# block 1

block_1/layers.png
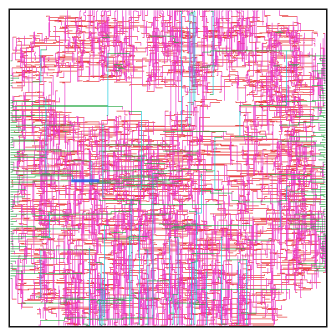

### config.mk
export PLATFORM = sky130hd
export DESIGN_NAME = adsb_squitter_validator
export DESIGN_NICKNAME = d
export VERILOG_FILES = /design/src/rtl/adsb_squitter_validator.sv
export SDC_FILE = /design/constraint.sdc
export NUM_CORES = 1
export LEC_CHECK = 0
export CAP_MARGIN = 40
export CORE_UTILIZATION = 55
export DETAILED_ROUTE_END_ITERATION = 6
export GPL_ROUTABILITY_DRIVEN = 0
export HOLD_SLACK_MARGIN = 0.05
export PLACE_DENSITY = 0.86
export SKIP_LAST_GASP = 1
export SYNTH_ARGS = -nofsm -noshare
export SYNTH_HDL_FRONTEND = slang
export SYNTH_SLANG_ARGS = --single-unit
export TNS_END_PERCENT = 50
### constraint.sdc
create_clock -name s00_axis_aclk -period 14.3 [get_ports s00_axis_aclk]
set_input_delay 2.145 -clock s00_axis_aclk [delete_from_list [all_inputs] [get_ports s00_axis_aclk]]
set_output_delay 2.145 -clock s00_axis_aclk [all_outputs]
set_load 0.01 [all_outputs]
### src/rtl/adsb_squitter_validator.sv
// ADS-B squitter validator: recomputes the Mode S CRC-24 over the 88-bit
// message field, optionally filters on downlink format (DF17/DF18 only),
// forwards good squitters as single-beat AXI-Stream transfers and keeps
// saturating statistics counters. Upstream ignores tready, so beats that
// arrive while busy are dropped and counted.
module adsb_squitter_validator #(
  parameter int          SQUITTER_LENGTH = 112,
  parameter int          BITS_PER_CYCLE  = 8,
  parameter logic [23:0] CRC_POLY        = 24'hFFF409,
  parameter int          COUNT_WIDTH     = 32
) (
  input  logic                       s00_axis_aclk,
  input  logic                       s00_axis_areset,
  input  logic                       s00_axis_tvalid,
  input  logic [SQUITTER_LENGTH-1:0] s00_axis_tdata,
  input  logic                       s00_axis_tlast,
  output logic                       s00_axis_tready,
  output logic                       m00_axis_tvalid,
  output logic [SQUITTER_LENGTH-1:0] m00_axis_tdata,
  output logic                       m00_axis_tlast,
  input  logic                       m00_axis_tready,
  input  logic                       df_filter_en,
  output logic [COUNT_WIDTH-1:0]     crc_ok_count,
  output logic [COUNT_WIDTH-1:0]     crc_fail_count,
  output logic [COUNT_WIDTH-1:0]     df_reject_count,
  output logic [COUNT_WIDTH-1:0]     dropped_count
);

  localparam int MSG_W      = SQUITTER_LENGTH - 24;
  localparam int NUM_CHUNKS = MSG_W / BITS_PER_CYCLE;
  localparam int CNT_W      = (NUM_CHUNKS > 1) ? $clog2(NUM_CHUNKS) : 1;
  localparam int IDX_W      = $clog2(SQUITTER_LENGTH);
  localparam logic [CNT_W-1:0] LAST_CHUNK = CNT_W'(NUM_CHUNKS - 1);

  typedef enum logic [1:0] {S_IDLE, S_CRC, S_CHECK, S_OUTPUT} state_t;

  state_t                     state, state_next;
  logic [SQUITTER_LENGTH-1:0] buffer;
  logic [23:0]                crc;
  logic [CNT_W-1:0]           chunk_cnt;
  logic [IDX_W-1:0]           top_idx;
  logic [BITS_PER_CYCLE-1:0]  chunk_bits;
  logic [4:0]                 df;
  logic                       crc_good, df_ok, drop;
  logic                       accept, crc_step, inc_fail, inc_reject, load_out, deliver;
  logic                       unused_tlast;

  // Shift one chunk of message bits, MSB first, through the Mode S LFSR.
  function automatic logic [23:0] crc_chunk(input logic [23:0] crc_in,
                                            input logic [BITS_PER_CYCLE-1:0] bits);
    logic [23:0] c;
    logic        fb;
    c = crc_in;
    for (int i = BITS_PER_CYCLE - 1; i >= 0; i--) begin
      fb = c[23] ^ bits[i];
      c  = {c[22:0], 1'b0} ^ (fb ? CRC_POLY : 24'd0);
    end
    return c;
  endfunction

  // Counters stick at all-ones instead of wrapping.
  function automatic logic [COUNT_WIDTH-1:0] sat_inc(input logic [COUNT_WIDTH-1:0] v);
    return (&v) ? v : v + COUNT_WIDTH'(1);
  endfunction

  assign unused_tlast    = s00_axis_tlast;
  assign s00_axis_tready = (state == S_IDLE);
  assign m00_axis_tvalid = (state == S_OUTPUT);
  assign m00_axis_tlast  = (state == S_OUTPUT);
  assign drop            = s00_axis_tvalid && !s00_axis_tready;
  assign crc_good        = (crc == buffer[23:0]);
  assign df              = buffer[SQUITTER_LENGTH-1 -: 5];
  assign df_ok           = !df_filter_en || (df == 5'd17) || (df == 5'd18);

  // Select the message chunk addressed by the chunk counter.
  always_comb begin
    top_idx    = IDX_W'(SQUITTER_LENGTH - 1 - BITS_PER_CYCLE * int'(chunk_cnt));
    chunk_bits = buffer[top_idx -: BITS_PER_CYCLE];
  end

  // FSM state register.
  always_ff @(posedge s00_axis_aclk or posedge s00_axis_areset) begin
    if (s00_axis_areset) state <= S_IDLE;
    else                 state <= state_next;
  end

  // FSM next-state and control strobes.
  always_comb begin
    state_next = state;
    accept     = 1'b0;
    crc_step   = 1'b0;
    inc_fail   = 1'b0;
    inc_reject = 1'b0;
    load_out   = 1'b0;
    deliver    = 1'b0;
    case (state)
      S_IDLE: begin
        if (s00_axis_tvalid) begin
          accept     = 1'b1;
          state_next = S_CRC;
        end
      end
      S_CRC: begin
        crc_step = 1'b1;
        if (chunk_cnt == LAST_CHUNK) state_next = S_CHECK;
      end
      S_CHECK: begin
        if (!crc_good) begin
          inc_fail   = 1'b1;
          state_next = S_IDLE;
        end else if (!df_ok) begin
          inc_reject = 1'b1;
          state_next = S_IDLE;
        end else begin
          load_out   = 1'b1;
          state_next = S_OUTPUT;
        end
      end
      S_OUTPUT: begin
        if (m00_axis_tready) begin
          deliver    = 1'b1;
          state_next = S_IDLE;
        end
      end
      default: state_next = S_IDLE;
    endcase
  end

  // Capture the accepted squitter; held until the next acceptance.
  always_ff @(posedge s00_axis_aclk) begin
    if (accept) buffer <= s00_axis_tdata;
  end

  // CRC register and chunk counter.
  always_ff @(posedge s00_axis_aclk or posedge s00_axis_areset) begin
    if (s00_axis_areset) begin
      crc       <= '0;
      chunk_cnt <= '0;
    end else if (accept) begin
      crc       <= '0;
      chunk_cnt <= '0;
    end else if (crc_step) begin
      crc       <= crc_chunk(crc, chunk_bits);
      chunk_cnt <= (chunk_cnt == LAST_CHUNK) ? '0 : chunk_cnt + CNT_W'(1);
    end
  end

  // Output data register, stable for the whole OUTPUT state.
  always_ff @(posedge s00_axis_aclk or posedge s00_axis_areset) begin
    if (s00_axis_areset) m00_axis_tdata <= '0;
    else if (load_out)   m00_axis_tdata <= buffer;
  end

  // Independent saturating statistics counters.
  always_ff @(posedge s00_axis_aclk or posedge s00_axis_areset) begin
    if (s00_axis_areset) begin
      crc_ok_count    <= '0;
      crc_fail_count  <= '0;
      df_reject_count <= '0;
      dropped_count   <= '0;
    end else begin
      if (deliver)    crc_ok_count    <= sat_inc(crc_ok_count);
      if (inc_fail)   crc_fail_count  <= sat_inc(crc_fail_count);
      if (inc_reject) df_reject_count <= sat_inc(df_reject_count);
      if (drop)       dropped_count   <= sat_inc(dropped_count);
    end
  end

endmodule

# block 2

--- config.mk ---
export PLATFORM = sky130hd
export DESIGN_NAME = regfile_wb_arbiter
export DESIGN_NICKNAME = d
export VERILOG_FILES = /design/src/rtl/regfile_wb_arbiter_pkg.sv /design/src/rtl/rr_arb2.sv /design/src/rtl/regfile_wb_arbiter.sv
export SDC_FILE = /design/constraint.sdc
export NUM_CORES = 1
export LEC_CHECK = 0
export ABC_AREA = 1
export CORE_ASPECT_RATIO = 1.75
export CORE_MARGIN = 5
export CORE_UTILIZATION = 41
export CTS_CLUSTER_SIZE = 16
export DETAILED_ROUTE_END_ITERATION = 7
export GPL_TIMING_DRIVEN = 0
export PLACE_DENSITY = 0.8
export SKIP_CTS_REPAIR_TIMING = 1
export SLEW_MARGIN = 30
export SYNTH_ARGS = -nofsm -noshare
export SYNTH_HDL_FRONTEND = slang
export SYNTH_HIERARCHICAL = 1
export SYNTH_SLANG_ARGS = --single-unit
--- constraint.sdc ---
create_clock -name clk -period 2.1 [get_ports clk]
set_input_delay 0.315 -clock clk [delete_from_list [all_inputs] [get_ports clk]]
set_output_delay 0.315 -clock clk [all_outputs]
set_load 0.005 [all_outputs]
--- src/rtl/regfile_wb_arbiter_pkg.sv ---
// Shared definitions for the register-file writeback arbiter.
// Holds the default widths, the requester-index constants used to index
// grant/ready vectors, and the encoding of the last-grant register.
package regfile_wb_arbiter_pkg;

    localparam int DATA_W_DEF = 32;
    localparam int ADDR_W_DEF = 5;
    localparam int NREGS_DEF  = 16;

    // Requester indices into the 2-bit valid/grant vectors.
    localparam int REQ_ALU = 0;
    localparam int REQ_LD  = 1;

    localparam logic [7:0] DROP_MAX = 8'hFF;

    typedef enum logic {
        GRANT_ALU = 1'b0,
        GRANT_LD  = 1'b1
    } grant_e;

endpackage

--- src/rtl/rr_arb2.sv ---
// Two-way round-robin arbiter.
// Ports:
//   clk, reset  - clock, asynchronous active-low reset
//   valid[1:0]  - request vector, indexed by REQ_ALU / REQ_LD
//   grant[1:0]  - combinational one-hot grant, never set without valid
// On a tie the requester that did not win most recently is granted. The
// last-grant register only moves on a transfer; it resets to the load
// requester so the ALU requester wins the first tie.
module rr_arb2
    import regfile_wb_arbiter_pkg::*;
(
    input  logic       clk,
    input  logic       reset,
    input  logic [1:0] valid,
    output logic [1:0] grant
);

    grant_e lastGrant;

    always_comb begin
        grant = '0;
        unique case (valid)
            2'b01:   grant[REQ_ALU] = 1'b1;
            2'b10:   grant[REQ_LD]  = 1'b1;
            2'b11: begin
                if (lastGrant == GRANT_LD) grant[REQ_ALU] = 1'b1;
                else                       grant[REQ_LD]  = 1'b1;
            end
            default: ;
        endcase
    end

    always_ff @(posedge clk or negedge reset) begin
        if (!reset) begin
            lastGrant <= GRANT_LD;
        end else if (|grant) begin
            lastGrant <= grant[REQ_LD] ? GRANT_LD : GRANT_ALU;
        end
    end

endmodule

--- src/rtl/regfile_wb_arbiter.sv ---
// Register-file writeback arbiter.
// Merges the ALU and load writeback streams onto the single register-file
// write port with one cycle of latency.
// Ports:
//   clk, reset               - clock, asynchronous active-low reset
//   req0_* (ALU), req1_* (load) - valid/ready handshake with addr and data
//   regWrite, wrAddr, wrData - registered register-file write port
//   busy_mask                - per-register write-in-flight flags
//   drop_count               - saturating count of discarded writes
// Writes to register 0 or to an address beyond NREGS are accepted so the
// requester never stalls on them, but they are counted and dropped.
module regfile_wb_arbiter
    import regfile_wb_arbiter_pkg::*;
#(
    parameter int DATA_W = DATA_W_DEF,
    parameter int ADDR_W = ADDR_W_DEF,
    parameter int NREGS  = NREGS_DEF
) (
    input  logic              clk,
    input  logic              reset,
    input  logic              req0_valid,
    output logic              req0_ready,
    input  logic [ADDR_W-1:0] req0_addr,
    input  logic [DATA_W-1:0] req0_data,
    input  logic              req1_valid,
    output logic              req1_ready,
    input  logic [ADDR_W-1:0] req1_addr,
    input  logic [DATA_W-1:0] req1_data,
    output logic              regWrite,
    output logic [ADDR_W-1:0] wrAddr,
    output logic [DATA_W-1:0] wrData,
    output logic [NREGS-1:0]  busy_mask,
    output logic [7:0]        drop_count
);

    logic [1:0]        reqValid;
    logic [1:0]        grant;
    logic              xfer;
    logic              addrOk;
    logic [ADDR_W-1:0] selAddr;
    logic [DATA_W-1:0] selData;
    logic [NREGS-1:0]  busySet;
    logic [NREGS-1:0]  busyClr;

    // Masking with reset keeps both readies low while reset is held.
    assign reqValid = {req1_valid, req0_valid} & {2{reset}};

    rr_arb2 uArb (
        .clk   (clk),
        .reset (reset),
        .valid (reqValid),
        .grant (grant)
    );

    assign req0_ready = grant[REQ_ALU];
    assign req1_ready = grant[REQ_LD];
    assign xfer       = |grant;
    assign selAddr    = grant[REQ_LD] ? req1_addr : req0_addr;
    assign selData    = grant[REQ_LD] ? req1_data : req0_data;
    assign addrOk     = (selAddr != '0) && (32'(selAddr) < NREGS);

    always_comb begin
        busySet = '0;
        busyClr = '0;
        for (int k = 0; k < NREGS; k++) begin
            busySet[k] = xfer && addrOk && (selAddr == ADDR_W'(k));
            busyClr[k] = regWrite && (wrAddr == ADDR_W'(k));
        end
    end

    always_ff @(posedge clk or negedge reset) begin
        if (!reset) begin
            regWrite   <= 1'b0;
            wrAddr     <= '0;
            wrData     <= '0;
            busy_mask  <= '0;
            drop_count <= '0;
        end else begin
            regWrite <= xfer && addrOk;
            // Write port holds the last real write; discards do not disturb it.
            if (xfer && addrOk) begin
                wrAddr <= selAddr;
                wrData <= selData;
            end
            // Set wins over clear so a back-to-back rewrite stays busy.
            busy_mask <= (busy_mask & ~busyClr) | busySet;
            if (xfer && !addrOk && drop_count != DROP_MAX) begin
                drop_count <= drop_count + 8'd1;
            end
        end
    end

endmodule
block_2/clock_wires.png
Bar = 20 um.
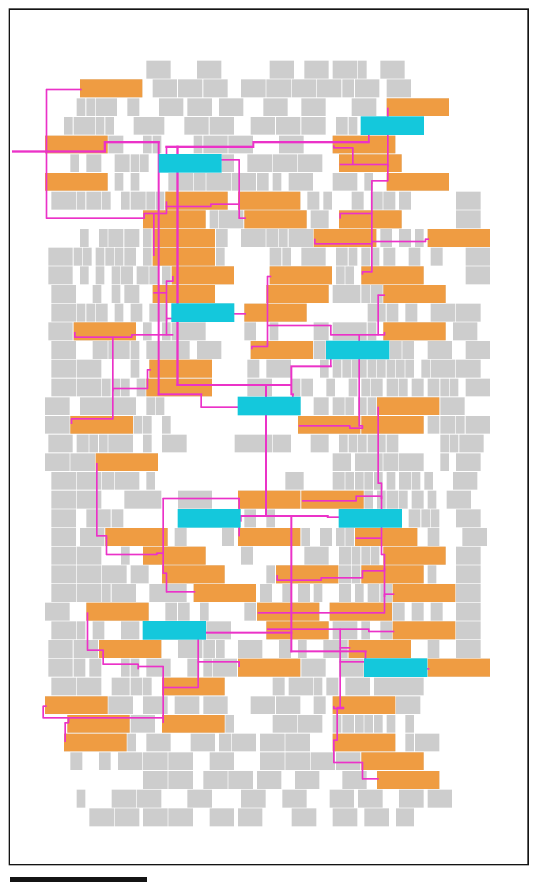
- clock-net drivers: cyan (count 9)
- flip-flops: orange (count 63)
- clock wires: magenta (length 817 um)
- routed clock nets: 10
power in the clock group: 0.00137 W
insertion delay of the later-clocked pin in the worst-skew pair: 320 ps
final setup skew: 4.058 ps
clock group share of total power: 0.288

==> reports/results.ini, block 2 <==
[final_timing]
final-setup-viol-count = 0
timing.final.crit_share = 0.9374
max-slew-margin-rel = 0.4196

[drt]
m1WireLength_mm = 3.418
antenna_left = 0
wl_per_cell_um = 16.21
via_count = 3139

[placed_design]
place_inst = 578
dpl-instance-area_um2 = 4597
dp.final_hpwl_mm = 7.469

[setup_path]
timing.rr.end = wrData[10]
worst-setup-path-type = in2reg
start_kind = input port
cp-end-kind = flip-flop
timing.critical_path.max_delay_family = buffers and inverters
worst_r2r_path_depth = 13
path_common_cell = sky130_fd_sc_hd__nand2_1

[power_and_ir_drop]
top_power_group = registers
leakagePower_nw = 2.207
power.sequential.total_w = 0.00180
comb_cell_power_w = 0.00159

[global_routing]
globalRoute.busiestLayer = met2
number_of_global_route_vias_before_repair = 3115
grt_antenna_before_repair = 0

[logic_synthesis]
synth.cellmix.adderShare = 0.004088
synthMuxAreaShare = 0.1079
yosys.stat.chipArea_um2 = 3060
ys_seq_share = 0.5155

[layout]
clock_area_frac = 0.05549
fillers = 578
layout_top_cells_excl_fill_tap = sky130_fd_sc_hd__clkdlybuf4s50_1, sky130_fd_sc_hd__nand2_1, sky130_fd_sc_hd__dfrtp_1
final_common_cell = sky130_fd_sc_hd__clkdlybuf4s50_1
non_clock_buffer_count = 167
area.sequential_um2 = 1578
max_flop_register = wrData
dominant_cells = non-clock buffers

[outcome]
status = finished clean

[clocking]
tritoncts.num_buffers = 9

[floorplan]
horiz_die_dim_um = 75.31
core_area_um2 = 7233

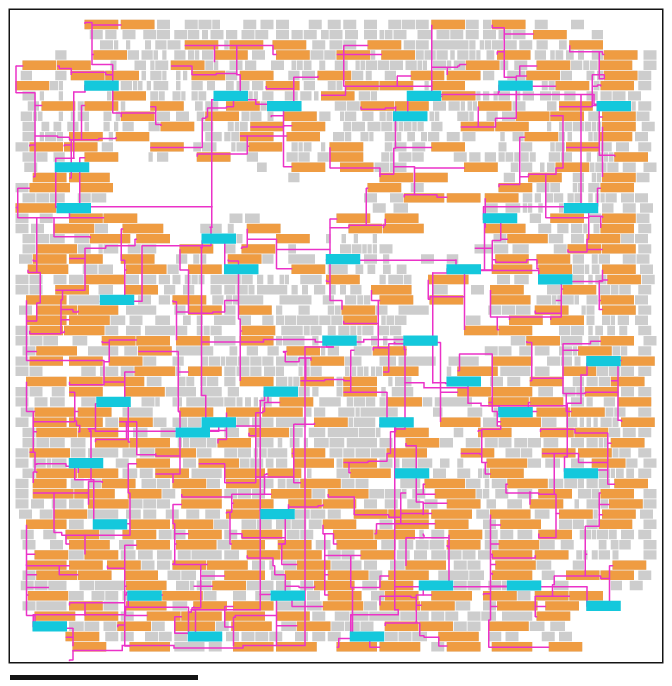
block_1/clock_wires.png
Bar = 50 um.
- flip-flops: orange (count 382)
- clock-net drivers: cyan (count 40)
- clock wires: magenta (length 4390 um)
- routed clock nets: 41
- flops lie: spread over the die
insertion delay of the later-clocked pin in the worst-skew pair: 530 ps
clock group share of total power: 0.248
final setup skew: 14.68 ps
power in the clock group: 0.000960 W

Notes on block_1/layers.png above:
- M2: magenta (wire length 20.4 mm)
- M4: cyan (wire length 1430 um)
- M3: green (wire length 2710 um)
- M5: blue (wire length 13.8 um)
- M1: red (wire length 16100 um)
Total GRT Usage: 0.2742
overall routed net length: 40.62 mm

==> reports/results.ini, block 1 <==
[floorplan]
tap-cell-count = 384

[layout]
area.sequential_um2 = 10120
clock_buffer_count = 61

[logic_synthesis]
synthMuxAreaShare = 0.1202
largest_area_cell = sky130_fd_sc_hd__dfrtp_1
yosys_most_used_dff = sky130_fd_sc_hd__dfrtp_1
xor_area_frac = 0.1187
yosysWarningCount = 0

[final_timing]
timing.final.crit_period_ps = 4566
fin_setup_tns_ps = 0

[power_and_ir_drop]
leakagePower_nw = 9.088

[setup_path]
reg2reg_setup_slack_ps = 10090
max_stage_delay_ps = 660

[outcome]
status = finished clean

[placed_design]
portBuffers = 359


# block 3

block_3/clock_wires.png
Bar = 50 um.
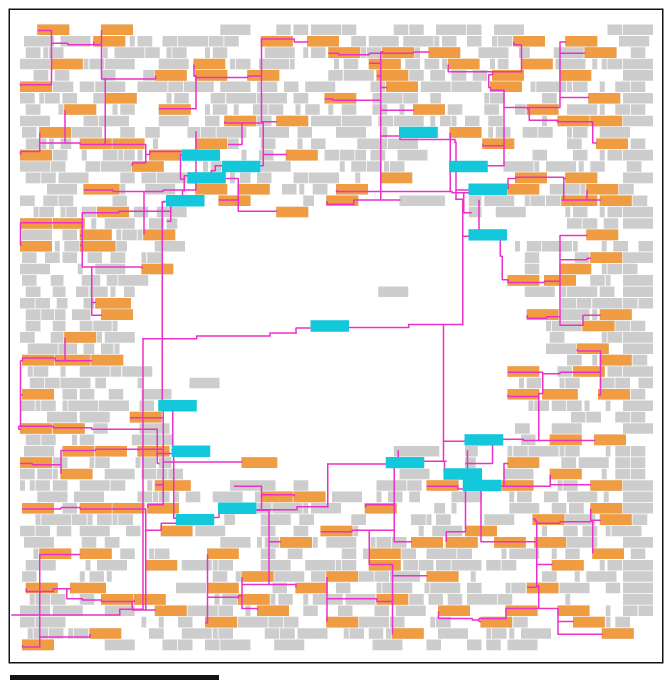

**config.mk**
```make
export PLATFORM = sky130hd
export DESIGN_NAME = id_stage_reg
export DESIGN_NICKNAME = d
export VERILOG_FILES = /design/src/rtl/id_stage_reg.sv
export SDC_FILE = /design/constraint.sdc
export NUM_CORES = 1
export LEC_CHECK = 0
export CELL_PAD_IN_SITES_DETAIL_PLACEMENT = 0
export CELL_PAD_IN_SITES_GLOBAL_PLACEMENT = 1
export CORE_MARGIN = 2
export CORE_UTILIZATION = 25
export DETAILED_ROUTE_END_ITERATION = 7
export PLACE_DENSITY = 0.79
export SYNTH_ARGS = -nofsm -noshare
export SYNTH_HDL_FRONTEND = slang
export SYNTH_SLANG_ARGS = --single-unit
```
**constraint.sdc**
```tcl
create_clock -name clk -period 1.3 [get_ports clk]
set_clock_uncertainty 0.1 [all_clocks]
set_input_delay 0.325 -clock clk [delete_from_list [all_inputs] [get_ports clk]]
set_output_delay 0.325 -clock clk [all_outputs]
set_load 0.05 [all_outputs]
```
**src/rtl/id_stage_reg.sv**
```systemverilog
// ID/EXE pipeline register. Captures the decoded bundle and register-file
// operands each rising edge, with freeze (hold), hazard (bubble) and flush (kill).
module id_stage_reg #(
   parameter int ADDRESS_LEN = 32
) (
   input  logic                   clk,
   input  logic                   rst,
   input  logic                   freeze,
   input  logic                   flush,
   input  logic                   hazard,
   input  logic                   valid_in,
   input  logic [ADDRESS_LEN-1:0] pc_in,
   input  logic [ADDRESS_LEN-1:0] val_rn_in,
   input  logic [ADDRESS_LEN-1:0] val_rm_in,
   input  logic [3:0]             src1_in,
   input  logic [3:0]             src2_in,
   input  logic [3:0]             dest_in,
   input  logic [3:0]             exe_cmd_in,
   input  logic                   mem_r_en_in,
   input  logic                   mem_w_en_in,
   input  logic                   wb_en_in,
   input  logic                   b_in,
   input  logic                   s_in,
   input  logic                   imm_in,
   input  logic [11:0]            shift_operand_in,
   input  logic [23:0]            signed_imm_24_in,
   input  logic [3:0]             status_in,
   output logic                   valid,
   output logic [ADDRESS_LEN-1:0] pc,
   output logic [ADDRESS_LEN-1:0] val_rn,
   output logic [ADDRESS_LEN-1:0] val_rm,
   output logic [3:0]             src1,
   output logic [3:0]             src2,
   output logic [3:0]             dest,
   output logic [3:0]             exe_cmd,
   output logic                   mem_r_en,
   output logic                   mem_w_en,
   output logic                   wb_en,
   output logic                   b,
   output logic                   s,
   output logic                   imm,
   output logic [11:0]            shift_operand,
   output logic [23:0]            signed_imm_24,
   output logic [3:0]             status
);

   typedef struct packed {
      logic                   valid;
      logic                   memREn;
      logic                   memWEn;
      logic                   wbEn;
      logic                   b;
      logic                   s;
      logic [ADDRESS_LEN-1:0] pc;
      logic [ADDRESS_LEN-1:0] valRn;
      logic [ADDRESS_LEN-1:0] valRm;
      logic [3:0]             src1;
      logic [3:0]             src2;
      logic [3:0]             dest;
      logic [3:0]             exeCmd;
      logic                   imm;
      logic [11:0]            shiftOperand;
      logic [23:0]            signedImm24;
      logic [3:0]             status;
   } bundle_t;

   bundle_t bundleQ;
   bundle_t bundleD;
   bundle_t bundleIn;

   always_comb begin
      bundleIn.valid        = valid_in;
      bundleIn.memREn       = mem_r_en_in;
      bundleIn.memWEn       = mem_w_en_in;
      bundleIn.wbEn         = wb_en_in;
      bundleIn.b            = b_in;
      bundleIn.s            = s_in;
      bundleIn.pc           = pc_in;
      bundleIn.valRn        = val_rn_in;
      bundleIn.valRm        = val_rm_in;
      bundleIn.src1         = src1_in;
      bundleIn.src2         = src2_in;
      bundleIn.dest         = dest_in;
      bundleIn.exeCmd       = exe_cmd_in;
      bundleIn.imm          = imm_in;
      bundleIn.shiftOperand = shift_operand_in;
      bundleIn.signedImm24  = signed_imm_24_in;
      bundleIn.status       = status_in;
   end

   // Flush beats freeze beats hazard; a bubble or an invalid slot still loads
   // data fields (so forwarding sees fresh indices) but never any control bit.
   always_comb begin
      bundleD = bundleQ;
      if (flush) begin
         bundleD = '0;
      end else if (!freeze) begin
         bundleD = bundleIn;
         if (hazard || !valid_in) begin
            bundleD.valid  = 1'b0;
            bundleD.memREn = 1'b0;
            bundleD.memWEn = 1'b0;
            bundleD.wbEn   = 1'b0;
            bundleD.b      = 1'b0;
            bundleD.s      = 1'b0;
         end
      end
   end

   always_ff @(posedge clk) begin
      if (rst) begin
         bundleQ <= '0;
      end else begin
         bundleQ <= bundleD;
      end
   end

   assign valid         = bundleQ.valid;
   assign mem_r_en      = bundleQ.memREn;
   assign mem_w_en      = bundleQ.memWEn;
   assign wb_en         = bundleQ.wbEn;
   assign b             = bundleQ.b;
   assign s             = bundleQ.s;
   assign pc            = bundleQ.pc;
   assign val_rn        = bundleQ.valRn;
   assign val_rm        = bundleQ.valRm;
   assign src1          = bundleQ.src1;
   assign src2          = bundleQ.src2;
   assign dest          = bundleQ.dest;
   assign exe_cmd       = bundleQ.exeCmd;
   assign imm           = bundleQ.imm;
   assign shift_operand = bundleQ.shiftOperand;
   assign signed_imm_24 = bundleQ.signedImm24;
   assign status        = bundleQ.status;

endmodule

```
# block 4

==> src/rtl/ras_pkg.sv <==
// ras_pkg: shared constants, checkpoint record and helpers for the return-address stack
package ras_pkg;
  localparam int RAS_ADDR_W = 17;
  localparam int RAS_DEPTH = 16;
  localparam int RAS_NCKPT = 4;
  localparam int RAS_PTR_W = $clog2(RAS_DEPTH);
  localparam int RAS_CNT_W = $clog2(RAS_DEPTH + 1);
  typedef struct packed {
    logic [RAS_PTR_W-1:0] ptr;
    logic [RAS_CNT_W-1:0] count;
    logic [RAS_ADDR_W-1:0] top;
  } ras_ckpt_t;
  function automatic int ckpt_idx_w(input int n);
    return n > 1 ? $clog2(n) : 1;
  endfunction
endpackage

==> src/rtl/return_addr_stack_if.sv <==
// return_addr_stack_if: op/checkpoint/prediction bundle between an instruction queue and the stack
// master drives op_push, op_pop, push_addr, ckpt_save, ckpt_restore, ckpt_id
// slave drives top_addr, top_valid, ovf_pulse, udf_pulse (and ovf_cnt/udf_cnt with RAS_STATS_EN)
interface return_addr_stack_if import ras_pkg::*; #(
  parameter int ADDR_W = RAS_ADDR_W,
  parameter int NCKPT = RAS_NCKPT
) ();
  localparam int IW = ckpt_idx_w(NCKPT);
  logic op_push, op_pop, ckpt_save, ckpt_restore;
  logic [ADDR_W-1:0] push_addr, top_addr;
  logic [IW-1:0] ckpt_id;
  logic top_valid, ovf_pulse, udf_pulse;
`ifdef RAS_STATS_EN
  logic [15:0] ovf_cnt, udf_cnt;
  modport master (output op_push, op_pop, push_addr, ckpt_save, ckpt_restore, ckpt_id,
                  input top_addr, top_valid, ovf_pulse, udf_pulse, ovf_cnt, udf_cnt);
  modport slave (input op_push, op_pop, push_addr, ckpt_save, ckpt_restore, ckpt_id,
                 output top_addr, top_valid, ovf_pulse, udf_pulse, ovf_cnt, udf_cnt);
`else
  modport master (output op_push, op_pop, push_addr, ckpt_save, ckpt_restore, ckpt_id,
                  input top_addr, top_valid, ovf_pulse, udf_pulse);
  modport slave (input op_push, op_pop, push_addr, ckpt_save, ckpt_restore, ckpt_id,
                 output top_addr, top_valid, ovf_pulse, udf_pulse);
`endif
endinterface

==> src/rtl/ras_ckpt_file.sv <==
// ras_ckpt_file: N-slot checkpoint register file, one save write port and one restore read port
// ports: clk, rst (async active-low), we/wa/wd save port, ra/rd combinational restore port
module ras_ckpt_file import ras_pkg::*; #(
  parameter int W = 8,
  parameter int N = RAS_NCKPT,
  localparam int IW = ckpt_idx_w(N)
) (
  input logic clk,
  input logic rst,
  input logic we,
  input logic [IW-1:0] wa,
  input logic [W-1:0] wd,
  input logic [IW-1:0] ra,
  output logic [W-1:0] rd
);
  logic [W-1:0] slot [N];
  always_ff @(posedge clk or negedge rst)
    if (!rst) for (int i = 0; i < N; i++) slot[i] <= '0;
    else if (we) slot[wa] <= wd;
  assign rd = slot[ra];
endmodule

==> src/rtl/return_addr_stack.sv <==
// return_addr_stack: checkpointed return-address stack predicting jalr targets
// ports: clk, rst (async active-low), bus (return_addr_stack_if.slave)
// optional: RAS_STATS_EN adds saturating ovf_cnt/udf_cnt event counters on bus
module return_addr_stack import ras_pkg::*; #(
  parameter int ADDR_W = RAS_ADDR_W,
  parameter int DEPTH = RAS_DEPTH,
  parameter int NCKPT = RAS_NCKPT
) (
  input logic clk,
  input logic rst,
  return_addr_stack_if.slave bus
);
  localparam int PW = $clog2(DEPTH);
  localparam int CW = $clog2(DEPTH + 1);
  typedef struct packed {
    logic [PW-1:0] ptr;
    logic [CW-1:0] count;
    logic [ADDR_W-1:0] top;
  } ckpt_t;
  logic [ADDR_W-1:0] mem [DEPTH];
  logic [PW-1:0] ptr, ptr_inc, ptr_dec;
  logic [CW-1:0] count;
  logic full, empty, ovf, udf;
  ckpt_t save_rec, rest_rec;
  assign ptr_inc = ptr + 1'b1;
  assign ptr_dec = ptr - 1'b1;
  assign full = count == CW'(DEPTH);
  assign empty = count == '0;
  assign save_rec = '{ptr: ptr, count: count, top: mem[ptr]};
  // a restore wins over a same-cycle save, so the slot being restored is never clobbered
  ras_ckpt_file #(.W($bits(ckpt_t)), .N(NCKPT)) u_ckpt (
    .clk(clk),
    .rst(rst),
    .we(bus.ckpt_save & ~bus.ckpt_restore),
    .wa(bus.ckpt_id),
    .wd(save_rec),
    .ra(bus.ckpt_id),
    .rd(rest_rec)
  );
  always_ff @(posedge clk or negedge rst)
    if (!rst) begin
      for (int i = 0; i < DEPTH; i++) mem[i] <= '0;
      ptr <= '0;
      count <= '0;
      ovf <= 1'b0;
      udf <= 1'b0;
    end else begin
      ovf <= 1'b0;
      udf <= 1'b0;
      if (bus.ckpt_restore) begin
        ptr <= rest_rec.ptr;
        count <= rest_rec.count;
        mem[rest_rec.ptr] <= rest_rec.top;
      end else if (bus.op_push && bus.op_pop) begin
        mem[ptr] <= bus.push_addr;
        if (empty) count <= CW'(1);
      end else if (bus.op_push) begin
        ptr <= ptr_inc;
        mem[ptr_inc] <= bus.push_addr;
        if (full) ovf <= 1'b1;
        else count <= count + 1'b1;
      end else if (bus.op_pop) begin
        if (empty) udf <= 1'b1;
        else begin
          ptr <= ptr_dec;
          count <= count - 1'b1;
        end
      end
    end
  assign bus.top_addr = mem[ptr];
  assign bus.top_valid = !empty;
  assign bus.ovf_pulse = ovf;
  assign bus.udf_pulse = udf;
`ifdef RAS_STATS_EN
  always_ff @(posedge clk or negedge rst)
    if (!rst) begin
      bus.ovf_cnt <= '0;
      bus.udf_cnt <= '0;
    end else begin
      if (ovf && bus.ovf_cnt != 16'hFFFF) bus.ovf_cnt <= bus.ovf_cnt + 1'b1;
      if (udf && bus.udf_cnt != 16'hFFFF) bus.udf_cnt <= bus.udf_cnt + 1'b1;
    end
`endif
endmodule

==> src/flat_wrapper.sv <==
// flat-port wrapper written by rule: the top's interface ports become plain ports
module return_addr_stack_flat import ras_pkg::*;
#(
  parameter int ADDR_W = RAS_ADDR_W,
  parameter int DEPTH = RAS_DEPTH,
  parameter int NCKPT = RAS_NCKPT
)
  (clk, rst, bus_op_push, bus_op_pop, bus_push_addr, bus_ckpt_save, bus_ckpt_restore, bus_ckpt_id, bus_top_addr, bus_top_valid, bus_ovf_pulse, bus_udf_pulse);
  return_addr_stack_if #(.ADDR_W(ADDR_W), .NCKPT(NCKPT)) bus_i ();
  input logic clk;
  input logic rst;
  input wire logic [$bits(bus_i.op_push)-1:0] bus_op_push;
  input wire logic [$bits(bus_i.op_pop)-1:0] bus_op_pop;
  input wire logic [$bits(bus_i.push_addr)-1:0] bus_push_addr;
  input wire logic [$bits(bus_i.ckpt_save)-1:0] bus_ckpt_save;
  input wire logic [$bits(bus_i.ckpt_restore)-1:0] bus_ckpt_restore;
  input wire logic [$bits(bus_i.ckpt_id)-1:0] bus_ckpt_id;
  output wire logic [$bits(bus_i.top_addr)-1:0] bus_top_addr;
  output wire logic [$bits(bus_i.top_valid)-1:0] bus_top_valid;
  output wire logic [$bits(bus_i.ovf_pulse)-1:0] bus_ovf_pulse;
  output wire logic [$bits(bus_i.udf_pulse)-1:0] bus_udf_pulse;
  assign bus_i.op_push = bus_op_push;
  assign bus_i.op_pop = bus_op_pop;
  assign bus_i.push_addr = bus_push_addr;
  assign bus_i.ckpt_save = bus_ckpt_save;
  assign bus_i.ckpt_restore = bus_ckpt_restore;
  assign bus_i.ckpt_id = bus_ckpt_id;
  assign bus_top_addr = bus_i.top_addr;
  assign bus_top_valid = bus_i.top_valid;
  assign bus_ovf_pulse = bus_i.ovf_pulse;
  assign bus_udf_pulse = bus_i.udf_pulse;
  return_addr_stack #(.ADDR_W(ADDR_W), .DEPTH(DEPTH), .NCKPT(NCKPT)) u_core (.clk(clk), .rst(rst), .bus(bus_i));
endmodule
==> config.mk <==
export PLATFORM = sky130hd
export DESIGN_NAME = return_addr_stack_flat
export DESIGN_NICKNAME = d
export VERILOG_FILES = /design/src/rtl/ras_pkg.sv /design/src/rtl/return_addr_stack_if.sv /design/src/rtl/ras_ckpt_file.sv /design/src/rtl/return_addr_stack.sv /design/src/flat_wrapper.sv
export SDC_FILE = /design/constraint.sdc
export NUM_CORES = 1
export LEC_CHECK = 0
export CAP_MARGIN = 5
export CORE_UTILIZATION = 65
export CTS_CLUSTER_SIZE = 12
export DETAILED_ROUTE_END_ITERATION = 6
export PLACE_DENSITY = 0.84
export REMOVE_ABC_BUFFERS = 1
export SLEW_MARGIN = 30
export SYNTH_ARGS = -nofsm -noshare
export SYNTH_HDL_FRONTEND = slang
export SYNTH_HIERARCHICAL = 1
export SYNTH_SLANG_ARGS = --single-unit
==> constraint.sdc <==
create_clock -name clk -period 5.5 [get_ports clk]
set_input_delay 0.55 -clock clk [delete_from_list [all_inputs] [get_ports clk]]
set_output_delay 0.55 -clock clk [all_outputs]
set_load 0.005 [all_outputs]
# block 5

$ cat src/rtl/store_buffer_unit_pkg.sv
// Shared constants and entry layout for the RV32I store buffer.
// The optional store-to-load forwarding path is enabled with macro STORE_FWD_EN.
package store_buffer_unit_pkg;

    localparam int XLEN_DEF = 32;

    localparam logic [2:0] FUNCT3_SB = 3'b000;
    localparam logic [2:0] FUNCT3_SH = 3'b001;
    localparam logic [2:0] FUNCT3_SW = 3'b010;

    localparam int ENT_ADDR_W = 30;
    localparam int ENT_DATA_W = 32;
    localparam int ENT_BE_W   = 4;

    typedef struct packed {
        logic [ENT_ADDR_W-1:0] addr;
        logic [ENT_DATA_W-1:0] data;
        logic [ENT_BE_W-1:0]   be;
    } sb_entry_t;

endpackage

$ cat src/rtl/store_buffer_unit_align.sv
// Combinational lane steering and misalignment detection for sb/sh/sw.
// Part of store_buffer_unit (optional feature macro: STORE_FWD_EN, unused here).
module store_align
    import store_buffer_unit_pkg::*;
(
    input  logic [1:0]  addr_lo,
    input  logic [31:0] data,
    input  logic [2:0]  funct3,
    output logic [31:0] wdata,
    output logic [3:0]  be,
    output logic        err
);

    always_comb begin
        wdata = '0;
        be    = '0;
        err   = 1'b0;
        case (funct3)
            FUNCT3_SB: begin
                be    = 4'b0001 << addr_lo;
                wdata = {4{data[7:0]}};
            end
            FUNCT3_SH: begin
                be    = addr_lo[1] ? 4'b1100 : 4'b0011;
                wdata = {2{data[15:0]}};
                err   = addr_lo[0];
            end
            FUNCT3_SW: begin
                be    = 4'b1111;
                wdata = data;
                err   = (addr_lo != 2'b00);
            end
            default: err = 1'b1;
        endcase
    end

endmodule

$ cat src/rtl/store_buffer_unit.sv
// In-order store buffer: steers RV32I stores onto word lanes and drains them over req/gnt.
// Define STORE_FWD_EN to add the combinational store-to-load forwarding port set.
module store_buffer_unit #(
    parameter int XLEN  = 32,
    parameter int DEPTH = 2
) (
    input  logic            clk,
    input  logic            reset,
    input  logic            st_valid,
    output logic            st_ready,
    input  logic [XLEN-1:0] st_addr,
    input  logic [XLEN-1:0] st_data,
    input  logic [2:0]      funct3,
    output logic            mem_req,
    input  logic            mem_gnt,
    output logic [XLEN-1:0] mem_addr,
    output logic [XLEN-1:0] mem_wdata,
    output logic [3:0]      mem_be,
    output logic            misalign_err,
`ifdef STORE_FWD_EN
    input  logic [XLEN-1:0] ld_addr,
    output logic [XLEN-1:0] fwd_data,
    output logic [3:0]      fwd_be,
`endif
    output logic            sb_empty
);
    import store_buffer_unit_pkg::*;

    localparam int PTR_W = $clog2(DEPTH);
    localparam int CNT_W = $clog2(DEPTH + 1);

    sb_entry_t          entries_q [DEPTH];
    sb_entry_t          entries_d [DEPTH];
    logic [PTR_W-1:0]   head_q, head_d;
    logic [PTR_W-1:0]   tail_q, tail_d;
    logic [CNT_W-1:0]   count_q, count_d;
    logic               misalign_err_q, misalign_err_d;

    logic [31:0]        align_wdata;
    logic [3:0]         align_be;
    logic               align_err;
    logic               accept;
    logic               push;
    logic               pop;
    sb_entry_t          head_entry;

    store_align u_align (
        .addr_lo (st_addr[1:0]),
        .data    (st_data),
        .funct3  (funct3),
        .wdata   (align_wdata),
        .be      (align_be),
        .err     (align_err)
    );

    assign st_ready = (count_q != CNT_W'(DEPTH));
    assign sb_empty = (count_q == '0);
    assign mem_req  = !sb_empty;

    // Illegal requests complete the handshake but never reach the queue.
    assign accept = st_valid && st_ready;
    assign push   = accept && !align_err;
    assign pop    = mem_req && mem_gnt;

    assign head_entry   = entries_q[head_q];
    assign mem_addr     = mem_req ? {head_entry.addr, 2'b00} : '0;
    assign mem_wdata    = mem_req ? head_entry.data : '0;
    assign mem_be       = mem_req ? head_entry.be : '0;
    assign misalign_err = misalign_err_q;

    always_comb begin
        entries_d      = entries_q;
        head_d         = head_q;
        tail_d         = tail_q;
        count_d        = count_q;
        misalign_err_d = accept && align_err;
        if (push) begin
            entries_d[tail_q] = '{addr: st_addr[XLEN-1:2], data: align_wdata, be: align_be};
            tail_d            = tail_q + 1'b1;
        end
        if (pop) begin
            head_d = head_q + 1'b1;
        end
        case ({push, pop})
            2'b10:   count_d = count_q + 1'b1;
            2'b01:   count_d = count_q - 1'b1;
            default: count_d = count_q;
        endcase
    end

    always_ff @(posedge clk or posedge reset) begin
        if (reset) begin
            for (int i = 0; i < DEPTH; i++) begin
                entries_q[i] <= '0;
            end
            head_q         <= '0;
            tail_q         <= '0;
            count_q        <= '0;
            misalign_err_q <= 1'b0;
        end else begin
            entries_q      <= entries_d;
            head_q         <= head_d;
            tail_q         <= tail_d;
            count_q        <= count_d;
            misalign_err_q <= misalign_err_d;
        end
    end

`ifdef STORE_FWD_EN
    logic unused_ld_lo;
    assign unused_ld_lo = ^ld_addr[1:0];

    // Walk oldest to youngest so younger matching bytes overwrite older ones.
    always_comb begin
        logic [PTR_W-1:0] fwd_idx;
        fwd_data = '0;
        fwd_be   = '0;
        fwd_idx  = '0;
        for (int i = 0; i < DEPTH; i++) begin
            fwd_idx = head_q + PTR_W'(i);
            if ((CNT_W'(i) < count_q) && (entries_q[fwd_idx].addr == ld_addr[XLEN-1:2])) begin
                for (int b = 0; b < 4; b++) begin
                    if (entries_q[fwd_idx].be[b]) begin
                        fwd_data[8*b +: 8] = entries_q[fwd_idx].data[8*b +: 8];
                        fwd_be[b]          = 1'b1;
                    end
                end
            end
        end
    end
`endif

endmodule

$ cat config.mk
export PLATFORM = sky130hd
export DESIGN_NAME = store_buffer_unit
export DESIGN_NICKNAME = d
export VERILOG_FILES = /design/src/rtl/store_buffer_unit_pkg.sv /design/src/rtl/store_buffer_unit_align.sv /design/src/rtl/store_buffer_unit.sv
export SDC_FILE = /design/constraint.sdc
export NUM_CORES = 1
export LEC_CHECK = 0
export ABC_AREA = 1
export CORE_MARGIN = 4
export CORE_UTILIZATION = 47
export CTS_CLUSTER_SIZE = 16
export DETAILED_ROUTE_END_ITERATION = 10
export PLACE_DENSITY = 0.77
export SYNTH_ARGS = -nofsm -noshare
export SYNTH_HDL_FRONTEND = slang
export SYNTH_SLANG_ARGS = --single-unit
$ cat constraint.sdc
create_clock -name clk -period 3.8 [get_ports clk]
set_input_delay 0.38 -clock clk [delete_from_list [all_inputs] [get_ports clk]]
set_output_delay 0.38 -clock clk [all_outputs]
set_load 0.1 [all_outputs]
# block 6

<file path="src/rtl/cpu_pipeline_ctrl_if.sv">
// Pipeline controller bundle: stage stall/busy inputs, MEM events,
// control-register read port, IRQ lines, stall/flush/redirect outputs.
interface cpu_pipeline_ctrl_if #(
  parameter int WORD_W = 32,
  parameter int ADDR_W = 30,
  parameter int IRQ_W  = 8
);
  logic              IFBusy;
  logic              MemBusy;
  logic              LDHazard;
  logic              MEMEn;
  logic [ADDR_W-1:0] MEMPC;
  logic [2:0]        MEMExpCode;
  logic [1:0]        MEMCtrlOp;
  logic [4:0]        MEMDstAddr;
  logic [WORD_W-1:0] MEMWrData;
  logic [4:0]        CRegRdAddr;
  logic [WORD_W-1:0] CRegRdData;
  logic              ExeMode;
  logic [IRQ_W-1:0]  IRQ;
  logic              IFStall;
  logic              IDStall;
  logic              EXStall;
  logic              MEMStall;
  logic              IFFlush;
  logic              IDFlush;
  logic              EXFlush;
  logic              MEMFlush;
  logic [ADDR_W-1:0] NewPC;

  modport master (
    output IFBusy, MemBusy, LDHazard, MEMEn,
    output MEMPC, MEMExpCode, MEMCtrlOp,
    output MEMDstAddr, MEMWrData,
    output CRegRdAddr, IRQ,
    input  CRegRdData, ExeMode,
    input  IFStall, IDStall, EXStall, MEMStall,
    input  IFFlush, IDFlush, EXFlush, MEMFlush,
    input  NewPC
  );

  modport slave (
    input  IFBusy, MemBusy, LDHazard, MEMEn,
    input  MEMPC, MEMExpCode, MEMCtrlOp,
    input  MEMDstAddr, MEMWrData,
    input  CRegRdAddr, IRQ,
    output CRegRdData, ExeMode,
    output IFStall, IDStall, EXStall, MEMStall,
    output IFFlush, IDFlush, EXFlush, MEMFlush,
    output NewPC
  );
endinterface

</file>
<file path="src/rtl/cpu_pipeline_ctrl.sv">
// Pipeline controller: stall/flush generation, trap/EXRT redirect and
// control-register file. Ports: clk, reset (async, active high) and the
// cpu_pipeline_ctrl_if slave bundle. Optional macro CPU_CTRL_IRQ_EN adds
// the IRQ synchroniser, CR5 IRQ_MASK, CR6 IRQ_PEND and interrupt takes.
module cpu_pipeline_ctrl #(
  parameter int WORD_W = 32,
  parameter int ADDR_W = 30,
  parameter int IRQ_W  = 8
) (
  input  logic clk,
  input  logic reset,
  cpu_pipeline_ctrl_if.slave bus
);
  typedef enum logic {RUN, REDIR} state_e;

  state_e            state_q, state_d;
  logic [1:0]        status_q, status_d;
  logic [1:0]        pstat_q, pstat_d;
  logic [WORD_W-1:0] epc_q, epc_d;
  logic [WORD_W-1:0] vec_q, vec_d;
  logic [WORD_W-1:0] code_q, code_d;

  logic ev_ok, exc, eret, irq_ev;
  logic trap, take, wr;

`ifdef CPU_CTRL_IRQ_EN
  logic [IRQ_W-1:0] sync_q, sync_d;
  logic [IRQ_W-1:0] pend_q, pend_d;
  logic [IRQ_W-1:0] mask_q, mask_d;
`else
  logic unused_irq;
  assign unused_irq = ^bus.IRQ;
`endif

  // Events only count in RUN on an unfrozen, valid MEM stage
  always_comb begin
    ev_ok  = (state_q == RUN) & bus.MEMEn
           & ~bus.MemBusy;
    exc    = ev_ok & (|bus.MEMExpCode);
    eret   = ev_ok & ~exc
           & (bus.MEMCtrlOp == 2'd2);
    irq_ev = 1'b0;
`ifdef CPU_CTRL_IRQ_EN
    irq_ev = ev_ok & ~exc & ~eret
           & status_q[1]
           & (|(pend_q & ~mask_q));
`endif
    trap   = exc | irq_ev;
    take   = trap | eret;
    wr     = bus.MEMEn & ~take
           & (bus.MEMCtrlOp == 2'd1);
  end

  always_comb begin
    bus.IFStall  = bus.MemBusy | bus.LDHazard
                 | bus.IFBusy;
    bus.IDStall  = bus.MemBusy | bus.LDHazard;
    bus.EXStall  = bus.MemBusy;
    bus.MEMStall = bus.MemBusy;
    bus.IFFlush  = 1'b0;
    // Bubble into EX on load-use, into ID on fetch miss
    bus.IDFlush  = ~bus.MemBusy
                 & (bus.LDHazard | bus.IFBusy);
    bus.EXFlush  = 1'b0;
    bus.MEMFlush = 1'b0;
    bus.NewPC    = vec_q[ADDR_W+1:2];
    if (eret) bus.NewPC = epc_q[ADDR_W-1:0];
    if (take) begin
      bus.IFStall  = 1'b0;
      bus.IDStall  = 1'b0;
      bus.EXStall  = 1'b0;
      bus.MEMStall = 1'b0;
      bus.IFFlush  = 1'b1;
      bus.IDFlush  = 1'b1;
      bus.EXFlush  = 1'b1;
      bus.MEMFlush = 1'b1;
    end
  end

  always_comb begin
    bus.CRegRdData = '0;
    case (bus.CRegRdAddr)
      5'd0: bus.CRegRdData = WORD_W'(status_q);
      5'd1: bus.CRegRdData = WORD_W'(pstat_q);
      5'd2: bus.CRegRdData = epc_q;
      5'd3: bus.CRegRdData = vec_q;
      5'd4: bus.CRegRdData = code_q;
`ifdef CPU_CTRL_IRQ_EN
      5'd5: bus.CRegRdData = WORD_W'(mask_q);
      5'd6: bus.CRegRdData = WORD_W'(pend_q);
`endif
      default: bus.CRegRdData = '0;
    endcase
  end

  assign bus.ExeMode = status_q[0];

  always_comb begin
    state_d  = take ? REDIR : RUN;
    status_d = status_q;
    pstat_d  = pstat_q;
    epc_d    = epc_q;
    vec_d    = vec_q;
    code_d   = code_q;
`ifdef CPU_CTRL_IRQ_EN
    sync_d   = bus.IRQ;
    pend_d   = sync_q;
    mask_d   = mask_q;
`endif
    if (wr) begin
      case (bus.MEMDstAddr)
        5'd0: status_d = bus.MEMWrData[1:0];
        5'd1: pstat_d  = bus.MEMWrData[1:0];
        5'd2: epc_d    = bus.MEMWrData;
        5'd3: vec_d    = bus.MEMWrData;
        5'd4: code_d   = bus.MEMWrData;
`ifdef CPU_CTRL_IRQ_EN
        5'd5: mask_d   = bus.MEMWrData[IRQ_W-1:0];
`endif
        default: ;
      endcase
    end
    if (trap) begin
      pstat_d  = status_q;
      status_d = 2'b00;
      epc_d    = WORD_W'(bus.MEMPC);
      code_d   = exc ? WORD_W'(bus.MEMExpCode)
                     : WORD_W'(1);
    end
    if (eret) status_d = pstat_q;
  end

  always_ff @(posedge clk or posedge reset) begin
    if (reset) begin
      state_q  <= RUN;
      status_q <= '0;
      pstat_q  <= '0;
      epc_q    <= '0;
      vec_q    <= '0;
      code_q   <= '0;
`ifdef CPU_CTRL_IRQ_EN
      sync_q   <= '0;
      pend_q   <= '0;
      mask_q   <= '1;
`endif
    end else begin
      state_q  <= state_d;
      status_q <= status_d;
      pstat_q  <= pstat_d;
      epc_q    <= epc_d;
      vec_q    <= vec_d;
      code_q   <= code_d;
`ifdef CPU_CTRL_IRQ_EN
      sync_q   <= sync_d;
      pend_q   <= pend_d;
      mask_q   <= mask_d;
`endif
    end
  end
endmodule

</file>
<file path="src/flat_wrapper.sv">
// flat-port wrapper written by rule: the top's interface ports become plain ports
module cpu_pipeline_ctrl_flat 
#(
  parameter int WORD_W = 32,
  parameter int ADDR_W = 30,
  parameter int IRQ_W  = 8
)
  (clk, reset, bus_IFBusy, bus_MemBusy, bus_LDHazard, bus_MEMEn, bus_MEMPC, bus_MEMExpCode, bus_MEMCtrlOp, bus_MEMDstAddr, bus_MEMWrData, bus_CRegRdAddr, bus_IRQ, bus_CRegRdData, bus_ExeMode, bus_IFStall, bus_IDStall, bus_EXStall, bus_MEMStall, bus_IFFlush, bus_IDFlush, bus_EXFlush, bus_MEMFlush, bus_NewPC);
  cpu_pipeline_ctrl_if #(.WORD_W(WORD_W), .ADDR_W(ADDR_W), .IRQ_W(IRQ_W)) bus_i ();
  input  logic clk;
  input  logic reset;
  input wire logic [$bits(bus_i.IFBusy)-1:0] bus_IFBusy;
  input wire logic [$bits(bus_i.MemBusy)-1:0] bus_MemBusy;
  input wire logic [$bits(bus_i.LDHazard)-1:0] bus_LDHazard;
  input wire logic [$bits(bus_i.MEMEn)-1:0] bus_MEMEn;
  input wire logic [$bits(bus_i.MEMPC)-1:0] bus_MEMPC;
  input wire logic [$bits(bus_i.MEMExpCode)-1:0] bus_MEMExpCode;
  input wire logic [$bits(bus_i.MEMCtrlOp)-1:0] bus_MEMCtrlOp;
  input wire logic [$bits(bus_i.MEMDstAddr)-1:0] bus_MEMDstAddr;
  input wire logic [$bits(bus_i.MEMWrData)-1:0] bus_MEMWrData;
  input wire logic [$bits(bus_i.CRegRdAddr)-1:0] bus_CRegRdAddr;
  input wire logic [$bits(bus_i.IRQ)-1:0] bus_IRQ;
  output wire logic [$bits(bus_i.CRegRdData)-1:0] bus_CRegRdData;
  output wire logic [$bits(bus_i.ExeMode)-1:0] bus_ExeMode;
  output wire logic [$bits(bus_i.IFStall)-1:0] bus_IFStall;
  output wire logic [$bits(bus_i.IDStall)-1:0] bus_IDStall;
  output wire logic [$bits(bus_i.EXStall)-1:0] bus_EXStall;
  output wire logic [$bits(bus_i.MEMStall)-1:0] bus_MEMStall;
  output wire logic [$bits(bus_i.IFFlush)-1:0] bus_IFFlush;
  output wire logic [$bits(bus_i.IDFlush)-1:0] bus_IDFlush;
  output wire logic [$bits(bus_i.EXFlush)-1:0] bus_EXFlush;
  output wire logic [$bits(bus_i.MEMFlush)-1:0] bus_MEMFlush;
  output wire logic [$bits(bus_i.NewPC)-1:0] bus_NewPC;
  assign bus_i.IFBusy = bus_IFBusy;
  assign bus_i.MemBusy = bus_MemBusy;
  assign bus_i.LDHazard = bus_LDHazard;
  assign bus_i.MEMEn = bus_MEMEn;
  assign bus_i.MEMPC = bus_MEMPC;
  assign bus_i.MEMExpCode = bus_MEMExpCode;
  assign bus_i.MEMCtrlOp = bus_MEMCtrlOp;
  assign bus_i.MEMDstAddr = bus_MEMDstAddr;
  assign bus_i.MEMWrData = bus_MEMWrData;
  assign bus_i.CRegRdAddr = bus_CRegRdAddr;
  assign bus_i.IRQ = bus_IRQ;
  assign bus_CRegRdData = bus_i.CRegRdData;
  assign bus_ExeMode = bus_i.ExeMode;
  assign bus_IFStall = bus_i.IFStall;
  assign bus_IDStall = bus_i.IDStall;
  assign bus_EXStall = bus_i.EXStall;
  assign bus_MEMStall = bus_i.MEMStall;
  assign bus_IFFlush = bus_i.IFFlush;
  assign bus_IDFlush = bus_i.IDFlush;
  assign bus_EXFlush = bus_i.EXFlush;
  assign bus_MEMFlush = bus_i.MEMFlush;
  assign bus_NewPC = bus_i.NewPC;
  cpu_pipeline_ctrl #(.WORD_W(WORD_W), .ADDR_W(ADDR_W), .IRQ_W(IRQ_W)) u_core (.clk(clk), .reset(reset), .bus(bus_i));
endmodule
</file>
<file path="config.mk">
export PLATFORM = sky130hd
export DESIGN_NAME = cpu_pipeline_ctrl_flat
export DESIGN_NICKNAME = d
export VERILOG_FILES = /design/src/rtl/cpu_pipeline_ctrl_if.sv /design/src/rtl/cpu_pipeline_ctrl.sv /design/src/flat_wrapper.sv
export SDC_FILE = /design/constraint.sdc
export NUM_CORES = 1
export LEC_CHECK = 0
export ABC_AREA = 1
export ABC_CLOCK_PERIOD_IN_PS = 3600
export CORE_MARGIN = 8
export CORE_UTILIZATION = 49
export DETAILED_ROUTE_END_ITERATION = 16
export HOLD_SLACK_MARGIN = 0.03
export PLACE_DENSITY = 0.82
export SKIP_LAST_GASP = 1
export SLEW_MARGIN = 10
export SYNTH_ARGS = -nofsm -noshare
export SYNTH_HDL_FRONTEND = slang
export SYNTH_SLANG_ARGS = --single-unit
</file>
<file path="constraint.sdc">
create_clock -name clk -period 3.6 [get_ports clk]
set_input_delay 0.72 -clock clk [delete_from_list [all_inputs] [get_ports clk]]
set_output_delay 0.72 -clock clk [all_outputs]
set_load 0.05 [all_outputs]
</file>
block_4/class_map.png
Fill, decap, tap and diode cells in gray.
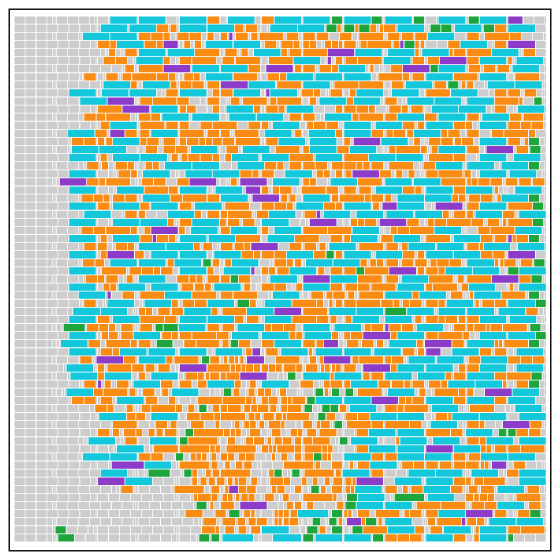
- clock drivers and dummy loads: purple (cells 67; share of their area 5.7%)
- remaining logic cells: orange (cells 1029; share of their area 47%)
- sequential cells: cyan (cells 387; share of their area 43%)
- remaining buffers and delay cells: green (cells 87; share of their area 3.8%)
Non-Filler Cell Area, Final: 22860 um^2
standard-cell row count: 65
final core occ: 0.7227
area of the core: 31640 um^2
sequential cell area share: 0.4239

==> reports/results.ini, block 4 <==
[drt]
via_count = 15720
first_iter_violations = 2088
drt_first_pass_iters = 6

[final_timing]
timing.final.crit_period_ps = 4427
fin_setup_tns_ps = 0
holdWs_ps = 481.1

[logic_synthesis]
largest_area_cell = sky130_fd_sc_hd__dfrtp_1
yosys.cell_types.count = 63
yosys_most_used_dff = sky130_fd_sc_hd__dfrtp_1

[layout]
clock_area_frac = 0.05609
layout-drive-gt1-share = 0.3943
final_cells = 1972
logic_area_um2 = 10520
layout_top_cells_excl_fill_tap = sky130_fd_sc_hd__dfrtp_1, sky130_fd_sc_hd__mux2_2, sky130_fd_sc_hd__o22ai_1
nMultiInputCombCells = 1022

[setup_path]
max_stage_delay_ps = 790
path_max_fanout = 30
critical_path.cell_chain = buf_12, buf_4, mux4_2, mux4_2, clkdlybuf4s50_1

[outcome]
status = finished clean

[clocking]
tritoncts.num_buffers = 41
cts.reportedPaths.clkPinSlew_ps = 60
cts_root_buf = sky130_fd_sc_hd__clkbuf_16
ctsHoldBuffers = 1

[worst_hold_path]
hold-path-endpoint = u_core/mem[143]

[placed_design]
portBuffers = 44

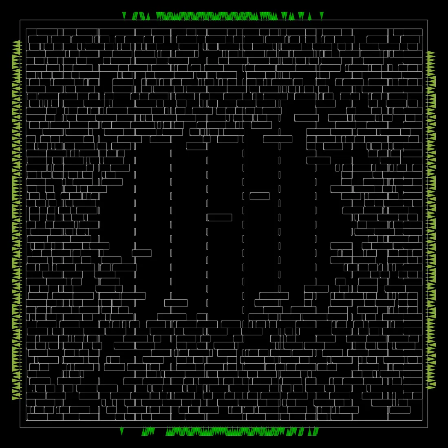
block_3/placed.png
Layout Cells excl Fill: 1165
final core occ: 0.5292
sequential cell area share: 0.2842
number of flip-flops and latches: 159
standard-cell row count: 55

## Picture notes: block_3/clock_wires.png
- clock-net drivers: cyan (count 17)
- flip-flops: orange (count 159)
- clock wires: magenta (length 2220 um)
- flops lie: spread over the die
insertion delay of the later-clocked pin in the worst-skew pair: 410 ps

==> reports/results.ini, block 3 <==
[drt]
first_iter_violations = 174
wl_per_cell_um = 15.15
via_count = 4861

[setup_path]
timing.critical_path.slowest_stage_cell = sky130_fd_sc_hd__dfxtp_4
crit_buf_inv = 1
logic_depth_of_the_worst_path_buffers_included = 1

[outcome]
violations_in_the_final_reports = negative setup slack
status = complete, but fails checks

[layout]
layout_stage_area_growth_over_the_synthesis_result_pct = 108.2
layout_top_cells_excl_fill_tap = sky130_fd_sc_hd__buf_12, sky130_fd_sc_hd__clkdlybuf4s50_1, sky130_fd_sc_hd__mux2i_1, sky130_fd_sc_hd__nor2_1, sky130_fd_sc_hd__dfxtp_2
non_filler_cell_area_final_um2 = 11980
clock_area_frac = 0.04919

[logic_synthesis]
synthDominantCellAreaShare = 0.5533
synth.avg_cell_area_um2 = 11.04
yosysWarningCount = 0
ys.flops = 159
xor_area_frac = 0

[worst_hold_path]
min_from = freeze

[final_timing]
max-slew-margin-rel = 0.7882
setup_slack_ps = -51.79
final-setup-viol-count = 159

[placed_design]
dpl-instance-area_um2 = 11150
portBuffers = 322
gp_congestion = 0.7442

[global_routing]
grt_util_all_layers = 0.1462
globalRouteMet3Util = 0.06028

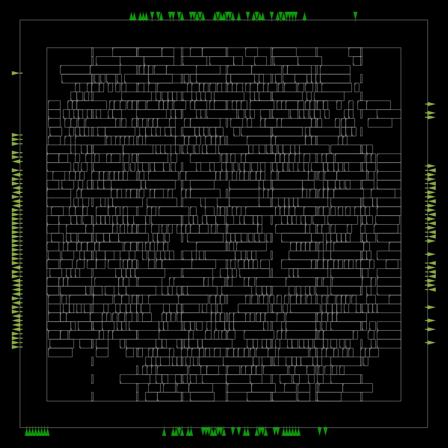
block_6/placed.png
Tapcell Cnt: 147
sequential cell area share: 0.2976
area of the core: 11860 um^2
final core occ: 0.7160

==> reports/results.ini, block 6 <==
[outcome]
status = finished clean

[floorplan]
initCoreUtil = 0.4954
die-height_um = 125.5
chip_area_um2 = 15750

[logic_synthesis]
synthDominantCellAreaShare = 0.4302
synthMuxAreaShare = 0
yosys.stat.chipArea_um2 = 5876
edff_count_synth = 0
yosysWarningCount = 0
aoi_share = 0.06282
floorplan.nets = 951

[final_timing]
holdWs_ps = 473.0
timing.final.crit_period_ps = 3200
fin_setup_tns_ps = 0
max-slew-margin-rel = 0.4288
final-setup-viol-count = 0
maxSlewViolCount = 0
final_hold_viol_count = 0
grt_setup_unrepaired = false

[global_routing]
number_of_global_route_vias_before_repair = 6375
grt_util_all_layers = 0.2522

[layout]
buffer_area_frac = 0.2817
clock_buffer_count = 14
clock_area_frac = 0.03462
final_nets = 1080
non_filler_cell_area_final_um2 = 8493

[drt]
first_iter_violations = 654
drc_errors = 0
via_count = 6403
wl_met2_mm = 9.892
met3RoutedLength_mm = 1.949
m1WireLength_mm = 7.854

[setup_path]
crit_required_ps = 2880
crit_startpoint = bus_CRegRdAddr[2]
timing.critical_path.max_delay_family = buffers and inverters
worst_setup_path_endpoint = bus_CRegRdData[31]
max_stage_delay_ps = 410
worst_r2r_path_depth = 9
path_max_fanout = 10

[placed_design]
portBuffers = 153
place_inst = 1125

[clocking]
cts_htree_levels = 3
cts.reportedPaths.clkPinSlew_ps = 60

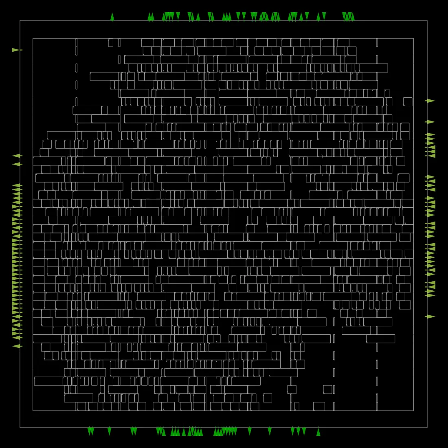
block_5/placed.png
area of the core: 14640 um^2
number of flip-flops and latches: 137
standard-cell row count: 44
Layout Cells excl Fill: 1246

==> reports/results.ini, block 5 <==
[outcome]
status = finished clean

[layout]
fillers = 1323
non_filler_cell_area_final_um2 = 8894
reg.largest.list = entries_q: 132 flops, count_q: 2 flops
final_common_cell = sky130_fd_sc_hd__nand2_1
logic_area_um2 = 3172
final_nets = 1122
finish.utilization = 0.6073
largest_register_ffs = 132

[global_routing]
globalRouteMet3Util = 0.05610
grt_antenna_before_repair = 0

[final_timing]
grt_setup_unrepaired = false
fin_setup_tns_ps = 0
timing.final.crit_period_ps = 2679
max-slew-margin-rel = 0.3104

[placed_design]
place_inst = 1215
dp.final_hpwl_mm = 13.03

[setup_path]
reg2reg_setup_slack_ps = 1450
timing.rr.end = count_q[1]

[logic_synthesis]
synth.avg_cell_area_um2 = 7.449
ys.flops = 137
asyncSetResetFlopFracSynth = 1.000
yosys.cell_types.count = 23

[drt]
wl_met2_mm = 10.14


==> gallery <==
Clock wires, drivers and flops.
Bar = 50 um.
(a)
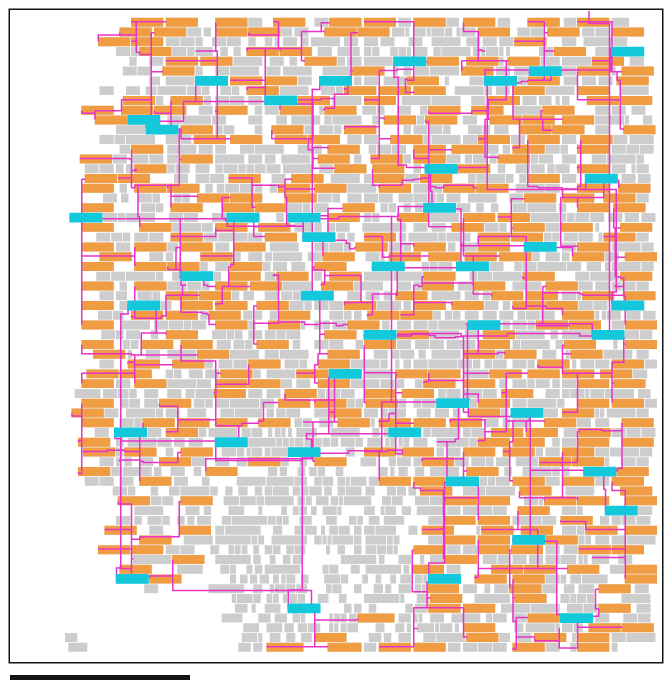
(b)
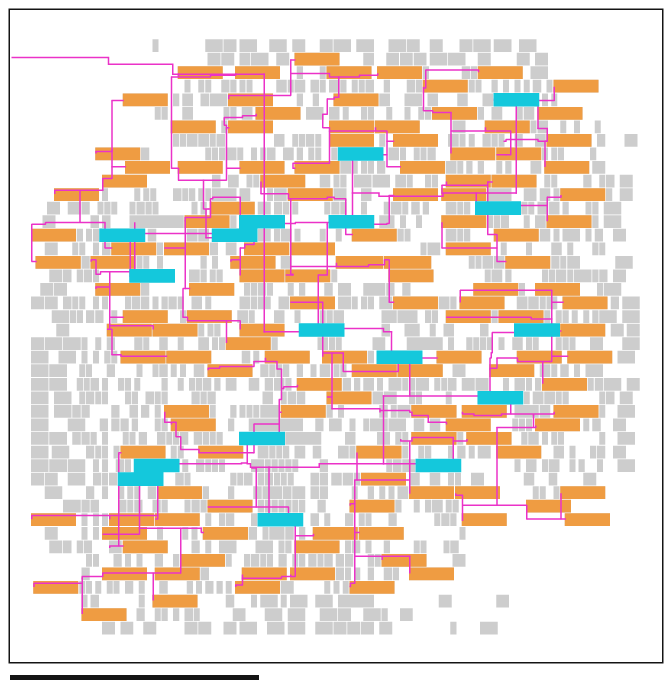
(c)
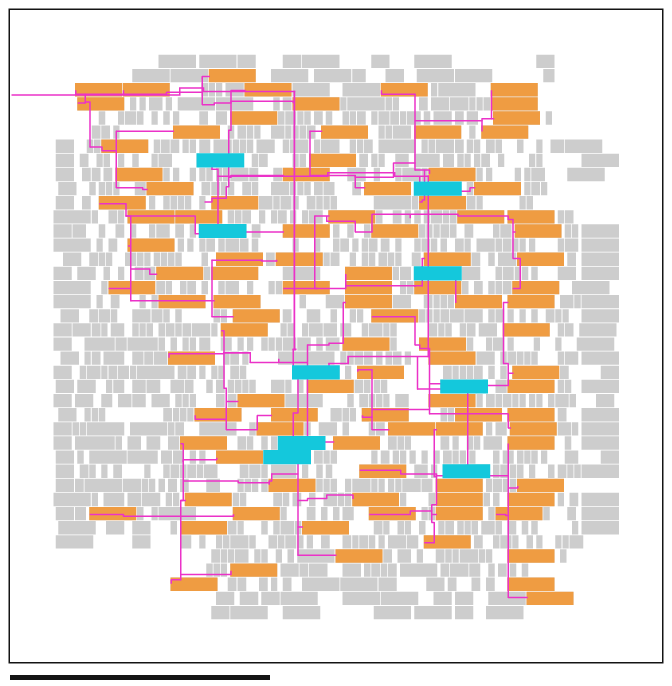
block 6 -> (c)
block 4 -> (a)
block 5 -> (b)

Key to (c):
- flip-flops: orange (count 101)
- clock-net drivers: cyan (count 9)
- clock wires: magenta (length 1240 um)
- routed clock nets: 10



==> layout pictures side by side <==
Cell classes on the final placement.
Fill, decap, tap and diode cells in gray.
picture 1
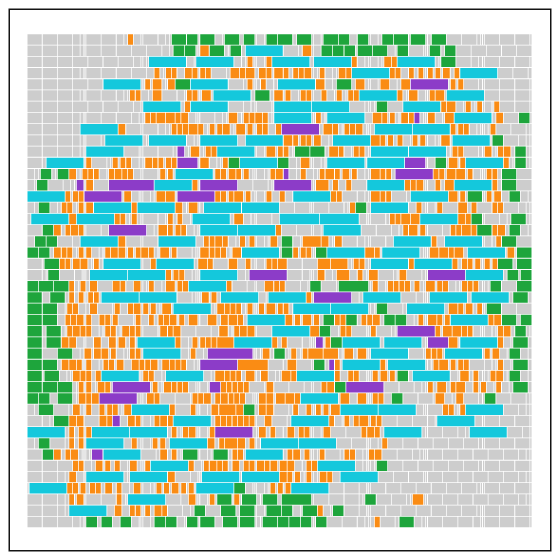
picture 2
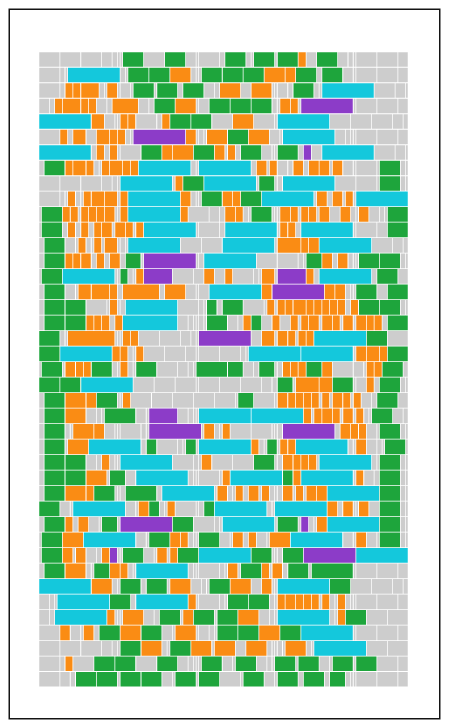
picture 3
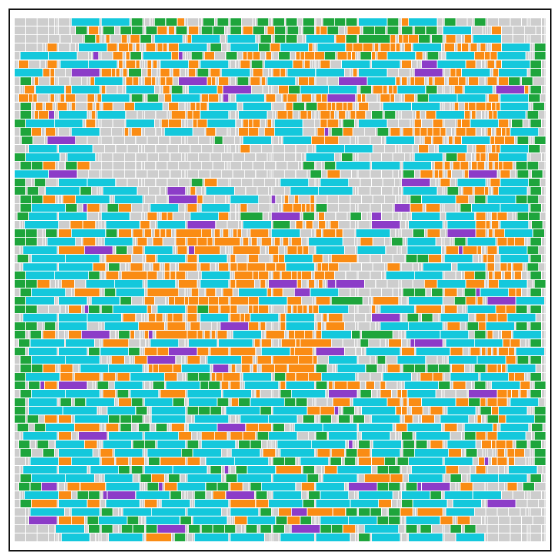
picture 4
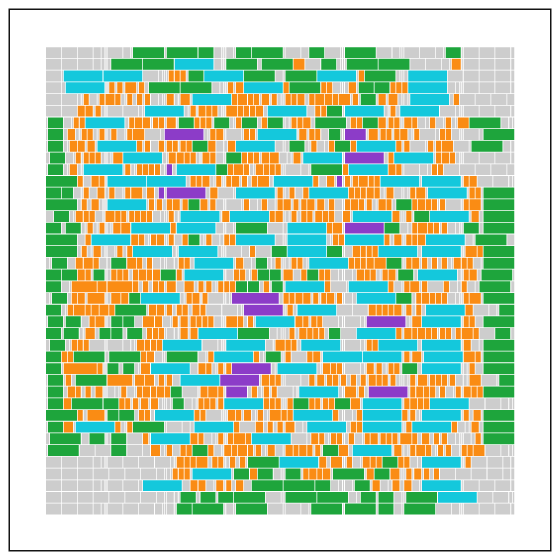
picture 5
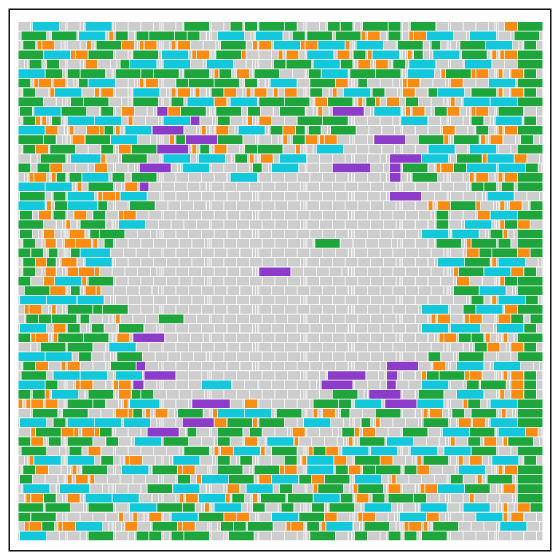
Of these, most sequential cells: picture 3
Of these, fewest cells: picture 2
- picture 1 = block 5
- picture 3 = block 1
- picture 2 = block 2
- picture 4 = block 6
- picture 5 = block 3


==> screenshots <==
Metal layers overlaid.
panel A
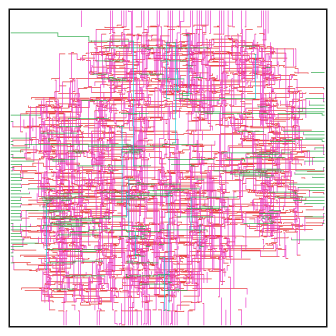
panel B
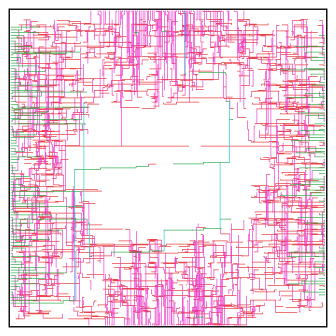
panel C
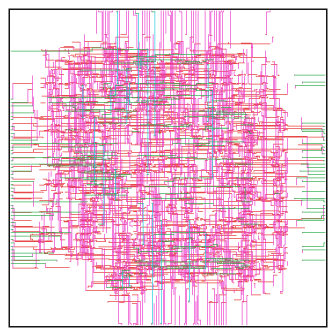
panel D
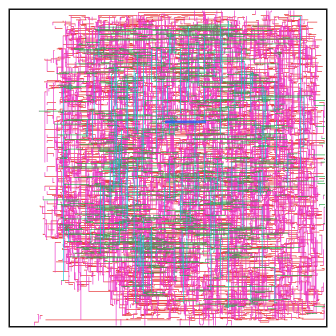
panel E
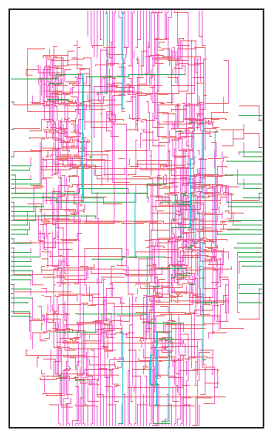
For block 4, see panel D.
For block 6, see panel C.
For block 3, see panel B.
For block 5, see panel A.
For block 2, see panel E.

Power and IR drop assume default switching activity.
